==================== design 1
File: src/rtl/gray_ptr_receiver.sv
// rtl/gray_ptr_receiver.sv - receives a Gray pointer from a foreign clock domain
// and derives the registered occupancy, empty/full, threshold and protocol-error flags.
module gray_ptr_receiver #(
  parameter int D_WIDTH     = 8,
  parameter int SYNC_STAGES = 2,
  parameter int MODE        = 0,
  parameter int THRESH      = 2
) (
  input  logic               clk,
  input  logic               rst_n,
  input  logic [D_WIDTH:0]   local_ptr,
  input  logic [D_WIDTH:0]   remote_ptr,
  output logic [D_WIDTH:0]   remote_bin,
  output logic [D_WIDTH:0]   level,
  output logic               flag,
  output logic               thresh_flag,
  output logic               err
);

  localparam int PW    = D_WIDTH + 1;
  localparam int DEPTH = 1 << D_WIDTH;

  localparam logic [PW-1:0] DEPTH_V  = PW'(DEPTH);
  localparam logic [PW-1:0] THR_LO   = PW'(THRESH);
  localparam logic [PW-1:0] THR_HI   = PW'(DEPTH - THRESH);
  localparam logic          FLAG_RST = (MODE == 0);
  localparam logic          THR_RST  = (MODE == 0) || (THRESH >= DEPTH);

  function automatic logic [PW-1:0] gray2bin(input logic [PW-1:0] g);
    logic [PW-1:0] b;
    b[PW-1] = g[PW-1];
    for (int i = PW - 2; i >= 0; i--) begin
      b[i] = b[i+1] ^ g[i];
    end
    return b;
  endfunction

  logic [SYNC_STAGES-1:0][PW-1:0] sync_q, sync_d;
  logic [PW-1:0] hist_q, hist_d;
  logic [PW-1:0] level_q, level_d;
  logic          flag_q, flag_d;
  logic          thr_q, thr_d;
  logic          err_q, err_d;

  logic [PW-1:0] remote_bin_c;
  logic [PW-1:0] local_bin;
  logic [PW-1:0] diff;
  logic [PW-1:0] chg;

  always_comb begin
    // Plain shift chain: stage 0 samples the asynchronous input, nothing sits between stages.
    sync_d       = {sync_q[SYNC_STAGES-2:0], remote_ptr};
    hist_d       = sync_q[SYNC_STAGES-1];
    remote_bin_c = gray2bin(sync_q[SYNC_STAGES-1]);
    local_bin    = gray2bin(local_ptr);

    if (MODE == 0) begin
      diff   = remote_bin_c - local_bin;
      flag_d = (diff == '0);
      thr_d  = (diff <= THR_LO);
    end else begin
      diff   = local_bin - remote_bin_c;
      flag_d = (diff == DEPTH_V);
      thr_d  = (diff >= THR_HI);
    end
    level_d = diff;

    // A legal Gray sequence changes at most one bit per sampled step.
    chg   = sync_q[SYNC_STAGES-1] ^ hist_q;
    err_d = err_q | ((chg & (chg - PW'(1))) != '0) | (diff > DEPTH_V);
  end

  always_ff @(posedge clk or negedge rst_n) begin
    if (!rst_n) begin
      sync_q  <= '0;
      hist_q  <= '0;
      level_q <= '0;
      flag_q  <= FLAG_RST;
      thr_q   <= THR_RST;
      err_q   <= 1'b0;
    end else begin
      sync_q  <= sync_d;
      hist_q  <= hist_d;
      level_q <= level_d;
      flag_q  <= flag_d;
      thr_q   <= thr_d;
      err_q   <= err_d;
    end
  end

  assign remote_bin  = remote_bin_c;
  assign level       = level_q;
  assign flag        = flag_q;
  assign thresh_flag = thr_q;
  assign err         = err_q;

endmodule

File: config.mk
export PLATFORM = sky130hd
export DESIGN_NAME = gray_ptr_receiver
export DESIGN_NICKNAME = d
export VERILOG_FILES = /design/src/rtl/gray_ptr_receiver.sv
export SDC_FILE = /design/constraint.sdc
export NUM_CORES = 1
export LEC_CHECK = 0
export ABC_AREA = 1
export CAP_MARGIN = 10
export CORE_UTILIZATION = 50
export CTS_CLUSTER_DIAMETER = 40
export DETAILED_ROUTE_END_ITERATION = 12
export PLACE_DENSITY = 0.78
export SYNTH_ARGS = -nofsm -noshare
export SYNTH_HDL_FRONTEND = slang
export SYNTH_SLANG_ARGS = --single-unit
File: constraint.sdc
create_clock -name clk -period 3.8 [get_ports clk]
set_clock_uncertainty 0.2 [all_clocks]
set_input_delay 1.14 -clock clk [delete_from_list [all_inputs] [get_ports clk]]
set_output_delay 1.14 -clock clk [all_outputs]
set_load 0.1 [all_outputs]
==================== design 2
### config.mk
export PLATFORM = sky130hd
export DESIGN_NAME = demux_1_2_5bit_reg
export DESIGN_NICKNAME = d
export VERILOG_FILES = /design/src/rtl/demux_1_2_5bit_reg.sv
export SDC_FILE = /design/constraint.sdc
export NUM_CORES = 1
export LEC_CHECK = 0
export CORE_UTILIZATION = 37
export CTS_BUF_LIST = sky130_fd_sc_hd__clkbuf_2 sky130_fd_sc_hd__clkbuf_4 sky130_fd_sc_hd__clkbuf_8
export CTS_CLUSTER_SIZE = 14
export DETAILED_ROUTE_END_ITERATION = 6
export PLACE_DENSITY_LB_ADDON = 0.05
export SYNTH_ARGS = -nofsm -noshare
export SYNTH_HDL_FRONTEND = slang
export SYNTH_SLANG_ARGS = --single-unit
### constraint.sdc
create_clock -name Clk -period 1 [get_ports Clk]
set_input_delay 0.1 -clock Clk [delete_from_list [all_inputs] [get_ports Clk]]
set_output_delay 0.1 -clock Clk [all_outputs]
set_load 0.05 [all_outputs]
### src/rtl/demux_1_2_5bit_reg.sv
// demux_1_2_5bit_reg: 1-to-2 demultiplexer with one valid/ready holding register per output channel
// Ports: Clk, Reset (sync, active-high); In/Sel/InValid/InReady input handshake;
//        OutA/OutAValid/OutAReady and OutB/OutBValid/OutBReady output channels.
// Optional: define DEMUX_CNT_EN to add the 8-bit CountA/CountB delivered-word counters.
module demux_1_2_5bit_reg #(
  parameter int WIDTH = 5
) (
  input  logic             Clk,
  input  logic             Reset,
  input  logic             Sel,
  input  logic [WIDTH-1:0] In,
  input  logic             InValid,
  output logic             InReady,
  output logic [WIDTH-1:0] OutA,
  output logic             OutAValid,
  input  logic             OutAReady,
  output logic [WIDTH-1:0] OutB,
  output logic             OutBValid,
  input  logic             OutBReady
`ifdef DEMUX_CNT_EN
  ,
  output logic [7:0]       CountA,
  output logic [7:0]       CountB
`endif
);
  logic acc, fill_a, fill_b, drain_a, drain_b;
  // A channel can take a word when it is empty or is being drained this same edge.
  always_comb begin
    InReady = !Reset && (Sel ? (!OutBValid || OutBReady) : (!OutAValid || OutAReady));
    acc     = InValid && InReady;
    fill_a  = acc && !Sel;
    fill_b  = acc && Sel;
    drain_a = OutAValid && OutAReady;
    drain_b = OutBValid && OutBReady;
  end
  always_ff @(posedge Clk) begin
    if (Reset) begin
      OutA      <= '0;
      OutAValid <= 1'b0;
      OutB      <= '0;
      OutBValid <= 1'b0;
    end else begin
      if (fill_a) OutA <= In;
      if (fill_b) OutB <= In;
      OutAValid <= fill_a || (OutAValid && !drain_a);
      OutBValid <= fill_b || (OutBValid && !drain_b);
    end
  end
`ifdef DEMUX_CNT_EN
  always_ff @(posedge Clk) begin
    if (Reset) begin
      CountA <= '0;
      CountB <= '0;
    end else begin
      if (drain_a) CountA <= CountA + 8'd1;
      if (drain_b) CountB <= CountB + 8'd1;
    end
  end
`endif
endmodule

==================== design 3
===== src/rtl/sram_ctrl_pkg.sv =====
// sram_ctrl_pkg: shared types and constants for the asynchronous-SRAM controller.
// Optional feature macro: SRAM_CTRL_TURNAROUND_EN (adds the TURN state after reads).
package sram_ctrl_pkg;

  // Nexys2 defaults for the SRAM geometry
  localparam int DEF_ADR_W = 19;
  localparam int DEF_DAT_W = 16;

  // Width of the shared wait-state counter (wait values 0..15)
  localparam int CNT_W = 4;

  typedef enum logic [2:0] {
    IDLE     = 3'd0,
    RD       = 3'd1,
    WR_SETUP = 3'd2,
    WR_PULSE = 3'd3,
    WR_HOLD  = 3'd4
`ifdef SRAM_CTRL_TURNAROUND_EN
    ,
    TURN     = 3'd5
`endif
  } state_t;

  // Truncate a wait-state parameter to the counter width
  function automatic logic [CNT_W-1:0] wait_load(input int w);
    return w[CNT_W-1:0];
  endfunction

endpackage


===== src/rtl/sram_ctrl_timer.sv =====
// sram_ctrl_timer: loadable down-counter; done is high while the count is zero.
// Shared by the read phase and the write-pulse phase.
module sram_ctrl_timer
  import sram_ctrl_pkg::*;
(
  input  logic             clk,
  input  logic             reset_n,
  input  logic             load,
  input  logic [CNT_W-1:0] load_val,
  output logic             done
);

  logic [CNT_W-1:0] count;

  // Load on request, otherwise count down and stick at zero
  always_ff @(posedge clk or negedge reset_n) begin
    if (!reset_n) begin
      count <= {CNT_W{1'b0}};
    end else if (load) begin
      count <= load_val;
    end else if (count != {CNT_W{1'b0}}) begin
      count <= count - {{(CNT_W-1){1'b0}}, 1'b1};
    end else begin
      count <= count;
    end
  end

  assign done = (count == {CNT_W{1'b0}});

endmodule


===== src/rtl/sram_ctrl.sv =====
// sram_ctrl: valid/ready request port to asynchronous SRAM pins, with a
// one-cycle response pulse. All pad-side outputs are registered.
// Optional feature macro: SRAM_CTRL_TURNAROUND_EN (one idle TURN cycle after each read).
module sram_ctrl
  import sram_ctrl_pkg::*;
#(
  parameter  int ADR_W   = DEF_ADR_W,
  parameter  int DAT_W   = DEF_DAT_W,
  parameter  int RD_WAIT = 1,
  parameter  int WR_WAIT = 1,
  localparam int BE_W    = DAT_W / 8
) (
  input  logic             clk,
  input  logic             reset_n,
  input  logic             req_valid,
  output logic             req_ready,
  input  logic             req_we,
  input  logic [ADR_W-1:0] req_adr,
  input  logic [DAT_W-1:0] req_wdat,
  input  logic [BE_W-1:0]  req_be,
  output logic             rsp_valid,
  output logic [DAT_W-1:0] rsp_rdat,
  output logic [ADR_W-1:0] sram_adr,
  output logic [DAT_W-1:0] sram_dat_o,
  output logic             sram_dat_oe,
  input  logic [DAT_W-1:0] sram_dat_i,
  output logic             sram_ce_n,
  output logic             sram_oe_n,
  output logic             sram_we_n,
  output logic [BE_W-1:0]  sram_be_n
);

  state_t           state;
  state_t           next_state;
  logic             accept;
  logic [BE_W-1:0]  be;
  logic [BE_W-1:0]  be_next;
  logic             timer_load;
  logic [CNT_W-1:0] timer_val;
  logic             timer_done;
  logic             rd_last;

  // Next-cycle values of the registered strobes
  logic             ce_n_d;
  logic             oe_n_d;
  logic             we_n_d;
  logic [BE_W-1:0]  be_n_d;
  logic             dat_oe_d;
  logic             rsp_valid_d;

  assign req_ready = (state == IDLE);
  assign accept    = req_valid && req_ready;
  assign rd_last   = (state == RD) && timer_done;

  sram_ctrl_timer u_timer (
    .clk      (clk),
    .reset_n  (reset_n),
    .load     (timer_load),
    .load_val (timer_val),
    .done     (timer_done)
  );

  // State register
  always_ff @(posedge clk or negedge reset_n) begin
    if (!reset_n) begin
      state <= IDLE;
    end else begin
      state <= next_state;
    end
  end

  // Next-state logic
  always_comb begin
    next_state = state;
    case (state)
      IDLE: begin
        if (accept) begin
          next_state = req_we ? WR_SETUP : RD;
        end else begin
          next_state = IDLE;
        end
      end
      RD: begin
        if (timer_done) begin
`ifdef SRAM_CTRL_TURNAROUND_EN
          next_state = TURN;
`else
          next_state = IDLE;
`endif
        end else begin
          next_state = RD;
        end
      end
      WR_SETUP: next_state = WR_PULSE;
      WR_PULSE: begin
        if (timer_done) begin
          next_state = WR_HOLD;
        end else begin
          next_state = WR_PULSE;
        end
      end
      WR_HOLD:  next_state = IDLE;
`ifdef SRAM_CTRL_TURNAROUND_EN
      TURN:     next_state = IDLE;
`endif
      default:  next_state = IDLE;
    endcase
  end

  // Timer loads: read wait on accepting a read, pulse width on leaving setup
  always_comb begin
    timer_load = 1'b0;
    timer_val  = {CNT_W{1'b0}};
    if (accept && !req_we) begin
      timer_load = 1'b1;
      timer_val  = wait_load(RD_WAIT);
    end else if (state == WR_SETUP) begin
      timer_load = 1'b1;
      timer_val  = wait_load(WR_WAIT);
    end else begin
      timer_load = 1'b0;
      timer_val  = {CNT_W{1'b0}};
    end
  end

  // Strobe values for the state being entered, so the pins change with the state
  always_comb begin
    ce_n_d      = 1'b1;
    oe_n_d      = 1'b1;
    we_n_d      = 1'b1;
    be_n_d      = {BE_W{1'b1}};
    dat_oe_d    = 1'b0;
    be_next     = accept ? req_be : be;
    rsp_valid_d = rd_last || (state == WR_HOLD);
    case (next_state)
      RD: begin
        ce_n_d = 1'b0;
        oe_n_d = 1'b0;
        be_n_d = {BE_W{1'b0}};
      end
      WR_SETUP, WR_HOLD: begin
        ce_n_d   = 1'b0;
        be_n_d   = ~be_next;
        dat_oe_d = 1'b1;
      end
      WR_PULSE: begin
        ce_n_d   = 1'b0;
        we_n_d   = 1'b0;
        be_n_d   = ~be_next;
        dat_oe_d = 1'b1;
      end
      default: begin
        ce_n_d   = 1'b1;
        oe_n_d   = 1'b1;
        we_n_d   = 1'b1;
        be_n_d   = {BE_W{1'b1}};
        dat_oe_d = 1'b0;
      end
    endcase
  end

  // Output and request registers; reset drops every strobe immediately
  always_ff @(posedge clk or negedge reset_n) begin
    if (!reset_n) begin
      sram_ce_n   <= 1'b1;
      sram_oe_n   <= 1'b1;
      sram_we_n   <= 1'b1;
      sram_be_n   <= {BE_W{1'b1}};
      sram_dat_oe <= 1'b0;
      sram_adr    <= {ADR_W{1'b0}};
      sram_dat_o  <= {DAT_W{1'b0}};
      be          <= {BE_W{1'b0}};
      rsp_valid   <= 1'b0;
      rsp_rdat    <= {DAT_W{1'b0}};
    end else begin
      sram_ce_n   <= ce_n_d;
      sram_oe_n   <= oe_n_d;
      sram_we_n   <= we_n_d;
      sram_be_n   <= be_n_d;
      sram_dat_oe <= dat_oe_d;
      rsp_valid   <= rsp_valid_d;
      be          <= be_next;
      if (accept) begin
        sram_adr <= req_adr;
      end
      if (accept && req_we) begin
        sram_dat_o <= req_wdat;
      end
      if (rd_last) begin
        rsp_rdat <= sram_dat_i;
      end
    end
  end

endmodule


===== config.mk =====
export PLATFORM = sky130hd
export DESIGN_NAME = sram_ctrl
export DESIGN_NICKNAME = d
export VERILOG_FILES = /design/src/rtl/sram_ctrl_pkg.sv /design/src/rtl/sram_ctrl_timer.sv /design/src/rtl/sram_ctrl.sv
export SDC_FILE = /design/constraint.sdc
export NUM_CORES = 1
export LEC_CHECK = 0
export ABC_AREA = 1
export CAP_MARGIN = 20
export CELL_PAD_IN_SITES_DETAIL_PLACEMENT = 0
export CELL_PAD_IN_SITES_GLOBAL_PLACEMENT = 1
export CORE_MARGIN = 1
export CORE_UTILIZATION = 32
export DETAILED_ROUTE_END_ITERATION = 10
export PLACE_DENSITY = 0.78
export SYNTH_ARGS = -nofsm -noshare
export SYNTH_HDL_FRONTEND = slang
export SYNTH_SLANG_ARGS = --single-unit

===== constraint.sdc =====
create_clock -name clk -period 1.5 [get_ports clk]
set_input_delay 0.15 -clock clk [delete_from_list [all_inputs] [get_ports clk]]
set_output_delay 0.15 -clock clk [all_outputs]
set_load 0.02 [all_outputs]

Figure 1. Signal wires on met2 (design 2).
Scale bar: 10 µm.
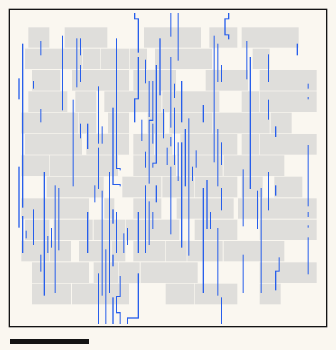
nets with wire on the layer	80
share of all routed wire	50%
main direction	vertical
wire length on this layer	584 µm

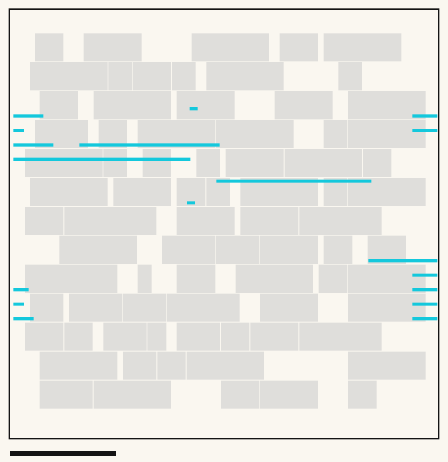
Figure 2: design 2, signal wires on met3.
Scale bar: 10 µm.
main direction	horizontal
wire length on this layer	72.7 µm
share of all routed wire	6.2%
nets with wire on the layer	16
longest straight run	16.3 µm

==> PnR_summary.wiki, design 2 <==
== Implementation results ==
{| class="wikitable"
! Metric !! Value
|-
| Status || finished with violations
|-
| Cell total in the yosys stat output || 44
|-
| Switching power || around 360 µW
|-
| Setup slack after layout || -0.2692 ns
|-
| Die Wd || just over 40 µm
|-
| Met3 Use GR || 0.1000
|-
| Top cell types by occurrence after synthesis || sky130_fd_sc_hd__dfxtp_1 (12), sky130_fd_sc_hd__mux2_4 (10), sky130_fd_sc_hd__nor2b_1 (8)
|-
| Violated checks || negative setup slack
|-
| Area added between synthesis and finish || 97.92%
|-
| Synth area leaders || sky130_fd_sc_hd__dfxtp_1 (44%), sky130_fd_sc_hd__mux2_4 (28%), sky130_fd_sc_hd__nor2b_1 (9.3%)
|-
| Final setup violation count || 7
|-
| Tally of non-filler cells in the final layout || 92
|-
| Last weighted congestion value of the routability-driven placer || 0.6375
|-
| DR WL met2 || around 600 µm
|-
| Fp util || 0.4053
|-
| Launching element of the worst setup path || OutBValid$_SDFF_PP0_
|-
| Post-route core utilization || 0.8021
|-
| Total power || roughly 1.3 mW
|-
| Critical Path Stages || 3
|-
| Buffers from clock root to sink, at most || 2
|-
| Core area || 1334 µm²
|-
| Pwr top || sequential cells
|-
| Setup TNS || -1.453 ns
|-
| Worst Min Path Start || Reset
|-
| Height of the chip || 40.22 µm
|-
| Power dissipated in the clock network || just under 400 µW
|-
| Distinct cells, synth || 13
|-
| Highest Signal Layer || met4
|}
==> design 2: kinds of logic after synthesis <==
family | Yosys count | share of synthesized area
buf+inv | 1 | 0.009250
compound gates | 2 | 0.02314
mux | 10 | 0.2778
simple gates | 19 | 0.2454
flops | 12 | 0.4444
==> design 2: layout make-up <==
cell class	instances	area, µm²	share of cell area
repair buffers	30	420.4	0.3930
multi-input cells	31	344.1	0.3216
flip-flops and latches	12	250.2	0.2339
clock buffers	4	36.28	0.03392
well taps	15	18.77	0.01754
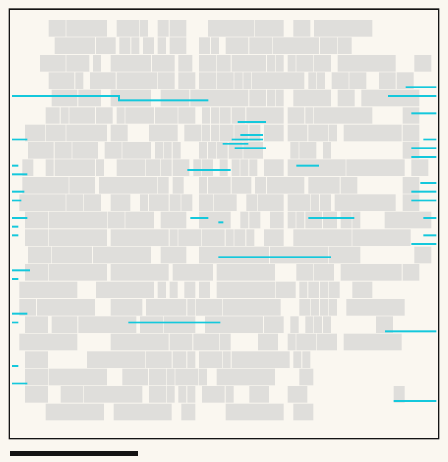
Figure 3: design 1, signal wires on met3.
Scale bar: 20 µm.
nets with wire on the layer	37
main direction	horizontal
share of all routed wire	4.0%
longest straight run	17.2 µm
wire length on this layer	177 µm
via count: 1722
met3 Use GR: 0.04623

==> PnR_summary.wiki, design 1 <==
== Implementation results ==
{| class="wikitable"
! Metric !! Value
|-
| Status || finished clean
|-
| Simple-gate area share of the yosys netlist || 0.3089
|-
| Area added between synthesis and finish || 46.99%
|-
| Insertion Delay late pin || 0.29 ns
|-
| Pwr top || combinational logic
|-
| Summed area of non-filler cells in the final layout || slightly above 3000 µm²
|-
| Total number of clock tree sinks || 39
|-
| Switching power || 841.4 µW
|-
| Number of I/O pins || between 40 and 50
|-
| Worst Path Buf+Inv || 4
|-
| Crit path cell chain || buf_12, inv_8, nand2_4, nand3_4, nand3_4, nand2_4, nand2_4, nand3_4, nand3_4, nand2_2, nand2_2, nand3_1, nand2_1, ha_2, fa_2, o21ai_4, xor2_2, buf_4, buf_4, nor2_1, nand3_1, a21oi_1
|-
| Remaining global-route overflow || 0
|-
| Pre-CTS setup slack || -0.7201 ns
|-
| Internal || ~960 µW
|-
| Synthesized-area fraction occupied by xor and xnor cells || 0.07096
|-
| Clock Tree Root || sky130_fd_sc_hd__clkbuf_8
|-
| Clock input transition at the sequential cells of the worst setup and hold paths || 0.08 ns
|-
| Critical path's largest stage delay || ~0.38 ns
|-
| Flip-flop and latch count after synthesis || 39
|-
| Launching element of the worst setup path || local_ptr[7]
|-
| Initial antenna violation count || 0
|-
| Number of flops mapped to enable cells by yosys || 0
|-
| Critical Path Stages || 22
|-
| Chip Area, Yosys || 2098 µm²
|-
| Average wire per cell in the routed design || 12.83 µm
|-
| Hold path depth || 0
|-
| Mean instance size in the synthesized netlist || about 9.4 µm²
|-
| Total power || about 1.8 mW
|-
| Cell total in the yosys stat output || 224
|-
| Terminus of the critical flop-to-flop path || thresh_flag$_DFF_PN1_
|-
| Flip-flop and latch power || approximately 500 µW
|-
| Final hold viol count || 0
|-
| Number of buffers inserted during clock tree synthesis || 5
|-
| Startpoint kind of the worst setup timing path || primary input
|-
| Pin count of the biggest net entering global routing || 40
|-
| Most popular library cell in the synthesized design by count || sky130_fd_sc_hd__nand2_1
|-
| Setup TNS || 0 ns
|-
| Power dissipated in the clock network || 347 µW
|}
[design 1: final cells by class]
| cell class | count | area (µm²) | share of cell area |
|---|---|---|---|
| multi-input combinational | 153 | 1222 | 0.3963 |
| sequential | 39 | 978.4 | 0.3172 |
| timing repair buffer | 64 | 575.6 | 0.1866 |
| inverter | 31 | 128.9 | 0.04179 |
| clock buffer | 5 | 68.82 | 0.02231 |
| tap | 50 | 62.56 | 0.02028 |
| clock inverter | 3 | 47.55 | 0.01542 |
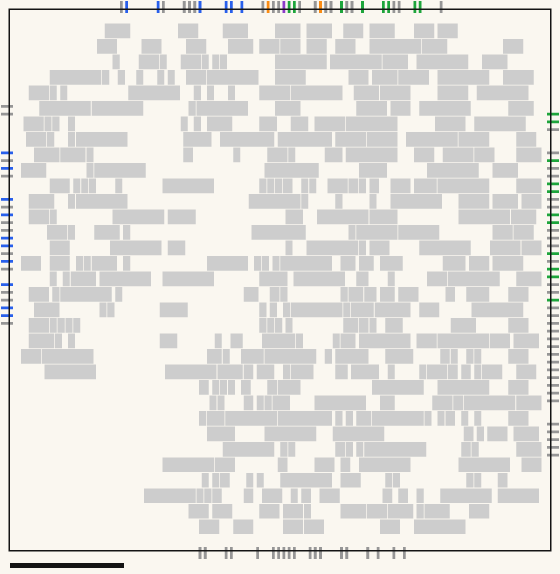
Figure 4: design 3, pin placement.
Scale bar: 20 µm. Pins as bars across the die edge, other pins in grey.
port	colour	pins	direction	edge
sram_we_n	purple	1	output	top
sram_adr	green	19	output	11 right, 8 top
req_be	orange	2	input	top
sram_dat_o	blue	16	output	10 left, 6 top

==> PnR_summary.wiki, design 3 <==
== Implementation results ==
{| class="wikitable"
! Metric !! Value
|-
| Combinational gate count || 164
|-
| Average wire per cell in the routed design || 12.51 µm
|-
| Setup slack after layout || 0.03519 ns
|-
| Most popular library cell in the synthesized design by count || sky130_fd_sc_hd__nand2_1
|-
| Combinational cell area excluding buffers and inverters || between 900 and 1000 µm²
|-
| Status || finished clean
|-
| Buffers from clock root to sink, at most || 2
|-
| Core area || about 8300 µm²
|-
| Sequential cell area share || 0.3799
|-
| Number of flops mapped to enable cells by yosys || 0
|-
| Synth area leaders || sky130_fd_sc_hd__dfrtp_1 (56%), sky130_fd_sc_hd__nand2_1 (13%), sky130_fd_sc_hd__mux2_4 (8.7%)
|-
| Simple-gate area share of the yosys netlist || 0.2180
|-
| Die Wd || between 90 and 100 µm
|-
| Critical Path Stages || 1
|-
| Worst Reg-to-Reg Cells || 7
|-
| TritonCTS clock tree || done
|-
| Top cell types by occurrence after synthesis || sky130_fd_sc_hd__nand2_1 (99), sky130_fd_sc_hd__dfrtp_1 (62), sky130_fd_sc_hd__nand3_1 (20)
|-
| Final worst-path cycle share || 0.9765
|-
| Share of post-route cells with drive strength above 1 || 0.1772
|-
| Remaining global-route overflow || 0
|-
| Layout buffer count excluding clock buffers || 130
|-
| Worst Min Path Start || req_wdat[5]
|-
| Worst min-delay path category || in2reg
|-
| Number of I/O pins || 116
|-
| Clock Tree Root || sky130_fd_sc_hd__clkbuf_8
|-
| Crit path cell chain || clkdlybuf4s50_1
|-
| Endpoint, Worst Hold || sram_dat_o[5]$_DFFE_PN0N_
|-
| Cell type of the slowest stage on the worst timing path || sky130_fd_sc_hd__clkdlybuf4s50_1
|-
| Capturing instance or port of the critical path || sram_dat_o[0]
|-
| Most frequent logic cell in the layout || sky130_fd_sc_hd__nand2_1
|-
| Fill count || 765
|-
| Crit path capture type || primary output
|-
| And-or/or-and share of the synthesized area || 0.01317
|-
| H-tree levels || 3
|-
| Net count after synthesis || around 320
|-
| Hold path depth || 3
|-
| Rel. slew slack || 0.7659
|-
| Wire length of the first global-routing pass || 10060 µm
|-
| Initial antenna violation count || 0
|-
| Setup TNS || 0 ns
|-
| Category of cells accounting for the largest share of critical-path delay || buffers and inverters
|-
| Number of warnings in the stage logs || 26
|-
| Chip Area, Yosys || 2755 µm²
|-
| Last weighted congestion value of the routability-driven placer || 0.6870
|-
| Clock network contribution to total cell area || 0.04492
|}
[design 3: report_power, final]
part | switching, mW | leakage [nW] | internal [mW]
Combinational | 2.58 | 1.61 | 2.36
Clock | 0.722 | 0.104 | 0.778
Sequential | 0.428 | 0.809 | 2.74
[design 3: layer usage]
metal / share of wire / GRT usage / up-vias
li1: - / - / 1070
met1: 0.44 / 0.1804 / 1018
met2: 0.47 / 0.2368 / 71
met3: 0.072 / 0.05153 / 6
met4: 0.011 / 0.05303 / 0
met5: 0 / 0 / -

==> layout pictures side by side <==
Metal 1.
shot_01.png
Scale bar: 20 µm.
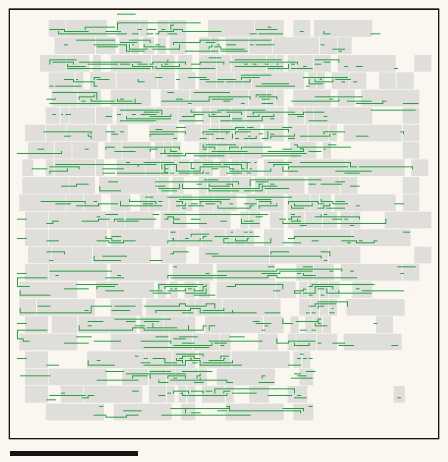
shot_02.png
Scale bar: 10 µm.
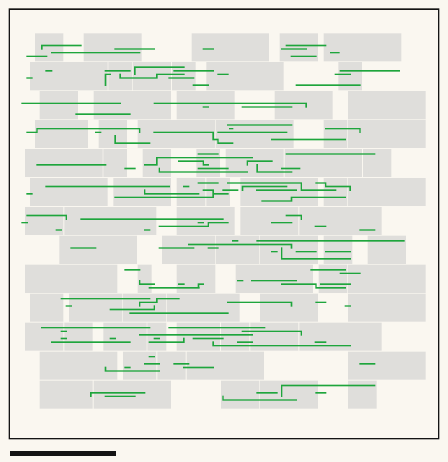
shot_03.png
Scale bar: 20 µm.
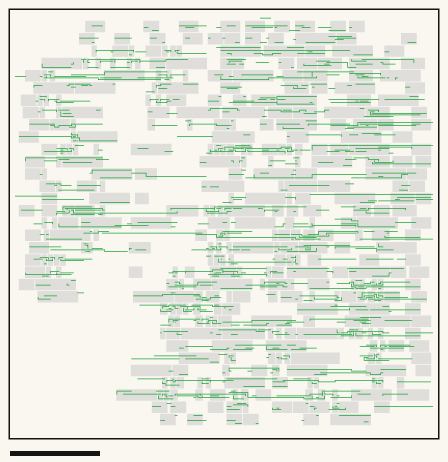
shot_03.png: design 3
shot_02.png: design 2
shot_01.png: design 1
- largest die: shot_03.png


==================== design 4
Figure 5. Pin placement (design 4).
Scale bar: 20 µm. Pins as bars across the die edge, other pins in grey.
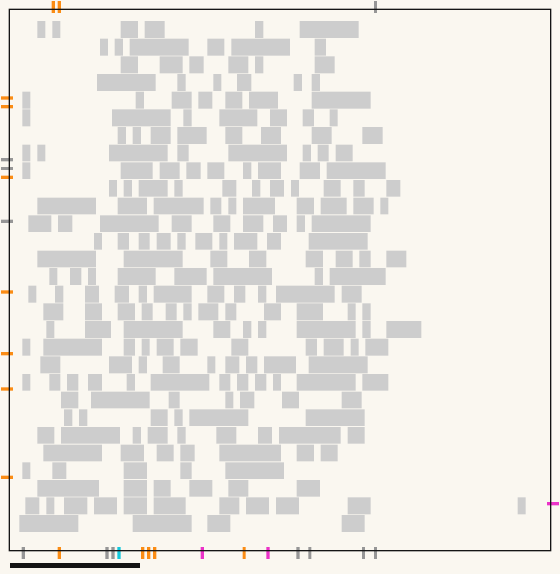

--- config.mk ---
export PLATFORM = sky130hd
export DESIGN_NAME = sddr_init_sequencer
export DESIGN_NICKNAME = d
export VERILOG_FILES = /design/src/rtl/sddr_pkg.sv /design/src/rtl/sddr_timer.sv /design/src/rtl/sddr_init_sequencer.sv
export SDC_FILE = /design/constraint.sdc
export NUM_CORES = 1
export LEC_CHECK = 0
export CELL_PAD_IN_SITES_DETAIL_PLACEMENT = 1
export CELL_PAD_IN_SITES_GLOBAL_PLACEMENT = 2
export CORE_UTILIZATION = 31
export DETAILED_ROUTE_END_ITERATION = 8
export HOLD_SLACK_MARGIN = 0.12
export PLACE_DENSITY = 0.87
export SYNTH_ARGS = -nofsm -noshare
export SYNTH_HDL_FRONTEND = slang
export SYNTH_HIERARCHICAL = 1
export SYNTH_SLANG_ARGS = --single-unit
--- constraint.sdc ---
create_clock -name in_ddr_clock_i -period 2.8 [get_ports in_ddr_clock_i]
set_input_delay 0.56 -clock in_ddr_clock_i [delete_from_list [all_inputs] [get_ports in_ddr_clock_i]]
set_output_delay 0.56 -clock in_ddr_clock_i [all_outputs]
set_load 0.03 [all_outputs]
--- src/rtl/sddr_pkg.sv ---
// ---------------------------------------------------------------------------
// sddr_pkg
// Shared definitions for the DDR3 init/refresh sequencer:
//   cmd_t     - DDR3 command encodings as {ras_n, cas_n, we_n}
//   state_t   - sequencer states
//   DEF_*     - default timing constants (DDR clock cycles) and mode values
//   max_timing- helper that sizes the shared wait counter
// ---------------------------------------------------------------------------
package sddr_pkg;

  typedef enum logic [2:0] {
    CMD_MRS  = 3'b000,
    CMD_REF  = 3'b001,
    CMD_PRE  = 3'b010,
    CMD_ACT  = 3'b011,
    CMD_WR   = 3'b100,
    CMD_RD   = 3'b101,
    CMD_ZQCL = 3'b110,
    CMD_NOP  = 3'b111
  } cmd_t;

  // Each MRSx / ZQCL / REF_* state is the wait that follows the command of
  // the same name, so the state tells which command was issued last.
  typedef enum logic [3:0] {
    ST_RST_HOLD,
    ST_CKE_WAIT,
    ST_XPR_WAIT,
    ST_MRS2,
    ST_MRS3,
    ST_MRS1,
    ST_MRS0,
    ST_ZQCL,
    ST_IDLE,
    ST_REF_PRE,
    ST_REF_RFC
  } state_t;

  localparam int DEF_T_RESET  = 40000;
  localparam int DEF_T_CKE    = 100000;
  localparam int DEF_T_XPR    = 72;
  localparam int DEF_T_MRD    = 4;
  localparam int DEF_T_MOD    = 12;
  localparam int DEF_T_ZQINIT = 512;
  localparam int DEF_T_RP     = 6;
  localparam int DEF_T_RFC    = 64;
  localparam int DEF_T_REFI   = 1560;

  localparam logic [13:0] DEF_MR0 = 14'h0520;
  localparam logic [13:0] DEF_MR1 = 14'h0004;
  localparam logic [13:0] DEF_MR2 = 14'h0000;
  localparam logic [13:0] DEF_MR3 = 14'h0000;

  function automatic int max_timing(input int t_reset, input int t_cke,
                                    input int t_xpr, input int t_mrd,
                                    input int t_mod, input int t_zqinit,
                                    input int t_rp, input int t_rfc,
                                    input int t_refi);
    int m;
    m = t_reset;
    if (t_cke    > m) m = t_cke;
    if (t_xpr    > m) m = t_xpr;
    if (t_mrd    > m) m = t_mrd;
    if (t_mod    > m) m = t_mod;
    if (t_zqinit > m) m = t_zqinit;
    if (t_rp     > m) m = t_rp;
    if (t_rfc    > m) m = t_rfc;
    if (t_refi   > m) m = t_refi;
    return m;
  endfunction

endpackage

--- src/rtl/sddr_timer.sv ---
// ---------------------------------------------------------------------------
// sddr_timer
// Loadable down-counter that stops at zero.
//   clk, rst_n  - clock, asynchronous active-low reset (count clears to 0)
//   load        - load load_value this cycle (takes priority over counting)
//   load_value  - value to load
//   zero        - count is zero
// ---------------------------------------------------------------------------
module sddr_timer #(
  parameter int WIDTH = 18
) (
  input  logic             clk,
  input  logic             rst_n,
  input  logic             load,
  input  logic [WIDTH-1:0] load_value,
  output logic             zero
);

  logic [WIDTH-1:0] count_reg;

  always_ff @(posedge clk or negedge rst_n) begin
    if (!rst_n) begin
      count_reg <= '0;
    end else if (load) begin
      count_reg <= load_value;
    end else if (count_reg != '0) begin
      count_reg <= count_reg - 1'b1;
    end
  end

  assign zero = (count_reg == '0);

endmodule

--- src/rtl/sddr_init_sequencer.sv ---
// ---------------------------------------------------------------------------
// sddr_init_sequencer
// DDR3 power-up sequence (RESET#, CKE, MRS2/3/1/0, ZQCL) followed by periodic
// auto-refresh with a request/grant handshake toward the future scheduler.
// Everything runs on the DDR clock; all outputs are registered.
//
// Build option: define SDDR_AUTO_REFRESH_EN to include the refresh interval
// counter, postponed-refresh counter and handshake. Without it ref_req_o is
// tied 0, ref_gnt_i is ignored and IDLE is terminal.
//
// Ports:
//   in_ddr_clock_i    DDR controller clock
//   in_ddr_reset_n_i  asynchronous active-low reset
//   ddr_reset_n_o     DDR3 RESET# toward the PHY
//   ctl_cke_o/odt_o   CKE / ODT (ODT is always 0)
//   ctl_ras_n_o, ctl_cas_n_o, ctl_we_n_o, ctl_ba_o, ctl_addr_o  command bus
//   init_done_o       init complete (sticky until reset)
//   ref_req_o         refresh wanted, scheduler must release the bus
//   ref_gnt_i         scheduler has released the bus
//   busy_o            sequencer owns the command bus
// ---------------------------------------------------------------------------
module sddr_init_sequencer
  import sddr_pkg::*;
#(
  parameter int BANK_BITS = 3,
  parameter int ADDR_BITS = 14,
  parameter int T_RESET   = DEF_T_RESET,
  parameter int T_CKE     = DEF_T_CKE,
  parameter int T_XPR     = DEF_T_XPR,
  parameter int T_MRD     = DEF_T_MRD,
  parameter int T_MOD     = DEF_T_MOD,
  parameter int T_ZQINIT  = DEF_T_ZQINIT,
  parameter int T_RP      = DEF_T_RP,
  parameter int T_RFC     = DEF_T_RFC,
  parameter int T_REFI    = DEF_T_REFI,
  parameter logic [ADDR_BITS-1:0] MR0 = ADDR_BITS'(DEF_MR0),
  parameter logic [ADDR_BITS-1:0] MR1 = ADDR_BITS'(DEF_MR1),
  parameter logic [ADDR_BITS-1:0] MR2 = ADDR_BITS'(DEF_MR2),
  parameter logic [ADDR_BITS-1:0] MR3 = ADDR_BITS'(DEF_MR3)
) (
  input  logic                 in_ddr_clock_i,
  input  logic                 in_ddr_reset_n_i,
  output logic                 ddr_reset_n_o,
  output logic                 ctl_cke_o,
  output logic                 ctl_odt_o,
  output logic                 ctl_ras_n_o,
  output logic                 ctl_cas_n_o,
  output logic                 ctl_we_n_o,
  output logic [BANK_BITS-1:0] ctl_ba_o,
  output logic [ADDR_BITS-1:0] ctl_addr_o,
  output logic                 init_done_o,
  output logic                 ref_req_o,
  input  logic                 ref_gnt_i,
  output logic                 busy_o
);

  localparam int TW = $clog2(max_timing(T_RESET, T_CKE, T_XPR, T_MRD, T_MOD,
                                        T_ZQINIT, T_RP, T_RFC, T_REFI)) + 1;
  localparam logic [ADDR_BITS-1:0] A10 = ADDR_BITS'(1) << 10;

  state_t               state_reg, state_next;
  logic                 armed_reg, armed_next;
  logic                 ddr_reset_n_reg, ddr_reset_n_next;
  logic                 cke_reg, cke_next;
  cmd_t                 cmd_reg, cmd_next;
  logic [BANK_BITS-1:0] ba_reg, ba_next;
  logic [ADDR_BITS-1:0] addr_reg, addr_next;
  logic                 init_done_reg, init_done_next;
  logic                 busy_reg, busy_next;

  logic                 tmr_load;
  logic [TW-1:0]        tmr_value;
  logic                 tmr_zero;

  // Waits load N-1 in the cycle the command is registered; the transition
  // fires the cycle after the count hits zero, so commands are N apart.
  sddr_timer #(.WIDTH(TW)) u_wait_timer (
    .clk        (in_ddr_clock_i),
    .rst_n      (in_ddr_reset_n_i),
    .load       (tmr_load),
    .load_value (tmr_value),
    .zero       (tmr_zero)
  );

`ifdef SDDR_AUTO_REFRESH_EN
  logic       ref_req_reg, ref_req_next;
  logic [1:0] post_reg, post_next;
  logic       refi_zero, refi_load, refi_tick;
  logic       enter_idle, ref_consume, ref_done;

  assign enter_idle  = (state_reg == ST_ZQCL) && tmr_zero;
  assign refi_tick   = init_done_reg && refi_zero;
  assign refi_load   = enter_idle || refi_tick;
  assign ref_consume = (state_reg == ST_IDLE) && ref_req_reg && ref_gnt_i;
  assign ref_done    = (state_reg == ST_REF_RFC) && tmr_zero;

  // Free-running interval: reloads on its own expiry regardless of whether
  // the previous refresh has been granted yet.
  sddr_timer #(.WIDTH(TW)) u_refi_timer (
    .clk        (in_ddr_clock_i),
    .rst_n      (in_ddr_reset_n_i),
    .load       (refi_load),
    .load_value (TW'(T_REFI - 1)),
    .zero       (refi_zero)
  );

  // Refreshes owed = ref_req + post. The request is kept up across a PRE
  // while postponed ones remain; post is retired when a refresh completes.
  always_comb begin
    ref_req_next = ref_req_reg;
    post_next    = post_reg;
    if (ref_consume && (post_reg == 2'd0)) ref_req_next = 1'b0;
    if (ref_done && (post_reg != 2'd0))    post_next    = post_reg - 2'd1;
    if (refi_tick) begin
      if (ref_req_next) begin
        if (post_next != 2'd3) post_next = post_next + 2'd1;
      end else begin
        ref_req_next = 1'b1;
      end
    end
  end

  always_ff @(posedge in_ddr_clock_i or negedge in_ddr_reset_n_i) begin
    if (!in_ddr_reset_n_i) begin
      ref_req_reg <= 1'b0;
      post_reg    <= 2'd0;
    end else begin
      ref_req_reg <= ref_req_next;
      post_reg    <= post_next;
    end
  end

  assign ref_req_o = ref_req_reg;
`else
  logic unused_ref_gnt;
  assign unused_ref_gnt = ref_gnt_i;
  assign ref_req_o      = 1'b0;
`endif

  always_comb begin
    state_next       = state_reg;
    armed_next       = armed_reg;
    ddr_reset_n_next = ddr_reset_n_reg;
    cke_next         = cke_reg;
    cmd_next         = CMD_NOP;
    ba_next          = '0;
    addr_next        = '0;
    init_done_next   = init_done_reg;
    busy_next        = busy_reg;
    tmr_load         = 1'b0;
    tmr_value        = '0;

    case (state_reg)
      ST_RST_HOLD: begin
        // The counter is 0 out of reset, so the first cycle arms the hold.
        if (!armed_reg) begin
          armed_next = 1'b1;
          tmr_load   = 1'b1;
          tmr_value  = TW'(T_RESET - 1);
        end else if (tmr_zero) begin
          ddr_reset_n_next = 1'b1;
          tmr_load         = 1'b1;
          tmr_value        = TW'(T_CKE - 1);
          state_next       = ST_CKE_WAIT;
        end
      end
      ST_CKE_WAIT: if (tmr_zero) begin
        cke_next   = 1'b1;
        tmr_load   = 1'b1;
        tmr_value  = TW'(T_XPR - 1);
        state_next = ST_XPR_WAIT;
      end
      ST_XPR_WAIT: if (tmr_zero) begin
        cmd_next   = CMD_MRS;
        ba_next    = BANK_BITS'(2);
        addr_next  = MR2;
        tmr_load   = 1'b1;
        tmr_value  = TW'(T_MRD - 1);
        state_next = ST_MRS2;
      end
      ST_MRS2: if (tmr_zero) begin
        cmd_next   = CMD_MRS;
        ba_next    = BANK_BITS'(3);
        addr_next  = MR3;
        tmr_load   = 1'b1;
        tmr_value  = TW'(T_MRD - 1);
        state_next = ST_MRS3;
      end
      ST_MRS3: if (tmr_zero) begin
        cmd_next   = CMD_MRS;
        ba_next    = BANK_BITS'(1);
        addr_next  = MR1;
        tmr_load   = 1'b1;
        tmr_value  = TW'(T_MRD - 1);
        state_next = ST_MRS1;
      end
      ST_MRS1: if (tmr_zero) begin
        cmd_next   = CMD_MRS;
        ba_next    = BANK_BITS'(0);
        addr_next  = MR0;
        tmr_load   = 1'b1;
        tmr_value  = TW'(T_MOD - 1);
        state_next = ST_MRS0;
      end
      ST_MRS0: if (tmr_zero) begin
        cmd_next   = CMD_ZQCL;
        addr_next  = A10;
        tmr_load   = 1'b1;
        tmr_value  = TW'(T_ZQINIT - 1);
        state_next = ST_ZQCL;
      end
      ST_ZQCL: if (tmr_zero) begin
        init_done_next = 1'b1;
        busy_next      = 1'b0;
        state_next     = ST_IDLE;
      end
      ST_IDLE: begin
`ifdef SDDR_AUTO_REFRESH_EN
        if (ref_consume) begin
          cmd_next   = CMD_PRE;
          addr_next  = A10;
          busy_next  = 1'b1;
          tmr_load   = 1'b1;
          tmr_value  = TW'(T_RP - 1);
          state_next = ST_REF_PRE;
        end
`endif
      end
`ifdef SDDR_AUTO_REFRESH_EN
      ST_REF_PRE: if (tmr_zero) begin
        cmd_next   = CMD_REF;
        tmr_load   = 1'b1;
        tmr_value  = TW'(T_RFC - 1);
        state_next = ST_REF_RFC;
      end
      ST_REF_RFC: if (tmr_zero) begin
        busy_next  = 1'b0;
        state_next = ST_IDLE;
      end
`endif
      default: begin
        state_next = ST_RST_HOLD;
        armed_next = 1'b0;
      end
    endcase
  end

  always_ff @(posedge in_ddr_clock_i or negedge in_ddr_reset_n_i) begin
    if (!in_ddr_reset_n_i) begin
      state_reg       <= ST_RST_HOLD;
      armed_reg       <= 1'b0;
      ddr_reset_n_reg <= 1'b0;
      cke_reg         <= 1'b0;
      cmd_reg         <= CMD_NOP;
      ba_reg          <= '0;
      addr_reg        <= '0;
      init_done_reg   <= 1'b0;
      busy_reg        <= 1'b1;
    end else begin
      state_reg       <= state_next;
      armed_reg       <= armed_next;
      ddr_reset_n_reg <= ddr_reset_n_next;
      cke_reg         <= cke_next;
      cmd_reg         <= cmd_next;
      ba_reg          <= ba_next;
      addr_reg        <= addr_next;
      init_done_reg   <= init_done_next;
      busy_reg        <= busy_next;
    end
  end

  assign ddr_reset_n_o = ddr_reset_n_reg;
  assign ctl_cke_o     = cke_reg;
  assign ctl_odt_o     = 1'b0;
  assign {ctl_ras_n_o, ctl_cas_n_o, ctl_we_n_o} = cmd_reg;
  assign ctl_ba_o      = ba_reg;
  assign ctl_addr_o    = addr_reg;
  assign init_done_o   = init_done_reg;
  assign busy_o        = busy_reg;

endmodule

==================== design 5
## config.mk

```make
export PLATFORM = sky130hd
export DESIGN_NAME = mem_arbiter
export DESIGN_NICKNAME = d
export VERILOG_FILES = /design/src/rtl/mem_arbiter_pkg.sv /design/src/rtl/mem_arbiter_arb_pick.sv /design/src/rtl/mem_arbiter.sv
export SDC_FILE = /design/constraint.sdc
export NUM_CORES = 1
export LEC_CHECK = 0
export CAP_MARGIN = 30
export CORE_ASPECT_RATIO = 2
export CORE_MARGIN = 1
export CORE_UTILIZATION = 38
export DETAILED_ROUTE_END_ITERATION = 10
export PLACE_DENSITY = 0.87
export SLEW_MARGIN = 20
export SYNTH_ARGS = -nofsm -noshare
export SYNTH_HDL_FRONTEND = slang
export SYNTH_SLANG_ARGS = --single-unit
```

## constraint.sdc

```tcl
create_clock -name clk -period 1.6 [get_ports clk]
set_input_delay 0.32 -clock clk [delete_from_list [all_inputs] [get_ports clk]]
set_output_delay 0.32 -clock clk [all_outputs]
set_load 0.005 [all_outputs]
```

## src/rtl/mem_arbiter_pkg.sv

```systemverilog
// mem_arbiter_pkg: shared state encodings, default widths and requester IDs for mem_arbiter
package mem_arbiter_pkg;
  typedef enum logic [1:0] {IDLE = 2'd0, ACCESS = 2'd1, RESP = 2'd2} state_t;
  localparam int DEF_DATA_WIDTH = 8;
  localparam int DEF_ADDR_BITS = 5;
  localparam logic ID_REQ0 = 1'b0;
  localparam logic ID_REQ1 = 1'b1;
endpackage

```

## src/rtl/mem_arbiter_arb_pick.sv

```systemverilog
// arb_pick: two-way winner selection; pointer names the requester favoured on a tie
import mem_arbiter_pkg::*;
module arb_pick (
  input  logic req0,
  input  logic req1,
  input  logic pointer,
  output logic winner
);
  // a lone requester always wins; a tie goes to the pointer
  always_comb winner = (req0 && req1) ? pointer : (req1 ? ID_REQ1 : ID_REQ0);
endmodule

```

## src/rtl/mem_arbiter.sv

```systemverilog
// mem_arbiter: two-requester single-port memory arbiter; define MEM_ARB_ROUND_ROBIN_EN for round-robin, else fixed priority to requester 0
import mem_arbiter_pkg::*;
module mem_arbiter #(
  parameter int DATA_WIDTH = DEF_DATA_WIDTH,
  parameter int ADDR_BITS = DEF_ADDR_BITS
) (
  input  logic                  clk,
  input  logic                  rst,
  input  logic                  req0,
  input  logic                  req1,
  input  logic                  w_r0,
  input  logic                  w_r1,
  input  logic [ADDR_BITS-1:0]  addr0,
  input  logic [ADDR_BITS-1:0]  addr1,
  input  logic [DATA_WIDTH-1:0] wdata0,
  input  logic [DATA_WIDTH-1:0] wdata1,
  output logic                  gnt0,
  output logic                  gnt1,
  output logic                  done0,
  output logic                  done1,
  output logic [DATA_WIDTH-1:0] rdata,
  output logic                  mem_en,
  output logic                  mem_w_r,
  output logic [ADDR_BITS-1:0]  mem_addr,
  output logic [DATA_WIDTH-1:0] mem_wdata,
  input  logic [DATA_WIDTH-1:0] mem_rdata
);
  state_t state;
  logic owner;
  logic ptr;
  logic winner;
  arb_pick u_pick (.req0(req0), .req1(req1), .pointer(ptr), .winner(winner));
`ifdef MEM_ARB_ROUND_ROBIN_EN
  // after each grant the other requester gets the tie-break
  always_ff @(posedge clk)
    if (rst) ptr <= ID_REQ0;
    else if (state == IDLE && (req0 || req1)) ptr <= ~winner;
`else
  assign ptr = ID_REQ0;
`endif
  // transaction FSM; the memory drive registers double as the latched request
  always_ff @(posedge clk) begin
    if (rst) begin
      state <= IDLE;
      owner <= ID_REQ0;
      gnt0 <= 1'b0;
      gnt1 <= 1'b0;
      done0 <= 1'b0;
      done1 <= 1'b0;
      rdata <= '0;
      mem_en <= 1'b0;
      mem_w_r <= 1'b0;
      mem_addr <= '0;
      mem_wdata <= '0;
    end else begin
      gnt0 <= 1'b0;
      gnt1 <= 1'b0;
      done0 <= 1'b0;
      done1 <= 1'b0;
      case (state)
        IDLE: if (req0 || req1) begin
          state <= ACCESS;
          owner <= winner;
          gnt0 <= winner == ID_REQ0;
          gnt1 <= winner == ID_REQ1;
          mem_en <= 1'b1;
          mem_w_r <= winner ? w_r1 : w_r0;
          mem_addr <= winner ? addr1 : addr0;
          mem_wdata <= winner ? wdata1 : wdata0;
        end
        ACCESS: begin
          mem_en <= 1'b0;
          state <= mem_w_r ? IDLE : RESP;
          done0 <= mem_w_r && owner == ID_REQ0;
          done1 <= mem_w_r && owner == ID_REQ1;
        end
        RESP: begin
          state <= IDLE;
          rdata <= mem_rdata;
          done0 <= owner == ID_REQ0;
          done1 <= owner == ID_REQ1;
        end
        default: state <= IDLE;
      endcase
    end
  end
endmodule
```

==================== design 6
`src/rtl/code_serializer.sv`:
```
// Parallel-to-serial feeder for the sequence detector: a valid/ready word in, one bit per clock out,
// with GAP zero cycles between words. Define CODE_SER_LSB_FIRST_EN for LSB-first order (MSB-first otherwise).
module code_serializer #(
  parameter int WIDTH = 4,
  parameter int GAP   = 1
) (
  input  logic             clk,
  input  logic             rst_n,
  input  logic [WIDTH-1:0] code_in,
  input  logic             code_valid,
  output logic             code_ready,
  output logic             data_out,
  output logic             bit_valid,
  output logic             bit_last
);

  localparam int MAX_WG = (WIDTH > GAP) ? WIDTH : GAP;
  localparam int CNT_W  = $clog2((MAX_WG > 2) ? MAX_WG : 2);
  localparam logic [CNT_W-1:0] BIT_LOAD = CNT_W'(WIDTH - 1);
  localparam logic [CNT_W-1:0] GAP_LOAD = (GAP > 0) ? CNT_W'(GAP - 1) : '0;

  typedef enum logic [1:0] {
    S_IDLE,
    S_SHIFT,
    S_GAP
  } state_t;

  state_t           r_state;
  logic [WIDTH-1:0] r_shift;
  logic [CNT_W-1:0] r_bit_cnt;
  logic [CNT_W-1:0] r_gap_cnt;
  logic             r_data_out;
  logic             r_bit_valid;

  logic             w_accept;
  logic             w_load_bit;
  logic [WIDTH-1:0] w_load_rest;
  logic             w_next_bit;
  logic [WIDTH-1:0] w_next_rest;

  // The shift register holds only the bits not yet emitted, aligned so the next one sits at the exit end.
`ifdef CODE_SER_LSB_FIRST_EN
  assign w_load_bit  = code_in[0];
  assign w_load_rest = code_in >> 1;
  assign w_next_bit  = r_shift[0];
  assign w_next_rest = r_shift >> 1;
`else
  assign w_load_bit  = code_in[WIDTH-1];
  assign w_load_rest = code_in << 1;
  assign w_next_bit  = r_shift[WIDTH-1];
  assign w_next_rest = r_shift << 1;
`endif

  // NOTE: code_ready looks only at state and rst_n, never at code_valid, so no combinational loop can form through the producer.
  always_comb begin
    code_ready = 1'b0;
    if (rst_n) begin
      case (r_state)
        S_IDLE:  code_ready = 1'b1;
        S_SHIFT: code_ready = (r_bit_cnt == '0) && (GAP == 0);
        S_GAP:   code_ready = (r_gap_cnt == '0);
        default: code_ready = 1'b0;
      endcase
    end
  end

  assign w_accept = code_valid && code_ready;

  always_ff @(posedge clk) begin
    if (!rst_n) begin
      r_state     <= S_IDLE;
      r_shift     <= '0;
      r_bit_cnt   <= '0;
      r_gap_cnt   <= '0;
      r_data_out  <= 1'b0;
      r_bit_valid <= 1'b0;
    end else if (w_accept) begin
      // Ready is only raised in the cycles where a new word may start, so one load path serves all states.
      r_state     <= S_SHIFT;
      r_shift     <= w_load_rest;
      r_bit_cnt   <= BIT_LOAD;
      r_gap_cnt   <= '0;
      r_data_out  <= w_load_bit;
      r_bit_valid <= 1'b1;
    end else begin
      case (r_state)
        S_SHIFT: begin
          if (r_bit_cnt != '0) begin
            r_data_out <= w_next_bit;
            r_shift    <= w_next_rest;
            r_bit_cnt  <= r_bit_cnt - CNT_W'(1);
          end else begin
            r_data_out  <= 1'b0;
            r_bit_valid <= 1'b0;
            if (GAP > 0) begin
              r_state   <= S_GAP;
              r_gap_cnt <= GAP_LOAD;
            end else begin
              r_state <= S_IDLE;
            end
          end
        end
        S_GAP: begin
          r_data_out  <= 1'b0;
          r_bit_valid <= 1'b0;
          if (r_gap_cnt != '0) begin
            r_gap_cnt <= r_gap_cnt - CNT_W'(1);
          end else begin
            r_state <= S_IDLE;
          end
        end
        default: begin
          r_state     <= S_IDLE;
          r_data_out  <= 1'b0;
          r_bit_valid <= 1'b0;
        end
      endcase
    end
  end

  assign data_out  = r_data_out;
  assign bit_valid = r_bit_valid;
  assign bit_last  = r_bit_valid && (r_bit_cnt == '0);

endmodule

```
`config.mk`:
```
export PLATFORM = sky130hd
export DESIGN_NAME = code_serializer
export DESIGN_NICKNAME = d
export VERILOG_FILES = /design/src/rtl/code_serializer.sv
export SDC_FILE = /design/constraint.sdc
export NUM_CORES = 1
export LEC_CHECK = 0
export CORE_ASPECT_RATIO = 0.8
export CORE_MARGIN = 8
export CORE_UTILIZATION = 25
export DETAILED_ROUTE_END_ITERATION = 16
export GPL_TIMING_DRIVEN = 0
export SYNTH_ARGS = -nofsm -noshare
export SYNTH_HDL_FRONTEND = slang
export SYNTH_SLANG_ARGS = --single-unit
```
`constraint.sdc`:
```
create_clock -name clk -period 1.45 [get_ports clk]
set_clock_uncertainty 0.1 [all_clocks]
set_input_delay 0.2175 -clock clk [delete_from_list [all_inputs] [get_ports clk]]
set_output_delay 0.2175 -clock clk [all_outputs]
set_load 0.01 [all_outputs]
```
==================== design 7
### src/rtl/mult_rom.sv
// 4x4 product lookup ROM (unsigned; signed two's complement when MULT_ROM_SIGNED_EN is defined).
// Latency: 1 cycle, one lookup per cycle, outputs straight from flops.
// Backpressure: none; every in_valid is accepted and out_valid pulses the next cycle.
module mult_rom (
    input  logic       clk,
    input  logic       rst_n,
    input  logic       in_valid,
    input  logic [3:0] n1,
    input  logic [3:0] n2,
    output logic [7:0] result,
    output logic       out_valid
);

    // Row index is n1 (address bits [7:4]), column index is n2 (bits [3:0]).
`ifdef MULT_ROM_SIGNED_EN
    // Nibble codes 8..15 represent -8..-1, so each row runs 0..7 then -8..-1.
    localparam logic [7:0] PROD [0:255] = '{
        8'sd0, 8'sd0, 8'sd0, 8'sd0, 8'sd0, 8'sd0, 8'sd0, 8'sd0, 8'sd0, 8'sd0, 8'sd0, 8'sd0, 8'sd0, 8'sd0, 8'sd0, 8'sd0,
        8'sd0, 8'sd1, 8'sd2, 8'sd3, 8'sd4, 8'sd5, 8'sd6, 8'sd7, -8'sd8, -8'sd7, -8'sd6, -8'sd5, -8'sd4, -8'sd3, -8'sd2, -8'sd1,
        8'sd0, 8'sd2, 8'sd4, 8'sd6, 8'sd8, 8'sd10, 8'sd12, 8'sd14, -8'sd16, -8'sd14, -8'sd12, -8'sd10, -8'sd8, -8'sd6, -8'sd4, -8'sd2,
        8'sd0, 8'sd3, 8'sd6, 8'sd9, 8'sd12, 8'sd15, 8'sd18, 8'sd21, -8'sd24, -8'sd21, -8'sd18, -8'sd15, -8'sd12, -8'sd9, -8'sd6, -8'sd3,
        8'sd0, 8'sd4, 8'sd8, 8'sd12, 8'sd16, 8'sd20, 8'sd24, 8'sd28, -8'sd32, -8'sd28, -8'sd24, -8'sd20, -8'sd16, -8'sd12, -8'sd8, -8'sd4,
        8'sd0, 8'sd5, 8'sd10, 8'sd15, 8'sd20, 8'sd25, 8'sd30, 8'sd35, -8'sd40, -8'sd35, -8'sd30, -8'sd25, -8'sd20, -8'sd15, -8'sd10, -8'sd5,
        8'sd0, 8'sd6, 8'sd12, 8'sd18, 8'sd24, 8'sd30, 8'sd36, 8'sd42, -8'sd48, -8'sd42, -8'sd36, -8'sd30, -8'sd24, -8'sd18, -8'sd12, -8'sd6,
        8'sd0, 8'sd7, 8'sd14, 8'sd21, 8'sd28, 8'sd35, 8'sd42, 8'sd49, -8'sd56, -8'sd49, -8'sd42, -8'sd35, -8'sd28, -8'sd21, -8'sd14, -8'sd7,
        8'sd0, -8'sd8, -8'sd16, -8'sd24, -8'sd32, -8'sd40, -8'sd48, -8'sd56, 8'sd64, 8'sd56, 8'sd48, 8'sd40, 8'sd32, 8'sd24, 8'sd16, 8'sd8,
        8'sd0, -8'sd7, -8'sd14, -8'sd21, -8'sd28, -8'sd35, -8'sd42, -8'sd49, 8'sd56, 8'sd49, 8'sd42, 8'sd35, 8'sd28, 8'sd21, 8'sd14, 8'sd7,
        8'sd0, -8'sd6, -8'sd12, -8'sd18, -8'sd24, -8'sd30, -8'sd36, -8'sd42, 8'sd48, 8'sd42, 8'sd36, 8'sd30, 8'sd24, 8'sd18, 8'sd12, 8'sd6,
        8'sd0, -8'sd5, -8'sd10, -8'sd15, -8'sd20, -8'sd25, -8'sd30, -8'sd35, 8'sd40, 8'sd35, 8'sd30, 8'sd25, 8'sd20, 8'sd15, 8'sd10, 8'sd5,
        8'sd0, -8'sd4, -8'sd8, -8'sd12, -8'sd16, -8'sd20, -8'sd24, -8'sd28, 8'sd32, 8'sd28, 8'sd24, 8'sd20, 8'sd16, 8'sd12, 8'sd8, 8'sd4,
        8'sd0, -8'sd3, -8'sd6, -8'sd9, -8'sd12, -8'sd15, -8'sd18, -8'sd21, 8'sd24, 8'sd21, 8'sd18, 8'sd15, 8'sd12, 8'sd9, 8'sd6, 8'sd3,
        8'sd0, -8'sd2, -8'sd4, -8'sd6, -8'sd8, -8'sd10, -8'sd12, -8'sd14, 8'sd16, 8'sd14, 8'sd12, 8'sd10, 8'sd8, 8'sd6, 8'sd4, 8'sd2,
        8'sd0, -8'sd1, -8'sd2, -8'sd3, -8'sd4, -8'sd5, -8'sd6, -8'sd7, 8'sd8, 8'sd7, 8'sd6, 8'sd5, 8'sd4, 8'sd3, 8'sd2, 8'sd1
    };
`else
    localparam logic [7:0] PROD [0:255] = '{
        8'd0, 8'd0, 8'd0, 8'd0, 8'd0, 8'd0, 8'd0, 8'd0, 8'd0, 8'd0, 8'd0, 8'd0, 8'd0, 8'd0, 8'd0, 8'd0,
        8'd0, 8'd1, 8'd2, 8'd3, 8'd4, 8'd5, 8'd6, 8'd7, 8'd8, 8'd9, 8'd10, 8'd11, 8'd12, 8'd13, 8'd14, 8'd15,
        8'd0, 8'd2, 8'd4, 8'd6, 8'd8, 8'd10, 8'd12, 8'd14, 8'd16, 8'd18, 8'd20, 8'd22, 8'd24, 8'd26, 8'd28, 8'd30,
        8'd0, 8'd3, 8'd6, 8'd9, 8'd12, 8'd15, 8'd18, 8'd21, 8'd24, 8'd27, 8'd30, 8'd33, 8'd36, 8'd39, 8'd42, 8'd45,
        8'd0, 8'd4, 8'd8, 8'd12, 8'd16, 8'd20, 8'd24, 8'd28, 8'd32, 8'd36, 8'd40, 8'd44, 8'd48, 8'd52, 8'd56, 8'd60,
        8'd0, 8'd5, 8'd10, 8'd15, 8'd20, 8'd25, 8'd30, 8'd35, 8'd40, 8'd45, 8'd50, 8'd55, 8'd60, 8'd65, 8'd70, 8'd75,
        8'd0, 8'd6, 8'd12, 8'd18, 8'd24, 8'd30, 8'd36, 8'd42, 8'd48, 8'd54, 8'd60, 8'd66, 8'd72, 8'd78, 8'd84, 8'd90,
        8'd0, 8'd7, 8'd14, 8'd21, 8'd28, 8'd35, 8'd42, 8'd49, 8'd56, 8'd63, 8'd70, 8'd77, 8'd84, 8'd91, 8'd98, 8'd105,
        8'd0, 8'd8, 8'd16, 8'd24, 8'd32, 8'd40, 8'd48, 8'd56, 8'd64, 8'd72, 8'd80, 8'd88, 8'd96, 8'd104, 8'd112, 8'd120,
        8'd0, 8'd9, 8'd18, 8'd27, 8'd36, 8'd45, 8'd54, 8'd63, 8'd72, 8'd81, 8'd90, 8'd99, 8'd108, 8'd117, 8'd126, 8'd135,
        8'd0, 8'd10, 8'd20, 8'd30, 8'd40, 8'd50, 8'd60, 8'd70, 8'd80, 8'd90, 8'd100, 8'd110, 8'd120, 8'd130, 8'd140, 8'd150,
        8'd0, 8'd11, 8'd22, 8'd33, 8'd44, 8'd55, 8'd66, 8'd77, 8'd88, 8'd99, 8'd110, 8'd121, 8'd132, 8'd143, 8'd154, 8'd165,
        8'd0, 8'd12, 8'd24, 8'd36, 8'd48, 8'd60, 8'd72, 8'd84, 8'd96, 8'd108, 8'd120, 8'd132, 8'd144, 8'd156, 8'd168, 8'd180,
        8'd0, 8'd13, 8'd26, 8'd39, 8'd52, 8'd65, 8'd78, 8'd91, 8'd104, 8'd117, 8'd130, 8'd143, 8'd156, 8'd169, 8'd182, 8'd195,
        8'd0, 8'd14, 8'd28, 8'd42, 8'd56, 8'd70, 8'd84, 8'd98, 8'd112, 8'd126, 8'd140, 8'd154, 8'd168, 8'd182, 8'd196, 8'd210,
        8'd0, 8'd15, 8'd30, 8'd45, 8'd60, 8'd75, 8'd90, 8'd105, 8'd120, 8'd135, 8'd150, 8'd165, 8'd180, 8'd195, 8'd210, 8'd225
    };
`endif

    logic [7:0] addr;
    assign addr = {n1, n2};

    // result only moves on an accepted lookup so it holds across idle cycles.
    always_ff @(posedge clk or negedge rst_n) begin
        if (!rst_n) begin
            result    <= 8'h00;
            out_valid <= 1'b0;
        end else begin
            out_valid <= in_valid;
            if (in_valid) begin
                result <= PROD[addr];
            end
        end
    end

endmodule

### config.mk
export PLATFORM = sky130hd
export DESIGN_NAME = mult_rom
export DESIGN_NICKNAME = d
export VERILOG_FILES = /design/src/rtl/mult_rom.sv
export SDC_FILE = /design/constraint.sdc
export NUM_CORES = 1
export LEC_CHECK = 0
export CORE_UTILIZATION = 58
export DETAILED_ROUTE_END_ITERATION = 7
export DONT_BUFFER_PORTS = 1
export GPL_TIMING_DRIVEN = 0
export HOLD_SLACK_MARGIN = 0.05
export PLACE_DENSITY = 0.76
export SETUP_SLACK_MARGIN = 0.05
export SLEW_MARGIN = 20
export SYNTH_ARGS = -nofsm -noshare
export SYNTH_HDL_FRONTEND = slang
export SYNTH_SLANG_ARGS = --single-unit
### constraint.sdc
create_clock -name clk -period 1 [get_ports clk]
set_input_delay 0.3 -clock clk [delete_from_list [all_inputs] [get_ports clk]]
set_output_delay 0.3 -clock clk [all_outputs]
set_load 0.03 [all_outputs]
Figure 6. Congestion heat map (design 4).
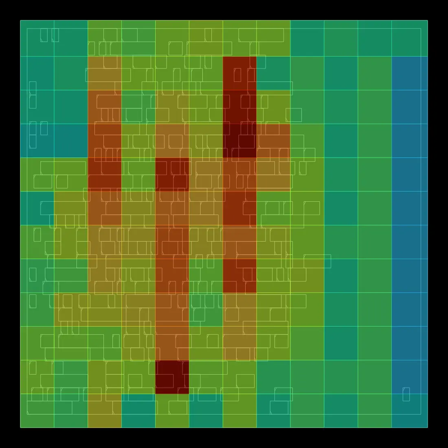
busiest metal layer after global routing: met2
met3 Use GR: 0.02982
average wire per cell in the routed design: 14.85 µm
post-route core utilization: 0.3724

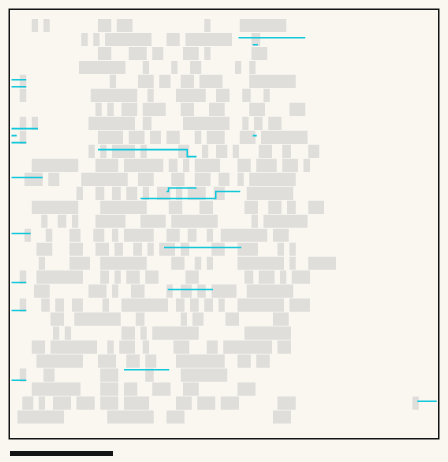
Figure 7: design 4, signal wires on met3.
Scale bar: 20 µm.
share of all routed wire	2.7%
nets with wire on the layer	15
main direction	horizontal

## Picture notes: Figure 5
port	colour	pins	direction	edge
ctl_addr_o	orange	14	output	7 left, 5 bottom, 2 top
ctl_ba_o	magenta	3	output	2 bottom, 1 right
init_done_o	cyan	1	output	bottom
all pins by edge	15 bottom, 10 left, 3 top, 1 right
height of the chip: 83.26 µm
input/output buffers: 14
Die Wd: 83.26 µm

==> PnR_summary.wiki, design 4 <==
== Implementation results ==
{| class="wikitable"
! Metric !! Value
|-
| Worst Reg-to-Reg Cells || 10
|-
| Core area || 6350 µm²
|-
| Sw frac || 0.2355
|-
| Critical Path Stages || 10
|-
| Syn. warnings || 6
|-
| Number of flops mapped to enable cells by yosys || 0
|-
| Comb area share || 0.4429
|-
| Detail Route Antenna Nets || 0
|-
| Cell total in the yosys stat output || 215
|-
| Clock Tree Root || sky130_fd_sc_hd__clkbuf_8
|-
| Slew Limit Fails || 0
|-
| Final worst-path cycle share || 0.9517
|-
| Required time worst endpoint || 2.97 ns
|-
| Total number of clock tree sinks || 34
|-
| Largest cell class by area || combinational gates
|-
| Fraction of synthesis flops using an asynchronous set or reset pin || 1.000
|-
| Total die size || 6932 µm²
|-
| Area added between synthesis and finish || 15.53%
|-
| Hold path depth || 1
|-
| Switching power || 207.9 µW
|-
| Number of I/O pins || 29
|-
| Share of post-route cells with drive strength above 1 || 0.1765
|-
| Peak fanout along the critical path || 15
|-
| Remaining routing DRC violations || 0
|-
| Number of gates given a new drive strength after cts || 0
|-
| Type of the worst setup path || reg2reg
|-
| Fp util || 0.3224
|-
| Distinct cells, synth || ~50
|-
| Main logic family after synthesis || simple AND/OR/NAND/NOR gates
|-
| Status || finished clean
|-
| Critical path's largest stage delay || 0.42 ns
|-
| Chip Area, Yosys || around 2000 µm²
|-
| Insertion Delay late pin || about 0.29 ns
|}
design 4: layer usage:
layer  share of wire  wire, µm  track usage
met5               0         0            0
met4           0.018        82      0.06270
met3           0.027       125      0.02982
met2            0.51      2402       0.2347
met1            0.44      2068       0.1913
design 4: logic make-up (layout without fill, tap and decap cells):
group,after synthesis,after routing
buffers and inverters,37,45
XOR/XNOR,16,16
adder cells (fa/ha/maj),2,2
AND/OR/NAND/NOR,84,84
flip-flops,34,34
other,1,16
multiplexers,4,4
AND-OR/OR-AND,37,37
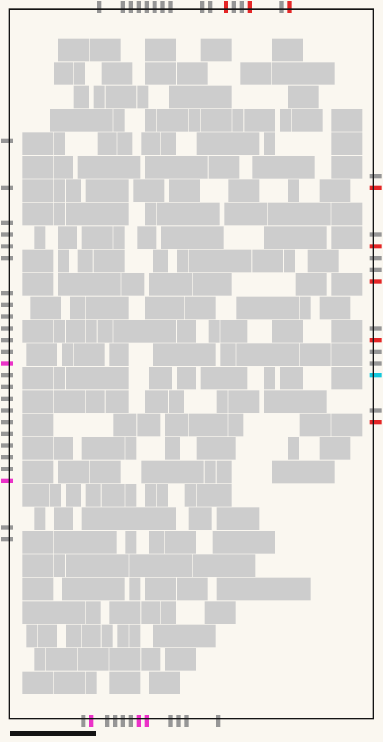
Figure 8: design 5, pin placement.
Scale bar: 10 µm. Pins as bars across the die edge, other pins in grey.
port	colour	pins	direction	edge
rst	cyan	1	input	right
rdata	red	8	output	5 right, 3 top
addr1	magenta	5	input	3 bottom, 2 left

==> PnR_summary.wiki, design 5 <==
== Implementation results ==
{| class="wikitable"
! Metric !! Value
|-
| Most common reg cell || sky130_fd_sc_hd__dfxtp_1
|-
| Last weighted congestion value of the routability-driven placer || 0.8225
|-
| Number of global-route vias before repair || approximately 1200
|-
| Pin count of the biggest net entering global routing || 17
|-
| Share of post-route cells with drive strength above 1 || 0.09390
|-
| Final worst-path cycle share || 0.9757
|-
| Busiest metal layer after global routing || met2
|-
| Cell type of the slowest stage on the worst timing path || sky130_fd_sc_hd__clkdlybuf4s50_1
|-
| Fp util || 0.4053
|-
| Peak fanout along the critical path || 5
|-
| Layout clock buffers || 6
|-
| Launching element of the worst setup path || mem_w_r$_SDFFE_PP0P_
|-
| Core area || ~3000 µm²
|-
| Non-clock buffers, area share || 0.3464
|-
| Status || finished clean
|-
| Clock network fraction of design power || 0.418
|-
| Slew Limit Fails || 0
|-
| Critical path's largest stage delay || 0.55 ns
|-
| Endpoint, Worst Hold || done0$_SDFF_PP0_
|-
| Post-synthesis cell type with the largest combined area || sky130_fd_sc_hd__dfxtp_1
|-
| Inverter count of the layout excluding clock inverters || 3
|-
| Buffers from clock root to sink, at most || 2
|}
## design 5: cells by family (layout without fill, tap and decap cells)
kind of cell | count (synthesis) | in the layout | share of synthesized area
buffers and inverters | 11 | 85 | 0.04610
muxes | 9 | 9 | 0.07377
and+or+nand+nor | 50 | 50 | 0.1803
adders and majority gates | 4 | 4 | 0.04099
DFF | 30 | 30 | 0.4918
AOI/OAI and AO/OA | 35 | 35 | 0.1670
## design 5: sequential cells by signal (all words and copies together) (netlist names)
register / cells
mem_wdata: 8
rdata: 8
mem_addr: 5
state: 2
done0: 1
done1: 1
gnt0: 1
gnt1: 1
mem_en: 1
mem_w_r: 1
owner: 1
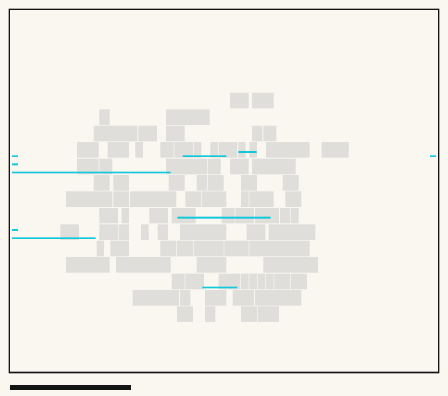
Figure 9: design 6, signal wires on met3.
Scale bar: 20 µm.
longest straight run	26.0 µm
main direction	horizontal
share of all routed wire	4.9%
wire length on this layer	72.7 µm
met3 Use GR: 0.03350
via count: 558
total detailed-routing wirelength: 1496 µm

==> PnR_summary.wiki, design 6 <==
== Implementation results ==
{| class="wikitable"
! Metric !! Value
|-
| Area added between synthesis and finish || 49.48%
|-
| Total power || 674.1 µW
|-
| Peak VDD IR || 0.0004668 V
|-
| TritonCTS clock tree || done
|-
| Final setup violation count || 2
|-
| Detail Route Antenna Nets || 0
|-
| Inverter count of the layout excluding clock inverters || 9
|-
| Worst Path Buf+Inv || 2
|-
| Violated checks || negative setup slack
|-
| Setup slack after layout || -0.007871 ns
|-
| Status || finished with violations
|-
| Input/output buffers || 10
|-
| Clock input transition at the sequential cells of the worst setup and hold paths || 0.07 ns
|-
| Cts hold-fix bufs || 0
|-
| Sequential element share of the synthesized area || 0.3659
|-
| Non-clock buffers, area share || 0.2156
|-
| DP HPWL || 969.6 µm
|-
| Post-Route Hold Slack || 0.3095 ns
|}
[design 6: repair_timing]
item | CTS | global route
resized | 21 | 8
cloned | 1 | 0
setup buffers | 7 | 1
pin swaps | 5 | 1
endpoints found under the setup margin | 10 | 9
[design 6: cells in the mapped netlist, types with 3 or more instances]
cell	number	share of area
sky130_fd_sc_hd__and2_1	3	0.031
sky130_fd_sc_hd__dfxtp_1	11	0.37
sky130_fd_sc_hd__a21oi_1	4	0.033
sky130_fd_sc_hd__inv_1	9	0.056
sky130_fd_sc_hd__o31a_1	3	0.044
sky130_fd_sc_hd__a311oi_1	3	0.044
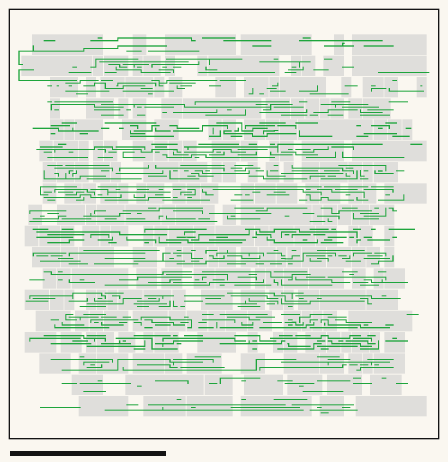
Figure 10: design 7, metal 1.
Scale bar: 20 µm.
main direction	horizontal
nets with wire on the layer	243
wire length on this layer	2150 µm
longest straight run	28.5 µm

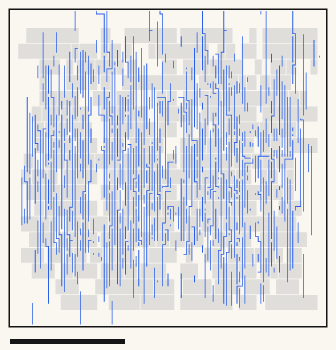
Figure 11: design 7, signal wires on met2.
Scale bar: 20 µm.
longest straight run	30.6 µm
wire length on this layer	2420 µm
share of all routed wire	44%
nets with wire on the layer	225
via count: 1976
met2 track demand over resource in global routing: 0.5984

==> PnR_summary.wiki, design 7 <==
== Implementation results ==
{| class="wikitable"
! Metric !! Value
|-
| Total die size || 2998 µm²
|-
| Power density of the placed cells || 813.5 nW/µm²
|-
| Final setup violation count || 16
|-
| Synth top area share || 0.1395
|-
| WL met3 || 705 µm
|-
| Number of post-CTS setup repair buffers || 7
|-
| Cts hold-fix bufs || 1
|-
| Setup slack after layout || -0.5932 ns
|-
| Total detailed-routing wirelength || 5468 µm
|-
| Highest Signal Layer || met4
|-
| Startpoint kind of the worst setup timing path || primary input
|-
| Fraction of synthesis flops using an asynchronous set or reset pin || 1.000
|-
| Adder share || 0.07752
|-
| Violated checks || negative setup slack
|-
| Status || finished with violations
|-
| Launching element of the worst setup path || n2[3]
|-
| Post-synthesis cell type with the largest combined area || sky130_fd_sc_hd__dfrtp_1
|-
| Timing-limited maximum frequency || around 630 MHz
|-
| Metal-1 WL || 2146 µm
|-
| Share of post-route cells with drive strength above 1 || 0.2927
|-
| Most frequent logic cell in the layout || sky130_fd_sc_hd__a21oi_1
|-
| Remaining global-route overflow || 0
|-
| Detail Route Antenna Nets || 0
|-
| Cell total in the yosys stat output || around 230
|-
| Top cell types by occurrence after synthesis || sky130_fd_sc_hd__a21oi_1 (23), sky130_fd_sc_hd__nand2_1 (22), sky130_fd_sc_hd__nor2_1 (20)
|-
| Startpoint of the most critical register-to-register path || result[5]$_DFFE_PN0P_
|-
| Chip Area, Yosys || 1614 µm²
|-
| Unrepaired setup endpoints after global routing || true
|-
| Cell type of the slowest stage on the worst timing path || sky130_fd_sc_hd__o21ai_0
|-
| NumNets Final || 268
|-
| Distinct cells, synth || 49
|-
| DR WL met2 || 2417 µm
|-
| Clock Tree Root || sky130_fd_sc_hd__clkbuf_4
|-
| Number of I/O pins || 20
|-
| Terminus of the critical flop-to-flop path || result[5]$_DFFE_PN0P_
|}
[design 7: report_power, final]
part / switching, mW / leakage [nW] / total, mW / internal, mW
Sequential: 0.117 / 0.105 / 0.525 / 0.409
Clock: 0.125 / 0.0150 / 0.278 / 0.154
Combinational: 0.480 / 0.671 / 0.842 / 0.362
Total: 0.721 / 0.791 / 1.65 / 0.925
[design 7: cell families after synthesis]
group / after synthesis
AND-OR/OR-AND: 87
XOR/XNOR: 2
adder cells (fa/ha/maj): 10
buffers and inverters: 34
flip-flops: 9
multiplexers: 5
AND/OR/NAND/NOR: 84

==================== design 8
Figure 12. Congestion heat map (design 8).
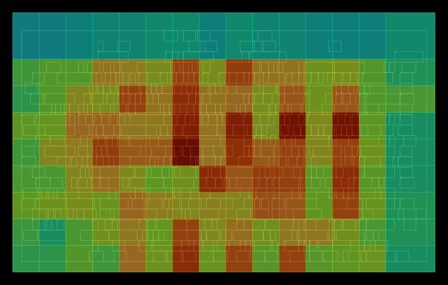

File: src/rtl/instr_fetch.sv
// rtl/instr_fetch.sv - instruction fetch unit: REQ/HOLD fetch FSM, PC tracking, bus PC load.
// Define FETCH_PREFETCH_EN to add a one-entry prefetch buffer filled while in HOLD.
module instr_fetch #(
  parameter logic [15:0] RESET_PC = 16'h0000
) (
  input  logic        clk,
  input  logic        rst,
  output logic        mem_req,
  output logic [15:0] mem_addr,
  input  logic        mem_ack,
  input  logic [15:0] mem_rdata,
  output logic [15:0] instr,
  output logic        instr_valid,
  input  logic        instr_done,
  input  logic        pc_load,
  input  logic [15:0] pc_bus,
  output logic [15:0] pc
);

  typedef enum logic {S_REQ, S_HOLD} state_t;

  state_t state;
  logic   accept;

  // An ack only counts against a request that is actually on the bus.
  assign accept = mem_req & mem_ack;

`ifdef FETCH_PREFETCH_EN
  logic        buf_valid;
  logic [15:0] buf_data;
`endif

  always_ff @(posedge clk) begin
    if (!rst) begin
      state       <= S_REQ;
      mem_req     <= 1'b0;
      mem_addr    <= RESET_PC;
      pc          <= RESET_PC;
      instr       <= 16'h0000;
      instr_valid <= 1'b0;
`ifdef FETCH_PREFETCH_EN
      buf_valid   <= 1'b0;
      buf_data    <= 16'h0000;
`endif
    end else if (pc_load) begin
      // Redirect wins over everything: drop held word, ack data and buffer.
      state       <= S_REQ;
      mem_req     <= 1'b1;
      mem_addr    <= pc_bus;
      pc          <= pc_bus;
      instr_valid <= 1'b0;
`ifdef FETCH_PREFETCH_EN
      buf_valid   <= 1'b0;
`endif
    end else begin
      case (state)
        S_REQ: begin
          if (accept) begin
            instr       <= mem_rdata;
            instr_valid <= 1'b1;
            pc          <= mem_addr + 16'd1;
            mem_addr    <= mem_addr + 16'd1;
            state       <= S_HOLD;
`ifdef FETCH_PREFETCH_EN
            mem_req     <= 1'b1;
            buf_valid   <= 1'b0;
`else
            mem_req     <= 1'b0;
`endif
          end else begin
            mem_req <= 1'b1;
          end
        end
        S_HOLD: begin
`ifdef FETCH_PREFETCH_EN
          // While holding, mem_addr tracks pc, i.e. the next sequential word.
          if (instr_done && buf_valid) begin
            instr     <= buf_data;
            pc        <= pc + 16'd1;
            mem_addr  <= pc + 16'd1;
            mem_req   <= 1'b1;
            buf_valid <= 1'b0;
          end else if (instr_done) begin
            state       <= S_REQ;
            instr_valid <= 1'b0;
            mem_req     <= 1'b1;
          end else if (accept) begin
            buf_data  <= mem_rdata;
            buf_valid <= 1'b1;
            mem_req   <= 1'b0;
          end
`else
          if (instr_done) begin
            state       <= S_REQ;
            instr_valid <= 1'b0;
            mem_req     <= 1'b1;
            mem_addr    <= pc;
          end
`endif
        end
      endcase
    end
  end

endmodule

File: config.mk
export PLATFORM = sky130hd
export DESIGN_NAME = instr_fetch
export DESIGN_NICKNAME = d
export VERILOG_FILES = /design/src/rtl/instr_fetch.sv
export SDC_FILE = /design/constraint.sdc
export NUM_CORES = 1
export LEC_CHECK = 0
export ABC_AREA = 1
export CORE_ASPECT_RATIO = 0.6
export CORE_MARGIN = 2
export CORE_UTILIZATION = 40
export DETAILED_ROUTE_END_ITERATION = 12
export GPL_TIMING_DRIVEN = 0
export PLACE_DENSITY = 0.74
export SLEW_MARGIN = 40
export SYNTH_ARGS = -nofsm -noshare
export SYNTH_HDL_FRONTEND = slang
export SYNTH_SLANG_ARGS = --single-unit
export TNS_END_PERCENT = 5
File: constraint.sdc
create_clock -name clk -period 1.31 [get_ports clk]
set_input_delay 0.1965 -clock clk [delete_from_list [all_inputs] [get_ports clk]]
set_output_delay 0.1965 -clock clk [all_outputs]
set_load 0.005 [all_outputs]
==================== design 9
--- src/rtl/riscv_pkg.sv ---
// Shared definitions for the EX-stage operand hazard controller:
// forwarding select encoding, tracker entry layout and the hit test.
package riscv_pkg;

    typedef enum logic [1:0] {
        FWD_RF    = 2'b00,
        FWD_EXMEM = 2'b01,
        FWD_MEMWB = 2'b10
    } fwd_sel_e;

    typedef struct packed {
        logic       valid;
        logic [4:0] rd;
        logic       regwrite;
        logic       memread;
    } hz_entry_t;

    localparam logic [4:0] REG_X0 = 5'd0;

    localparam hz_entry_t HZ_ENTRY_NONE = '{valid: 1'b0, rd: REG_X0, regwrite: 1'b0, memread: 1'b0};

    // A source operand depends on an in-flight producer. x0 never matches.
    function automatic logic hz_hit(input hz_entry_t e, input logic [4:0] rs, input logic use_rs);
        return e.valid & e.regwrite & (e.rd != REG_X0) & (e.rd == rs) & use_rs;
    endfunction

    // Newer producer (currently in EX) beats the older one (currently in MEM).
    function automatic fwd_sel_e hz_sel(input logic hit_ex, input logic hit_mem);
        if (hit_ex)
            return FWD_EXMEM;
        else if (hit_mem)
            return FWD_MEMWB;
        else
            return FWD_RF;
    endfunction

endpackage

--- src/rtl/hz_tracker.sv ---
// Three-entry destination tracker (EX, MEM, WB). Shifts every cycle; the EX
// slot takes the ID instruction when it advances, else an invalid bubble.
module hz_tracker
    import riscv_pkg::*;
(
    input  logic      clk,
    input  logic      rst_n,
    input  logic      load_en,
    input  hz_entry_t id_entry,
    output hz_entry_t ex_q,
    output hz_entry_t mem_q,
    output hz_entry_t wb_q
);

    // Pipeline shift with bubble insertion on stall, flush or empty ID.
    always_ff @(posedge clk or negedge rst_n) begin
        if (!rst_n) begin
            ex_q  <= HZ_ENTRY_NONE;
            mem_q <= HZ_ENTRY_NONE;
            wb_q  <= HZ_ENTRY_NONE;
        end else begin
            wb_q  <= mem_q;
            mem_q <= ex_q;
            ex_q  <= load_en ? id_entry : HZ_ENTRY_NONE;
        end
    end

endmodule

--- src/rtl/operand_hazard_ctrl.sv ---
// Operand hazard controller for the EX-stage ALU path.
// Produces registered forwarding selects for operand 1 and register-side
// operand 2, and a combinational load-use stall/bubble.
// Optional build macro: HAZARD_STATS_EN adds stall_cnt / fwd_cnt counters.
module operand_hazard_ctrl
    import riscv_pkg::*;
(
    input  logic        clk,
    input  logic        rst_n,
    input  logic        id_valid,
    input  logic [4:0]  id_rs1,
    input  logic [4:0]  id_rs2,
    input  logic        id_use_rs1,
    input  logic        id_use_rs2,
    input  logic [4:0]  id_rd,
    input  logic        id_regwrite,
    input  logic        id_memread,
    input  logic        flush,
    output logic        stall,
    output logic        bubble,
    output logic [1:0]  fwd_a,
    output logic [1:0]  fwd_b
`ifdef HAZARD_STATS_EN
   ,output logic [31:0] stall_cnt,
    output logic [31:0] fwd_cnt
`endif
);

    hz_entry_t id_entry;
    hz_entry_t ex_q;
    hz_entry_t mem_q;
    hz_entry_t wb_q;
    logic      load_en;
    logic      hit_ex_a;
    logic      hit_ex_b;
    logic      hit_mem_a;
    logic      hit_mem_b;
    fwd_sel_e  fwd_a_d;
    fwd_sel_e  fwd_b_d;

    // WB producers are covered by the write-through register file, so the
    // WB entry and the memread bit of MEM carry no decision here.
    logic      unused_tracker;
    assign unused_tracker = ^{wb_q, mem_q.memread};

    assign id_entry = '{valid: id_valid, rd: id_rd, regwrite: id_regwrite, memread: id_memread};
    assign load_en  = id_valid & ~stall & ~flush;

    hz_tracker u_tracker (
        .clk      (clk),
        .rst_n    (rst_n),
        .load_en  (load_en),
        .id_entry (id_entry),
        .ex_q     (ex_q),
        .mem_q    (mem_q),
        .wb_q     (wb_q)
    );

    // Dependency checks of the ID sources against EX and MEM producers.
    always_comb begin
        hit_ex_a  = hz_hit(ex_q,  id_rs1, id_use_rs1);
        hit_ex_b  = hz_hit(ex_q,  id_rs2, id_use_rs2);
        hit_mem_a = hz_hit(mem_q, id_rs1, id_use_rs1);
        hit_mem_b = hz_hit(mem_q, id_rs2, id_use_rs2);
    end

    // Load in EX feeding the ID instruction: hold one cycle. Flush wins.
    always_comb begin
        stall  = id_valid & ~flush & ex_q.memread & (hit_ex_a | hit_ex_b);
        bubble = stall;
    end

    // Next selects; forced to register file when the instruction won't enter EX.
    always_comb begin
        fwd_a_d = FWD_RF;
        fwd_b_d = FWD_RF;
        if (load_en) begin
            fwd_a_d = hz_sel(hit_ex_a, hit_mem_a);
            fwd_b_d = hz_sel(hit_ex_b, hit_mem_b);
        end
    end

    // Selects captured alongside the ID/EX register.
    always_ff @(posedge clk or negedge rst_n) begin
        if (!rst_n) begin
            fwd_a <= FWD_RF;
            fwd_b <= FWD_RF;
        end else begin
            fwd_a <= fwd_a_d;
            fwd_b <= fwd_b_d;
        end
    end

`ifdef HAZARD_STATS_EN
    // Saturating hazard statistics.
    always_ff @(posedge clk or negedge rst_n) begin
        if (!rst_n) begin
            stall_cnt <= '0;
            fwd_cnt   <= '0;
        end else begin
            if (stall && stall_cnt != 32'hFFFF_FFFF)
                stall_cnt <= stall_cnt + 32'd1;
            if ((fwd_a_d != FWD_RF || fwd_b_d != FWD_RF) && fwd_cnt != 32'hFFFF_FFFF)
                fwd_cnt <= fwd_cnt + 32'd1;
        end
    end
`endif

endmodule

--- config.mk ---
export PLATFORM = sky130hd
export DESIGN_NAME = operand_hazard_ctrl
export DESIGN_NICKNAME = d
export VERILOG_FILES = /design/src/rtl/riscv_pkg.sv /design/src/rtl/hz_tracker.sv /design/src/rtl/operand_hazard_ctrl.sv
export SDC_FILE = /design/constraint.sdc
export NUM_CORES = 1
export LEC_CHECK = 0
export CORE_UTILIZATION = 35
export CTS_CLUSTER_DIAMETER = 120
export DETAILED_ROUTE_END_ITERATION = 6
export PLACE_DENSITY_LB_ADDON = 0.05
export SYNTH_ARGS = -nofsm -noshare
export SYNTH_HDL_FRONTEND = slang
export SYNTH_HIERARCHICAL = 1
export SYNTH_SLANG_ARGS = --single-unit
--- constraint.sdc ---
create_clock -name clk -period 2.4 [get_ports clk]
set_input_delay 0.48 -clock clk [delete_from_list [all_inputs] [get_ports clk]]
set_output_delay 0.48 -clock clk [all_outputs]
set_load 0.02 [all_outputs]
==================== design 10
[config.mk]
export PLATFORM = sky130hd
export DESIGN_NAME = darkriscv_wb_adapter_flat
export DESIGN_NICKNAME = d
export VERILOG_FILES = /design/src/rtl/darkriscv_wb_pkg.sv /design/src/rtl/darkriscv_wb_if.sv /design/src/rtl/darkriscv_wb_sel.sv /design/src/rtl/darkriscv_wb_adapter.sv /design/src/flat_wrapper.sv
export SDC_FILE = /design/constraint.sdc
export NUM_CORES = 1
export LEC_CHECK = 0
export ABC_AREA = 1
export CAP_MARGIN = 20
export CELL_PAD_IN_SITES_DETAIL_PLACEMENT = 0
export CELL_PAD_IN_SITES_GLOBAL_PLACEMENT = 1
export CORE_MARGIN = 1
export CORE_UTILIZATION = 48
export CTS_CLUSTER_DIAMETER = 30
export CTS_CLUSTER_SIZE = 28
export DETAILED_ROUTE_END_ITERATION = 10
export DONT_BUFFER_PORTS = 1
export GPL_ROUTABILITY_DRIVEN = 1
export GPL_TIMING_DRIVEN = 0
export PLACE_DENSITY = 0.85
export SLEW_MARGIN = 10
export SYNTH_ARGS = -nofsm -noshare
export SYNTH_HDL_FRONTEND = slang
export SYNTH_SLANG_ARGS = --single-unit
export TNS_END_PERCENT = 30
[constraint.sdc]
create_clock -name clk -period 3.8 [get_ports clk]
set_input_delay 0.95 -clock clk [delete_from_list [all_inputs] [get_ports clk]]
set_output_delay 0.95 -clock clk [all_outputs]
set_load 0.1 [all_outputs]
[src/rtl/darkriscv_wb_pkg.sv]
// darkriscv_wb_pkg: shared FSM states, access-size codes and defaults for the Wishbone adapter
package darkriscv_wb_pkg;
    typedef enum logic [1:0] {IDLE, DACCESS, IFETCH, GAP} state_t;
    localparam logic [2:0] DLEN_B = 3'd1;
    localparam logic [2:0] DLEN_H = 3'd2;
    localparam logic [2:0] DLEN_W = 3'd4;
    localparam int TIMEOUT_DEFAULT = 255;
    function automatic logic [31:0] word_addr(input logic [31:0] a);
        return {a[31:2], 2'b00};
    endfunction
endpackage

[src/rtl/darkriscv_wb_if.sv]
// darkriscv_wb_if: classic Wishbone single-master bus bundle
interface darkriscv_wb_if;
    logic        cyc_o;
    logic        stb_o;
    logic        we_o;
    logic [31:0] addr_o;
    logic [31:0] data_o;
    logic [3:0]  sel_o;
    logic [31:0] data_i;
    logic        ack_i;
    modport master(output cyc_o, stb_o, we_o, addr_o, data_o, sel_o, input data_i, ack_i);
    modport slave(input cyc_o, stb_o, we_o, addr_o, data_o, sel_o, output data_i, ack_i);
endinterface

[src/rtl/darkriscv_wb_sel.sv]
// darkriscv_wb_sel: byte-lane select and alignment check for a core data access
module darkriscv_wb_sel
    import darkriscv_wb_pkg::*;
(
    input  logic [1:0] addr_i,
    input  logic [2:0] dlen_i,
    output logic [3:0] sel_o,
    output logic       misaligned_o
);
    always_comb begin
        sel_o = dlen_i == DLEN_B ? 4'b0001 << addr_i :
                dlen_i == DLEN_H ? 4'b0011 << {addr_i[1], 1'b0} : 4'b1111;
        misaligned_o = dlen_i == DLEN_W ? addr_i != 2'b00 :
                       dlen_i == DLEN_H ? addr_i[0] : dlen_i != DLEN_B;
    end
endmodule

[src/rtl/darkriscv_wb_adapter.sv]
// darkriscv_wb_adapter: bridges the DarkRISC-V core to a Wishbone bus with a one-entry fetch buffer
module darkriscv_wb_adapter
    import darkriscv_wb_pkg::*;
#(
    parameter int TIMEOUT_CYCLES = TIMEOUT_DEFAULT
) (
    input  logic          clk,
    input  logic          rst,
    input  logic [31:0]   iaddr_i,
    output logic [31:0]   idata_o,
    input  logic [31:0]   daddr_i,
    input  logic [31:0]   datao_i,
    output logic [31:0]   datai_o,
    input  logic [2:0]    dlen_i,
    input  logic          drd_i,
    input  logic          dwr_i,
    input  logic          das_i,
    output logic          hlt_o,
    output logic          berr_o,
    darkriscv_wb_if.master wb
);
    state_t      state_q, state_d;
    logic [31:0] addr_q, addr_d, data_q, data_d, datai_q, datai_d;
    logic [31:0] idata_q, idata_d, itag_q, itag_d, tmo_q, tmo_d;
    logic [3:0]  sel_q, sel_d, dsel;
    logic        we_q, we_d, ivalid_q, ivalid_d, dvalid_q, dvalid_d, berr_q, berr_d;
    logic        busy, dpend, ihit, mis, tmo_exp, done;
    logic [31:0] rdata;

    darkriscv_wb_sel u_sel (.addr_i(daddr_i[1:0]), .dlen_i(dlen_i), .sel_o(dsel), .misaligned_o(mis));

    assign busy    = state_q == DACCESS || state_q == IFETCH;
    assign dpend   = das_i & (drd_i | dwr_i) & ~dvalid_q;
    assign ihit    = ivalid_q & (itag_q == iaddr_i);
    assign hlt_o   = dpend | ~ihit;
    assign tmo_exp = busy & ~wb.ack_i & (tmo_q == 32'(TIMEOUT_CYCLES - 1));
    assign done    = busy & (wb.ack_i | tmo_exp);
    // An aborted access completes like an ack carrying zero.
    assign rdata   = tmo_exp ? 32'h0 : wb.data_i;

    assign wb.cyc_o  = busy;
    assign wb.stb_o  = busy;
    assign wb.we_o   = we_q;
    assign wb.addr_o = addr_q;
    assign wb.data_o = data_q;
    assign wb.sel_o  = sel_q;
    assign datai_o   = datai_q;
    assign idata_o   = idata_q;
    assign berr_o    = berr_q;

    always_comb begin
        state_d  = state_q;
        addr_d   = addr_q;
        data_d   = data_q;
        sel_d    = sel_q;
        we_d     = we_q;
        datai_d  = datai_q;
        idata_d  = idata_q;
        itag_d   = itag_q;
        ivalid_d = ivalid_q;
        berr_d   = 1'b0;
        tmo_d    = busy && !done ? tmo_q + 32'd1 : 32'd0;
        // The core consumes a completed data access on the edge it leaves the stall.
        dvalid_d = dvalid_q & hlt_o;
        unique case (state_q)
            IDLE: begin
                if (dpend && mis) begin
                    berr_d   = 1'b1;
                    dvalid_d = 1'b1;
                    datai_d  = 32'h0;
                    state_d  = GAP;
                end else if (dpend) begin
                    state_d = DACCESS;
                    addr_d  = word_addr(daddr_i);
                    we_d    = dwr_i;
                    data_d  = datao_i;
                    sel_d   = dsel;
                end else if (!ihit) begin
                    state_d = IFETCH;
                    addr_d  = word_addr(iaddr_i);
                    we_d    = 1'b0;
                    sel_d   = 4'hF;
                end
            end
            DACCESS: begin
                if (done) begin
                    state_d  = GAP;
                    dvalid_d = 1'b1;
                    berr_d   = tmo_exp;
                    datai_d  = we_q ? datai_q : rdata;
                end
            end
            IFETCH: begin
                if (done) begin
                    state_d  = GAP;
                    idata_d  = rdata;
                    itag_d   = addr_q;
                    ivalid_d = 1'b1;
                    berr_d   = tmo_exp;
                end
            end
            GAP: state_d = IDLE;
        endcase
    end

    always_ff @(posedge clk) begin
        if (rst) begin
            state_q  <= IDLE;
            addr_q   <= '0;
            data_q   <= '0;
            sel_q    <= '0;
            we_q     <= 1'b0;
            datai_q  <= '0;
            idata_q  <= '0;
            itag_q   <= '0;
            ivalid_q <= 1'b0;
            dvalid_q <= 1'b0;
            berr_q   <= 1'b0;
            tmo_q    <= '0;
        end else begin
            state_q  <= state_d;
            addr_q   <= addr_d;
            data_q   <= data_d;
            sel_q    <= sel_d;
            we_q     <= we_d;
            datai_q  <= datai_d;
            idata_q  <= idata_d;
            itag_q   <= itag_d;
            ivalid_q <= ivalid_d;
            dvalid_q <= dvalid_d;
            berr_q   <= berr_d;
            tmo_q    <= tmo_d;
        end
    end
endmodule

[src/flat_wrapper.sv]
// flat-port wrapper written by rule: the top's interface ports become plain ports
module darkriscv_wb_adapter_flat import darkriscv_wb_pkg::*;
#(
    parameter int TIMEOUT_CYCLES = TIMEOUT_DEFAULT
)
  (clk, rst, iaddr_i, idata_o, daddr_i, datao_i, datai_o, dlen_i, drd_i, dwr_i, das_i, hlt_o, berr_o, wb_cyc_o, wb_stb_o, wb_we_o, wb_addr_o, wb_data_o, wb_sel_o, wb_data_i, wb_ack_i);
  darkriscv_wb_if wb_i ();
  input  logic clk;
  input  logic rst;
  input  logic [31:0] iaddr_i;
  output logic [31:0] idata_o;
  input  logic [31:0] daddr_i;
  input  logic [31:0] datao_i;
  output logic [31:0] datai_o;
  input  logic [2:0] dlen_i;
  input  logic drd_i;
  input  logic dwr_i;
  input  logic das_i;
  output logic hlt_o;
  output logic berr_o;
  output wire logic [$bits(wb_i.cyc_o)-1:0] wb_cyc_o;
  output wire logic [$bits(wb_i.stb_o)-1:0] wb_stb_o;
  output wire logic [$bits(wb_i.we_o)-1:0] wb_we_o;
  output wire logic [$bits(wb_i.addr_o)-1:0] wb_addr_o;
  output wire logic [$bits(wb_i.data_o)-1:0] wb_data_o;
  output wire logic [$bits(wb_i.sel_o)-1:0] wb_sel_o;
  input wire logic [$bits(wb_i.data_i)-1:0] wb_data_i;
  input wire logic [$bits(wb_i.ack_i)-1:0] wb_ack_i;
  assign wb_cyc_o = wb_i.cyc_o;
  assign wb_stb_o = wb_i.stb_o;
  assign wb_we_o = wb_i.we_o;
  assign wb_addr_o = wb_i.addr_o;
  assign wb_data_o = wb_i.data_o;
  assign wb_sel_o = wb_i.sel_o;
  assign wb_i.data_i = wb_data_i;
  assign wb_i.ack_i = wb_ack_i;
  darkriscv_wb_adapter #(.TIMEOUT_CYCLES(TIMEOUT_CYCLES)) u_core (.clk(clk), .rst(rst), .iaddr_i(iaddr_i), .idata_o(idata_o), .daddr_i(daddr_i), .datao_i(datao_i), .datai_o(datai_o), .dlen_i(dlen_i), .drd_i(drd_i), .dwr_i(dwr_i), .das_i(das_i), .hlt_o(hlt_o), .berr_o(berr_o), .wb(wb_i));
endmodule
Figure 13. The metal 4 layer (design 10).
Scale bar: 50 µm.
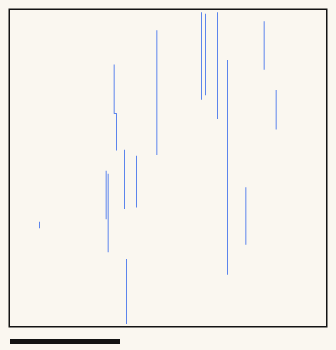
longest straight run	97.2 µm
share of all routed wire	1.9%
nets with wire on the layer	13
wire length on this layer	522 µm
main direction	vertical
via count: 8990
total detailed-routing wirelength: 27780 µm

==> PnR_summary.wiki, design 10 <==
== Implementation results ==
{| class="wikitable"
! Metric !! Value
|-
| Power of the combinational group || 2.70 mW
|-
| Die Wd || 143.6 µm
|-
| Metal-1 WL || 12100 µm
|-
| Setup TNS || 0 ns
|-
| Most common reg cell || sky130_fd_sc_hd__dfxtp_1
|-
| Cell total in the yosys stat output || 1422
|-
| Sw frac || 0.5704
|-
| Sequential element share of the synthesized area || 0.4117
|-
| Status || finished clean
|-
| Post-Route Hold Slack || between 0.4 and 0.5 ns
|-
| Unrepaired setup endpoints after global routing || false
|-
| Total number of clock tree sinks || around 200
|-
| Last weighted congestion value of the routability-driven placer || 0.9297
|-
| Initial antenna violation count || 0
|-
| Peak fanout along the critical path || 10
|-
| Number of flops mapped to enable cells by yosys || 0
|-
| Num rows || roughly 50
|-
| Tally of non-filler cells in the final layout || 1720
|-
| Busiest metal layer after global routing || met2
|}
-- design 10: cell type report --
cell class	count	area, µm²
clock buffers	17	425.4
flip-flops and latches	198	3964
plain buffers	85	401.6
multi-input cells	1020	4812
fillers	2025	8997
clock inverters	15	205.2
well taps	265	331.6
inverters	120	452.9
-- design 10: worst register-to-register path, delay by kind of cell (launching register included) --
family	cells	cell delay, ns
fa+ha+maj	1	0.96
flops	1	0.39
simple gates	6	0.94
buf+inv	4	0.95
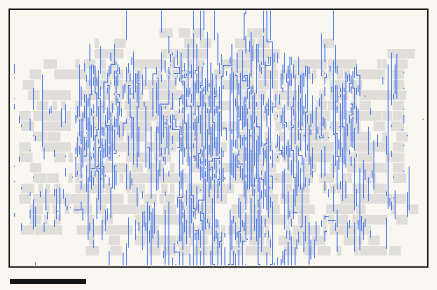
Figure 14: design 8, signal wires on met2.
Scale bar: 20 µm.
main direction	vertical
nets with wire on the layer	440
longest straight run	37.7 µm
met2 track demand over resource in global routing: 0.3873
total detailed-routing wirelength: 9170 µm
via count: 3120

Notes on Figure 12 above:
global-route met1 utilization: 0.3768
total track usage: 0.2573
post-route core utilization: 0.6346
met3 Use GR: 0.05598
average wire per cell in the routed design: 15.65 µm

==> PnR_summary.wiki, design 8 <==
== Implementation results ==
{| class="wikitable"
! Metric !! Value
|-
| Status || finished with violations
|-
| Violated checks || negative setup slack
|-
| Non-clock buffers, area share || 0.2658
|-
| DR vias/cell || between 5 and 6
|-
| Initial detailed-routing violation count || about 330
|-
| Summed area of non-filler cells in the final layout || 3983 µm²
|-
| Flops || 51
|-
| TritonCTS clock tree || done
|-
| Comb area share || 0.3698
|-
| Insertion Delay late pin || 0.31 ns
|-
| Sw frac || 0.3068
|-
| Post-synthesis cell type with the largest combined area || sky130_fd_sc_hd__dfxtp_1
|-
| Largest cell class by area || combinational gates
|-
| Die Wd || ~110 µm
|-
| Rel. slew slack || 0.5561
|-
| And-or/or-and share of the synthesized area || 0.1846
|-
| Endpoint arrival time on the critical path || approximately 1.6 ns
|-
| Combinational cell area excluding buffers and inverters || 1473 µm²
|-
| H-tree levels || 2
|-
| Setup slack after layout || -0.02162 ns
|-
| Chip Area, Yosys || 2664 µm²
|-
| Final hold viol count || 0
|-
| Setup TNS || -0.05926 ns
|-
| Remaining global-route overflow || 0
|-
| Total number of clock tree sinks || 51
|-
| DP HPWL || approximately 6400 µm
|-
| Fill count || between 500 and 600
|-
| Switching power || ~1.1 mW
|-
| Crit path time final || around 1.3 ns
|-
| Tally of non-filler cells in the final layout || between 500 and 600
|-
| Final setup violation count || 5
|-
| Inverter count of the layout excluding clock inverters || 40
|-
| Height of the chip || 67.21 µm
|-
| Number of buffers inserted during clock tree synthesis || 5
|-
| Power density of the placed cells || approximately 900 nW/µm²
|-
| Cell type of the slowest stage on the worst timing path || sky130_fd_sc_hd__dfxtp_4
|-
| Number of gates given a new drive strength after cts || 125
|-
| Adder share || 0.004697
|-
| Layout clock buffers || 7
|-
| Top cell types by occurrence after synthesis || sky130_fd_sc_hd__nand2_1 (73), sky130_fd_sc_hd__nor2_1 (73), sky130_fd_sc_hd__dfxtp_1 (51)
|-
| DR WL met2 || 3808 µm
|-
| Distinct cells, synth || 34
|-
| Fp util || 0.4244
|}
-- design 8: path summary, 6_finish.rpt --
path,startpoint,endpoint,slack [ns],cells past startpoint
max reg2reg,mem_addr[6]$_SDFFE_PN0P_,pc[7]$_SDFFE_PN0P_,-0.02,7
max,mem_addr[6]$_SDFFE_PN0P_,pc[7]$_SDFFE_PN0P_,-0.02,7
min reg2reg,instr_valid$_SDFFE_PP0P_,instr_valid$_SDFFE_PP0P_,0.46,2
min,pc_load,mem_addr[15]$_SDFFE_PN0P_,0.36,5
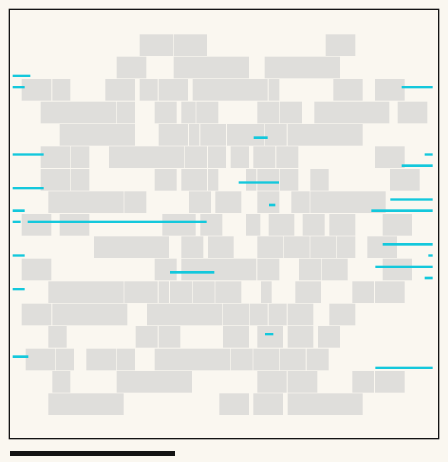
Figure 15: design 9, signal wires on met3.
Scale bar: 20 µm.
main direction	horizontal
wire length on this layer	88.5 µm
share of all routed wire	4.6%
nets with wire on the layer	23
longest straight run	21.4 µm
total detailed-routing wirelength: 1915 µm
via count: 721

==> PnR_summary.wiki, design 9 <==
== Implementation results ==
{| class="wikitable"
! Metric !! Value
|-
| Status || finished clean
|-
| Unrepaired setup endpoints after global routing || true
|-
| Flop-to-flop setup slack || 0.48 ns
|-
| Initial detailed-routing violation count || 7
|-
| Hold path depth || 0
|-
| Number of post-CTS setup repair buffers || 0
|-
| Worst Min Path Start || u_tracker/ex_q[7]$_DFF_PN0_
|-
| Endpoint arrival time on the critical path || 1.91 ns
|-
| Height of the chip || 51.85 µm
|-
| Net count after synthesis || 97
|-
| Sequential share of power || 0.545
|-
| Area added between synthesis and finish || 57.84%
|-
| Wire length of the first global-routing pass || 3325 µm
|-
| Type of the worst setup path || reg2out
|-
| Power dissipated in the clock network || 158 µW
|-
| Worst Path Buf+Inv || 1
|-
| Num rows || 17
|-
| Crit path capture type || primary output
|-
| Input/output buffers || 28
|-
| Endpoint, Worst Hold || u_tracker/mem_q[7]$_DFF_PN0_
|-
| Metal-1 WL || 871 µm
|-
| Die Wd || between 50 and 60 µm
|-
| Cell count after synthesis || 74
|-
| Summed area of non-filler cells in the final layout || between 1000 and 1500 µm²
|-
| Antenna fix cells || 0
|-
| Post-synthesis instance area || between 800 and 900 µm²
|}
## design 9: layout make-up
cell class,count,area (µm²),share of cell area
Clock buffer,4,26.28,0.01914
Multi-Input combinational cell,54,402.9,0.2935
Sequential cell,19,475.5,0.3464
Tap cell,28,35.03,0.02552
Timing Repair Buffer,48,432.9,0.3154
## design 9: flip-flops by register name (all words and copies together), names as in the netlist
register	flops
fwd_a	2
u_tracker/mem_q	7
u_tracker/ex_q	8
fwd_b	2

==================== design 11
==> src/rtl/pipe_hazard_ctrl_pkg.sv <==
// ---------------------------------------------------------------------------
// core_pipe_pkg
//   Definitions shared by the pipeline control blocks: controller state
//   encodings, the canonical NOP instruction word, the register-index width
//   and a small source-operand match helper.
//   No ports (package).
// ---------------------------------------------------------------------------
package core_pipe_pkg;

    localparam int unsigned REG_IDX_W = 5;

    // addi x0, x0, 0 -- loaded into IF/ID whenever it is flushed
    localparam logic [31:0] NOP_INSTR = 32'h0000_0013;

    typedef enum logic [1:0] {
        RUN      = 2'd0,
        LU_STALL = 2'd1,
        MDU_WAIT = 2'd2,
        KILL     = 2'd3
    } ctrl_state_t;

    // Pipeline control strobes produced each cycle by the sequencer
    typedef struct packed {
        logic pc_stall;
        logic id_stall;
        logic ifid_flush;
        logic idex_flush;
        logic ex_stall;
    } ctrl_out_t;

    // True when a source operand is actually read and names register rd
    function automatic logic src_match(input logic                 uses,
                                       input logic [REG_IDX_W-1:0] rs,
                                       input logic [REG_IDX_W-1:0] rd);
        return uses && (rs == rd);
    endfunction

endpackage

==> src/rtl/pipe_hazard_ctrl_if.sv <==
// ---------------------------------------------------------------------------
// pipe_hazard_ctrl_if
//   Bundle between the pipeline datapath and the hazard sequencer.
//   master : pipeline side (drives ID/EX/fetch status, receives controls)
//   slave  : sequencer side
//   Signals:
//     id_rs1/id_rs2, id_uses_rs1/id_uses_rs2 : ID source operands
//     ex_rd, ex_mem_read                     : EX destination / load flag
//     ex_mdu_start, mdu_done                 : multi-cycle MUL/DIV handshake
//     ex_redirect                            : EX taken branch/jump
//     imem_ready                             : fetch data valid
//     pc_stall, id_stall, ifid_flush,
//     idex_flush, ex_stall                   : pipeline controls
//     mdu_timeout                            : sticky MDU watchdog flag
//     ctrl_state                             : debug view of sequencer state
// ---------------------------------------------------------------------------
interface pipe_hazard_ctrl_if;
    import core_pipe_pkg::*;

    logic [REG_IDX_W-1:0] id_rs1;
    logic [REG_IDX_W-1:0] id_rs2;
    logic                 id_uses_rs1;
    logic                 id_uses_rs2;
    logic [REG_IDX_W-1:0] ex_rd;
    logic                 ex_mem_read;
    logic                 ex_mdu_start;
    logic                 mdu_done;
    logic                 ex_redirect;
    logic                 imem_ready;

    logic                 pc_stall;
    logic                 id_stall;
    logic                 ifid_flush;
    logic                 idex_flush;
    logic                 ex_stall;
    logic                 mdu_timeout;
    logic [1:0]           ctrl_state;

    modport master (
        output id_rs1, id_rs2, id_uses_rs1, id_uses_rs2, ex_rd, ex_mem_read,
               ex_mdu_start, mdu_done, ex_redirect, imem_ready,
        input  pc_stall, id_stall, ifid_flush, idex_flush, ex_stall,
               mdu_timeout, ctrl_state
    );

    modport slave (
        input  id_rs1, id_rs2, id_uses_rs1, id_uses_rs2, ex_rd, ex_mem_read,
               ex_mdu_start, mdu_done, ex_redirect, imem_ready,
        output pc_stall, id_stall, ifid_flush, idex_flush, ex_stall,
               mdu_timeout, ctrl_state
    );

endinterface

==> src/rtl/pipe_hazard_ctrl_hazard_detect.sv <==
// ---------------------------------------------------------------------------
// hazard_detect
//   Combinational load-use comparator: flags when the instruction in ID reads
//   a register that the load currently in EX will write. x0 never hazards.
//   Ports:
//     rs1, rs2           in  ID source register indices
//     uses_rs1, uses_rs2 in  ID instruction actually reads the operand
//     rd                 in  EX destination register index
//     mem_read           in  EX instruction is a load
//     lu_hit             out load-use hazard present
// ---------------------------------------------------------------------------
module hazard_detect
    import core_pipe_pkg::*;
(
    input  logic [REG_IDX_W-1:0] rs1,
    input  logic [REG_IDX_W-1:0] rs2,
    input  logic                 uses_rs1,
    input  logic                 uses_rs2,
    input  logic [REG_IDX_W-1:0] rd,
    input  logic                 mem_read,
    output logic                 lu_hit
);

    assign lu_hit = mem_read && (rd != '0) &&
                    (src_match(uses_rs1, rs1, rd) || src_match(uses_rs2, rs2, rd));

endmodule

==> src/rtl/pipe_hazard_ctrl.sv <==
// ---------------------------------------------------------------------------
// pipe_hazard_ctrl
//   Central stall/flush sequencer for the 5-stage in-order core. Resolves
//   load-use hazards, multi-cycle MUL/DIV occupancy of EX, EX redirects and
//   instruction-memory wait states (including killing a stale fetch that is
//   still outstanding after a redirect).
//   Priority within a cycle: redirect > mdu start > load-use > fetch wait.
//
//   Parameters:
//     LOAD_USE_BUBBLES : bubbles per load-use hazard (1..3)
//     MDU_TIMEOUT      : MDU_WAIT cycles before mdu_timeout is raised
//     CNT_W            : performance counter width
//   Ports:
//     clk, rst   : clock, asynchronous active-high reset
//     bus        : pipe_hazard_ctrl_if.slave (hazard inputs, control outputs)
//     perf_lu    : cycles bubbled for load-use
//     perf_mdu   : cycles spent in MDU_WAIT
//     perf_imem  : cycles stalled on fetch wait
//     perf_flush : cycles flushing IF/ID for redirect / stale fetch
//   Build option:
//     PIPE_HAZARD_CTRL_PERF_EN defined   -> saturating perf counters present
//     PIPE_HAZARD_CTRL_PERF_EN undefined -> perf ports tied to zero
// ---------------------------------------------------------------------------
module pipe_hazard_ctrl
    import core_pipe_pkg::*;
#(
    parameter int unsigned LOAD_USE_BUBBLES = 1,
    parameter int unsigned MDU_TIMEOUT      = 64,
    parameter int unsigned CNT_W            = 32
) (
    input  logic                 clk,
    input  logic                 rst,
    pipe_hazard_ctrl_if.slave    bus,
    output logic [CNT_W-1:0]     perf_lu,
    output logic [CNT_W-1:0]     perf_mdu,
    output logic [CNT_W-1:0]     perf_imem,
    output logic [CNT_W-1:0]     perf_flush
);

    localparam int unsigned          MDU_CNT_W  = $clog2(MDU_TIMEOUT + 1);
    localparam logic [MDU_CNT_W-1:0] MDU_MAX    = MDU_CNT_W'(MDU_TIMEOUT);
    localparam logic [MDU_CNT_W-1:0] MDU_LAST   = MDU_CNT_W'(MDU_TIMEOUT - 1);
    localparam logic [MDU_CNT_W-1:0] MDU_ONE    = MDU_CNT_W'(1);
    localparam logic [1:0]           BUB_RELOAD = 2'(LOAD_USE_BUBBLES - 1);

    ctrl_state_t          state, state_next;
    logic [1:0]           bub_cnt, bub_next;
    logic [MDU_CNT_W-1:0] mdu_cnt, mdu_next;
    logic                 tmo_q, tmo_next;
    logic                 lu_hit;
    ctrl_out_t            ctl;

    hazard_detect u_hazard_detect (
        .rs1      (bus.id_rs1),
        .rs2      (bus.id_rs2),
        .uses_rs1 (bus.id_uses_rs1),
        .uses_rs2 (bus.id_uses_rs2),
        .rd       (bus.ex_rd),
        .mem_read (bus.ex_mem_read),
        .lu_hit   (lu_hit)
    );

    always_ff @(posedge clk or posedge rst) begin
        if (rst) begin
            state   <= RUN;
            bub_cnt <= '0;
            mdu_cnt <= '0;
            tmo_q   <= 1'b0;
        end else begin
            state   <= state_next;
            bub_cnt <= bub_next;
            mdu_cnt <= mdu_next;
            tmo_q   <= tmo_next;
        end
    end

    always_comb begin
        state_next = state;
        bub_next   = bub_cnt;
        mdu_next   = mdu_cnt;
        tmo_next   = tmo_q;
        ctl        = '0;

        unique case (state)
            // LU_STALL shares RUN's redirect handling; otherwise it only
            // counts down the remaining bubbles.
            RUN, LU_STALL: begin
                if (bus.ex_redirect) begin
                    ctl.ifid_flush = 1'b1;
                    ctl.idex_flush = 1'b1;
                    bub_next       = '0;
                    // Fetch still outstanding means it carries the old path
                    state_next     = bus.imem_ready ? RUN : KILL;
                end else if (state == LU_STALL) begin
                    ctl.pc_stall   = 1'b1;
                    ctl.id_stall   = 1'b1;
                    ctl.idex_flush = 1'b1;
                    bub_next       = bub_cnt - 2'd1;
                    if (bub_cnt <= 2'd1) begin
                        state_next = RUN;
                    end
                end else if (bus.ex_mdu_start) begin
                    ctl.pc_stall = 1'b1;
                    ctl.id_stall = 1'b1;
                    ctl.ex_stall = 1'b1;
                    mdu_next     = '0;
                    state_next   = MDU_WAIT;
                end else if (lu_hit) begin
                    ctl.pc_stall   = 1'b1;
                    ctl.id_stall   = 1'b1;
                    ctl.idex_flush = 1'b1;
                    if (LOAD_USE_BUBBLES > 1) begin
                        bub_next   = BUB_RELOAD;
                        state_next = LU_STALL;
                    end
                end else if (!bus.imem_ready) begin
                    // The ID instruction has already advanced; feed ID a NOP
                    ctl.pc_stall   = 1'b1;
                    ctl.ifid_flush = 1'b1;
                end
            end

            MDU_WAIT: begin
                if (bus.mdu_done) begin
                    // Result is available this cycle, so stalls drop now
                    state_next = RUN;
                end else begin
                    ctl.pc_stall = 1'b1;
                    ctl.id_stall = 1'b1;
                    ctl.ex_stall = 1'b1;
                    if (mdu_cnt != MDU_MAX) begin
                        mdu_next = mdu_cnt + MDU_ONE;
                    end
                    if (mdu_cnt >= MDU_LAST) begin
                        tmo_next = 1'b1;
                    end
                end
            end

            KILL: begin
                // The word returned with imem_ready is stale and is dropped too
                ctl.ifid_flush = 1'b1;
                if (bus.ex_redirect) begin
                    ctl.idex_flush = 1'b1;
                    state_next     = bus.imem_ready ? RUN : KILL;
                end else if (bus.imem_ready) begin
                    state_next = RUN;
                end
            end

            default: state_next = RUN;
        endcase

        if (ctl.ifid_flush) begin
            ctl.id_stall = 1'b0;
        end

        // Outputs are combinational on inputs, so hold them quiet in reset
        if (rst) begin
            ctl = '0;
        end
    end

    assign bus.pc_stall    = ctl.pc_stall;
    assign bus.id_stall    = ctl.id_stall;
    assign bus.ifid_flush  = ctl.ifid_flush;
    assign bus.idex_flush  = ctl.idex_flush;
    assign bus.ex_stall    = ctl.ex_stall;
    assign bus.mdu_timeout = tmo_q;
    assign bus.ctrl_state  = state;

`ifdef PIPE_HAZARD_CTRL_PERF_EN
    localparam logic [CNT_W-1:0] CNT_ONE = CNT_W'(1);

    logic ev_lu, ev_mdu, ev_imem, ev_flush;

    // A bubble into ID/EX without an IF/ID flush only arises from load-use;
    // an IF/ID flush without an ID/EX bubble in RUN only from a fetch wait.
    assign ev_lu    = ctl.idex_flush && !ctl.ifid_flush;
    assign ev_mdu   = (state == MDU_WAIT) && !rst;
    assign ev_imem  = (state == RUN) && ctl.ifid_flush && !ctl.idex_flush;
    assign ev_flush = ctl.ifid_flush && !ev_imem;

    always_ff @(posedge clk or posedge rst) begin
        if (rst) begin
            perf_lu    <= '0;
            perf_mdu   <= '0;
            perf_imem  <= '0;
            perf_flush <= '0;
        end else begin
            if (ev_lu && perf_lu != '1)       perf_lu    <= perf_lu + CNT_ONE;
            if (ev_mdu && perf_mdu != '1)     perf_mdu   <= perf_mdu + CNT_ONE;
            if (ev_imem && perf_imem != '1)   perf_imem  <= perf_imem + CNT_ONE;
            if (ev_flush && perf_flush != '1) perf_flush <= perf_flush + CNT_ONE;
        end
    end
`else
    assign perf_lu    = '0;
    assign perf_mdu   = '0;
    assign perf_imem  = '0;
    assign perf_flush = '0;
`endif

endmodule

==> src/flat_wrapper.sv <==
// flat-port wrapper written by rule: the top's interface ports become plain ports
module pipe_hazard_ctrl_flat import core_pipe_pkg::*;
#(
    parameter int unsigned LOAD_USE_BUBBLES = 1,
    parameter int unsigned MDU_TIMEOUT      = 64,
    parameter int unsigned CNT_W            = 32
)
  (clk, rst, perf_lu, perf_mdu, perf_imem, perf_flush, bus_id_rs1, bus_id_rs2, bus_id_uses_rs1, bus_id_uses_rs2, bus_ex_rd, bus_ex_mem_read, bus_ex_mdu_start, bus_mdu_done, bus_ex_redirect, bus_imem_ready, bus_pc_stall, bus_id_stall, bus_ifid_flush, bus_idex_flush, bus_ex_stall, bus_mdu_timeout, bus_ctrl_state);
  pipe_hazard_ctrl_if bus_i ();
  input  logic clk;
  input  logic rst;
  output logic [CNT_W-1:0] perf_lu;
  output logic [CNT_W-1:0] perf_mdu;
  output logic [CNT_W-1:0] perf_imem;
  output logic [CNT_W-1:0] perf_flush;
  input wire logic [$bits(bus_i.id_rs1)-1:0] bus_id_rs1;
  input wire logic [$bits(bus_i.id_rs2)-1:0] bus_id_rs2;
  input wire logic [$bits(bus_i.id_uses_rs1)-1:0] bus_id_uses_rs1;
  input wire logic [$bits(bus_i.id_uses_rs2)-1:0] bus_id_uses_rs2;
  input wire logic [$bits(bus_i.ex_rd)-1:0] bus_ex_rd;
  input wire logic [$bits(bus_i.ex_mem_read)-1:0] bus_ex_mem_read;
  input wire logic [$bits(bus_i.ex_mdu_start)-1:0] bus_ex_mdu_start;
  input wire logic [$bits(bus_i.mdu_done)-1:0] bus_mdu_done;
  input wire logic [$bits(bus_i.ex_redirect)-1:0] bus_ex_redirect;
  input wire logic [$bits(bus_i.imem_ready)-1:0] bus_imem_ready;
  output wire logic [$bits(bus_i.pc_stall)-1:0] bus_pc_stall;
  output wire logic [$bits(bus_i.id_stall)-1:0] bus_id_stall;
  output wire logic [$bits(bus_i.ifid_flush)-1:0] bus_ifid_flush;
  output wire logic [$bits(bus_i.idex_flush)-1:0] bus_idex_flush;
  output wire logic [$bits(bus_i.ex_stall)-1:0] bus_ex_stall;
  output wire logic [$bits(bus_i.mdu_timeout)-1:0] bus_mdu_timeout;
  output wire logic [$bits(bus_i.ctrl_state)-1:0] bus_ctrl_state;
  assign bus_i.id_rs1 = bus_id_rs1;
  assign bus_i.id_rs2 = bus_id_rs2;
  assign bus_i.id_uses_rs1 = bus_id_uses_rs1;
  assign bus_i.id_uses_rs2 = bus_id_uses_rs2;
  assign bus_i.ex_rd = bus_ex_rd;
  assign bus_i.ex_mem_read = bus_ex_mem_read;
  assign bus_i.ex_mdu_start = bus_ex_mdu_start;
  assign bus_i.mdu_done = bus_mdu_done;
  assign bus_i.ex_redirect = bus_ex_redirect;
  assign bus_i.imem_ready = bus_imem_ready;
  assign bus_pc_stall = bus_i.pc_stall;
  assign bus_id_stall = bus_i.id_stall;
  assign bus_ifid_flush = bus_i.ifid_flush;
  assign bus_idex_flush = bus_i.idex_flush;
  assign bus_ex_stall = bus_i.ex_stall;
  assign bus_mdu_timeout = bus_i.mdu_timeout;
  assign bus_ctrl_state = bus_i.ctrl_state;
  pipe_hazard_ctrl #(.LOAD_USE_BUBBLES(LOAD_USE_BUBBLES), .MDU_TIMEOUT(MDU_TIMEOUT), .CNT_W(CNT_W)) u_core (.clk(clk), .rst(rst), .bus(bus_i), .perf_lu(perf_lu), .perf_mdu(perf_mdu), .perf_imem(perf_imem), .perf_flush(perf_flush));
endmodule
==> config.mk <==
export PLATFORM = sky130hd
export DESIGN_NAME = pipe_hazard_ctrl_flat
export DESIGN_NICKNAME = d
export VERILOG_FILES = /design/src/rtl/pipe_hazard_ctrl_pkg.sv /design/src/rtl/pipe_hazard_ctrl_if.sv /design/src/rtl/pipe_hazard_ctrl_hazard_detect.sv /design/src/rtl/pipe_hazard_ctrl.sv /design/src/flat_wrapper.sv
export SDC_FILE = /design/constraint.sdc
export NUM_CORES = 1
export LEC_CHECK = 0
export CAP_MARGIN = 10
export CORE_MARGIN = 4
export CORE_UTILIZATION = 34
export CTS_CLUSTER_SIZE = 28
export DETAILED_ROUTE_END_ITERATION = 7
export PLACE_DENSITY = 0.95
export SETUP_SLACK_MARGIN = 0.1
export SYNTH_ARGS = -nofsm -noshare
export SYNTH_HDL_FRONTEND = slang
export SYNTH_SLANG_ARGS = --single-unit
==> constraint.sdc <==
create_clock -name clk -period 2.88 [get_ports clk]
set_input_delay 0.288 -clock clk [delete_from_list [all_inputs] [get_ports clk]]
set_output_delay 0.288 -clock clk [all_outputs]
set_load 0.01 [all_outputs]
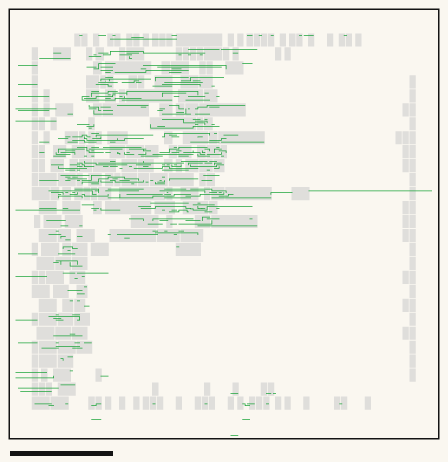
Figure 16: design 11, metal 1.
Scale bar: 20 µm.
main direction	horizontal
longest straight run	23.9 µm
nets with wire on the layer	180
wire length on this layer	1160 µm
share of all routed wire	33%
total detailed-routing wirelength: 3547 µm
global-route met1 utilization: 0.07885
via count: 1341

==> PnR_summary.wiki <==
== Implementation results ==
{| class="wikitable"
! Metric !! Value
|-
| Status || finished clean
|-
| Most popular library cell in the synthesized design by count || sky130_fd_sc_hd__buf_4
|-
| Antenna fix cells || 0
|-
| Number of I/O pins || 160
|-
| Capturing instance or port of the critical path || bus_pc_stall
|-
| Total number of clock tree sinks || 12
|-
| Total power || 895.4 µW
|-
| Inserted tap cell count || 72
|-
| Internal || 514.3 µW
|-
| Core area || roughly 5500 µm²
|-
| Top cell by count, worst path || sky130_fd_sc_hd__clkdlybuf4s50_1
|-
| Number of buffers inserted during clock tree synthesis || 3
|-
| Clock network fraction of design power || 0.211
|-
| Total track usage || 0.08500
|-
| Flip-flop and latch count after synthesis || 12
|-
| Sequential element share of the synthesized area || 0.1555
|-
| Distinct cells, synth || 43
|-
| Pwr top || combinational logic
|-
| Cts hold-fix bufs || 0
|-
| Combinational gate count || 215
|-
| Leading cell types in the layout, fill and taps excluded || sky130_fd_sc_hd__conb_1 (128), sky130_fd_sc_hd__clkdlybuf4s50_1 (31), sky130_fd_sc_hd__dfrtp_1 (12)
|-
| H-tree levels || 1
|-
| Worst Reg-to-Reg Cells || 6
|-
| Wire length of the first global-routing pass || 5085 µm
|-
| Worst Min Path Start || u_core.bus.mdu_timeout$_DFFE_PP0P_
|-
| Hold path depth || 1
|-
| Cell count after synthesis || ~240
|-
| Peak fanout along the critical path || 3
|-
| Post-Route Hold Slack || 0.4839 ns
|-
| Endpoint, Worst Hold || u_core.bus.mdu_timeout$_DFFE_PP0P_
|-
| Most common reg cell || sky130_fd_sc_hd__dfrtp_1
|-
| DP HPWL || between 2000 and 3000 µm
|-
| Insertion Delay late pin || about 0.24 ns
|-
| Fp util || 0.3506
|-
| Fraction of synthesis flops using an asynchronous set or reset pin || 1.000
|-
| Average wire per cell in the routed design || 10.37 µm
|-
| Critical Path Stages || 6
|-
| TritonCTS clock tree || done
|-
| Pin count of the biggest net entering global routing || 17
|-
| Simple-gate area share of the yosys netlist || 0.1141
|-
| Total die size || between 6000 and 7000 µm²
|}
## sequential cells by signal, summed over array words and instances (netlist names)
signal,count
u_core.bub_cnt,2
u_core.bus.ctrl_state,2
u_core.bus.mdu_timeout,1
u_core.mdu_cnt,7
## layer usage
layer  track usage  routed length [µm]  part of all wire  vias to the layer above
li1              -                   -                 -                      608
met1       0.07885                1155              0.33                      619
met2        0.1742                1894              0.53                      110
met3       0.02183                 464              0.13                        4
met4       0.02972                  32            0.0090                        0
met5             0                   0                 0                        -


==> layout pictures side by side <==
Signal wires on met3.
Plate I
Scale bar: 10 µm.
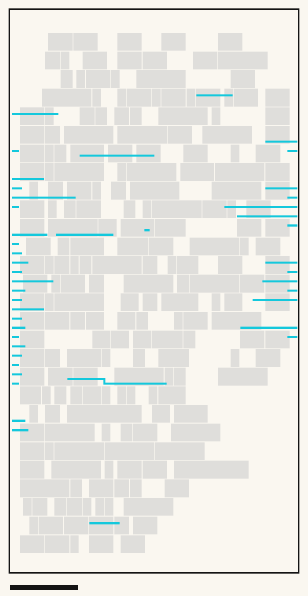
Plate II
Scale bar: 20 µm.
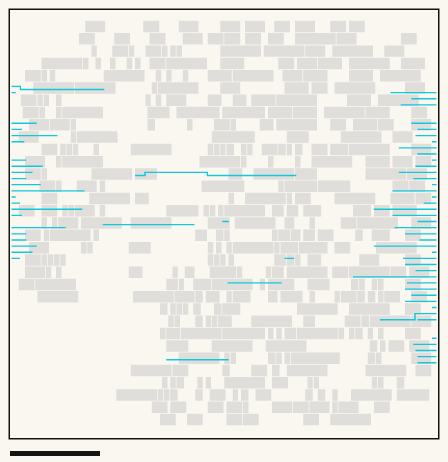
Plate III
Scale bar: 20 µm.
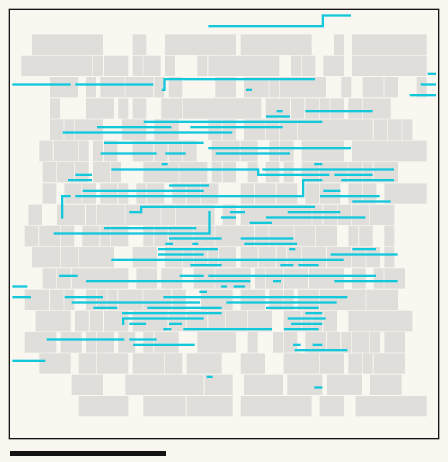
Plate IV
Scale bar: 50 µm.
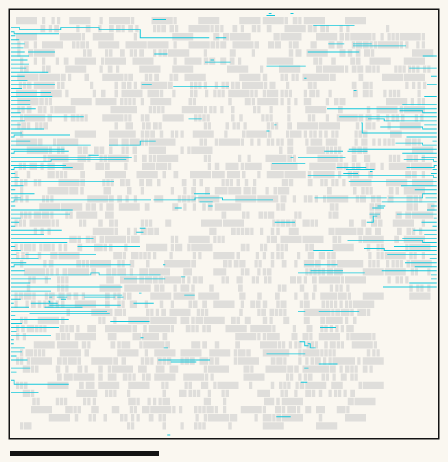
Plate V
Scale bar: 20 µm.
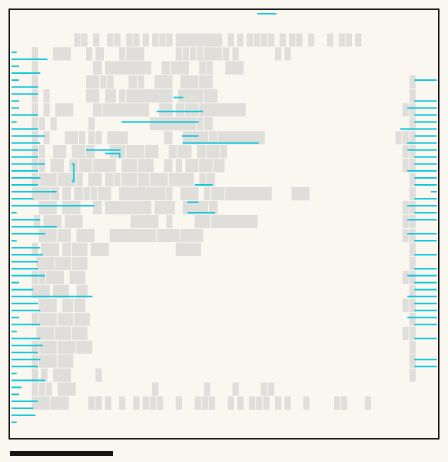
Plate VI
Scale bar: 20 µm.
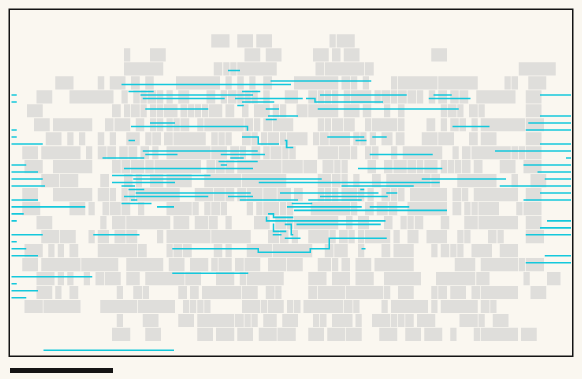
design 10: Plate IV
design 8: Plate VI
design 11: Plate V
design 7: Plate III
design 3: Plate II
design 5: Plate I
The one with the largest die is Plate IV.
The one with the smallest die is Plate III.


==> notes/layouts.md <==
Pictures saved along the way, in no particular order.

Metal 1.
image #1
Scale bar: 20 µm.
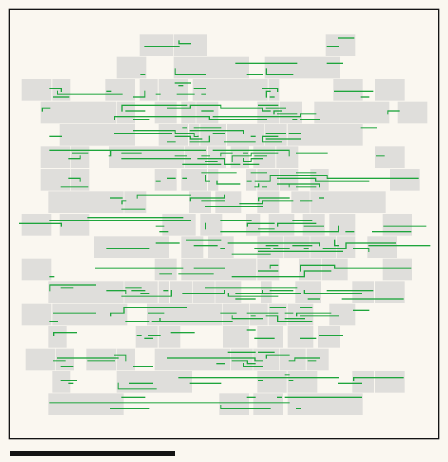
image #2
Scale bar: 20 µm.
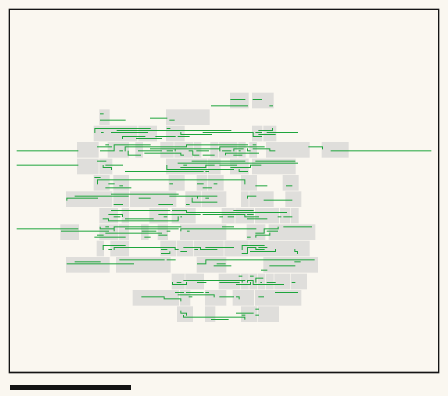
image #3
Scale bar: 20 µm.
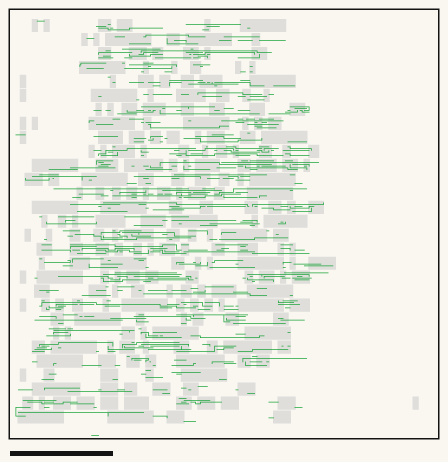
image #4
Scale bar: 50 µm.
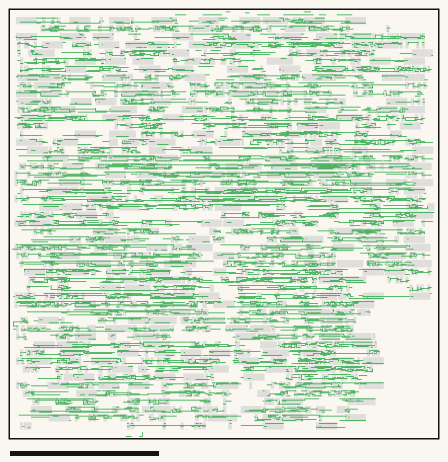
image #5
Scale bar: 20 µm.
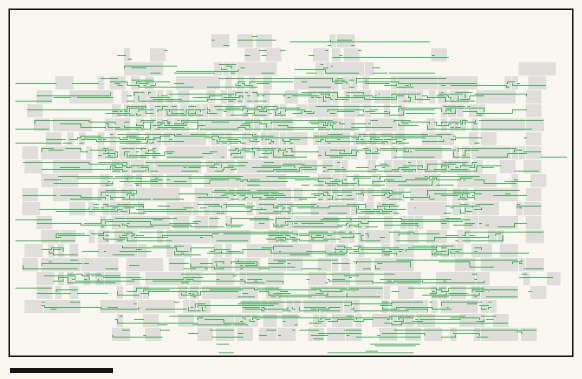
image #6
Scale bar: 10 µm.
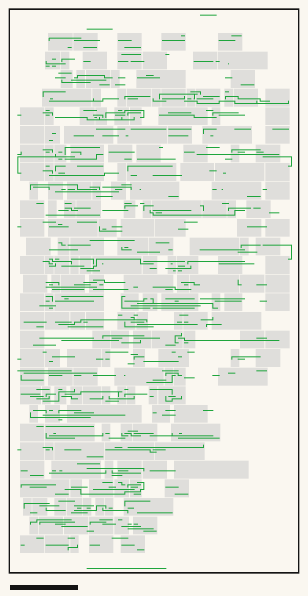
Of these, smallest die: image #1
Of these, largest die: image #4
image #5 -> design 8
image #3 -> design 4
image #6 -> design 5
image #1 -> design 9
image #4 -> design 10
image #2 -> design 6

Key to image #4:
longest straight run	52.9 µm
share of all routed wire	44%
nets with wire on the layer	1479
main direction	horizontal
wire length on this layer	12100 µm

No activity file was given, so power comes from the tool's default toggle rates.
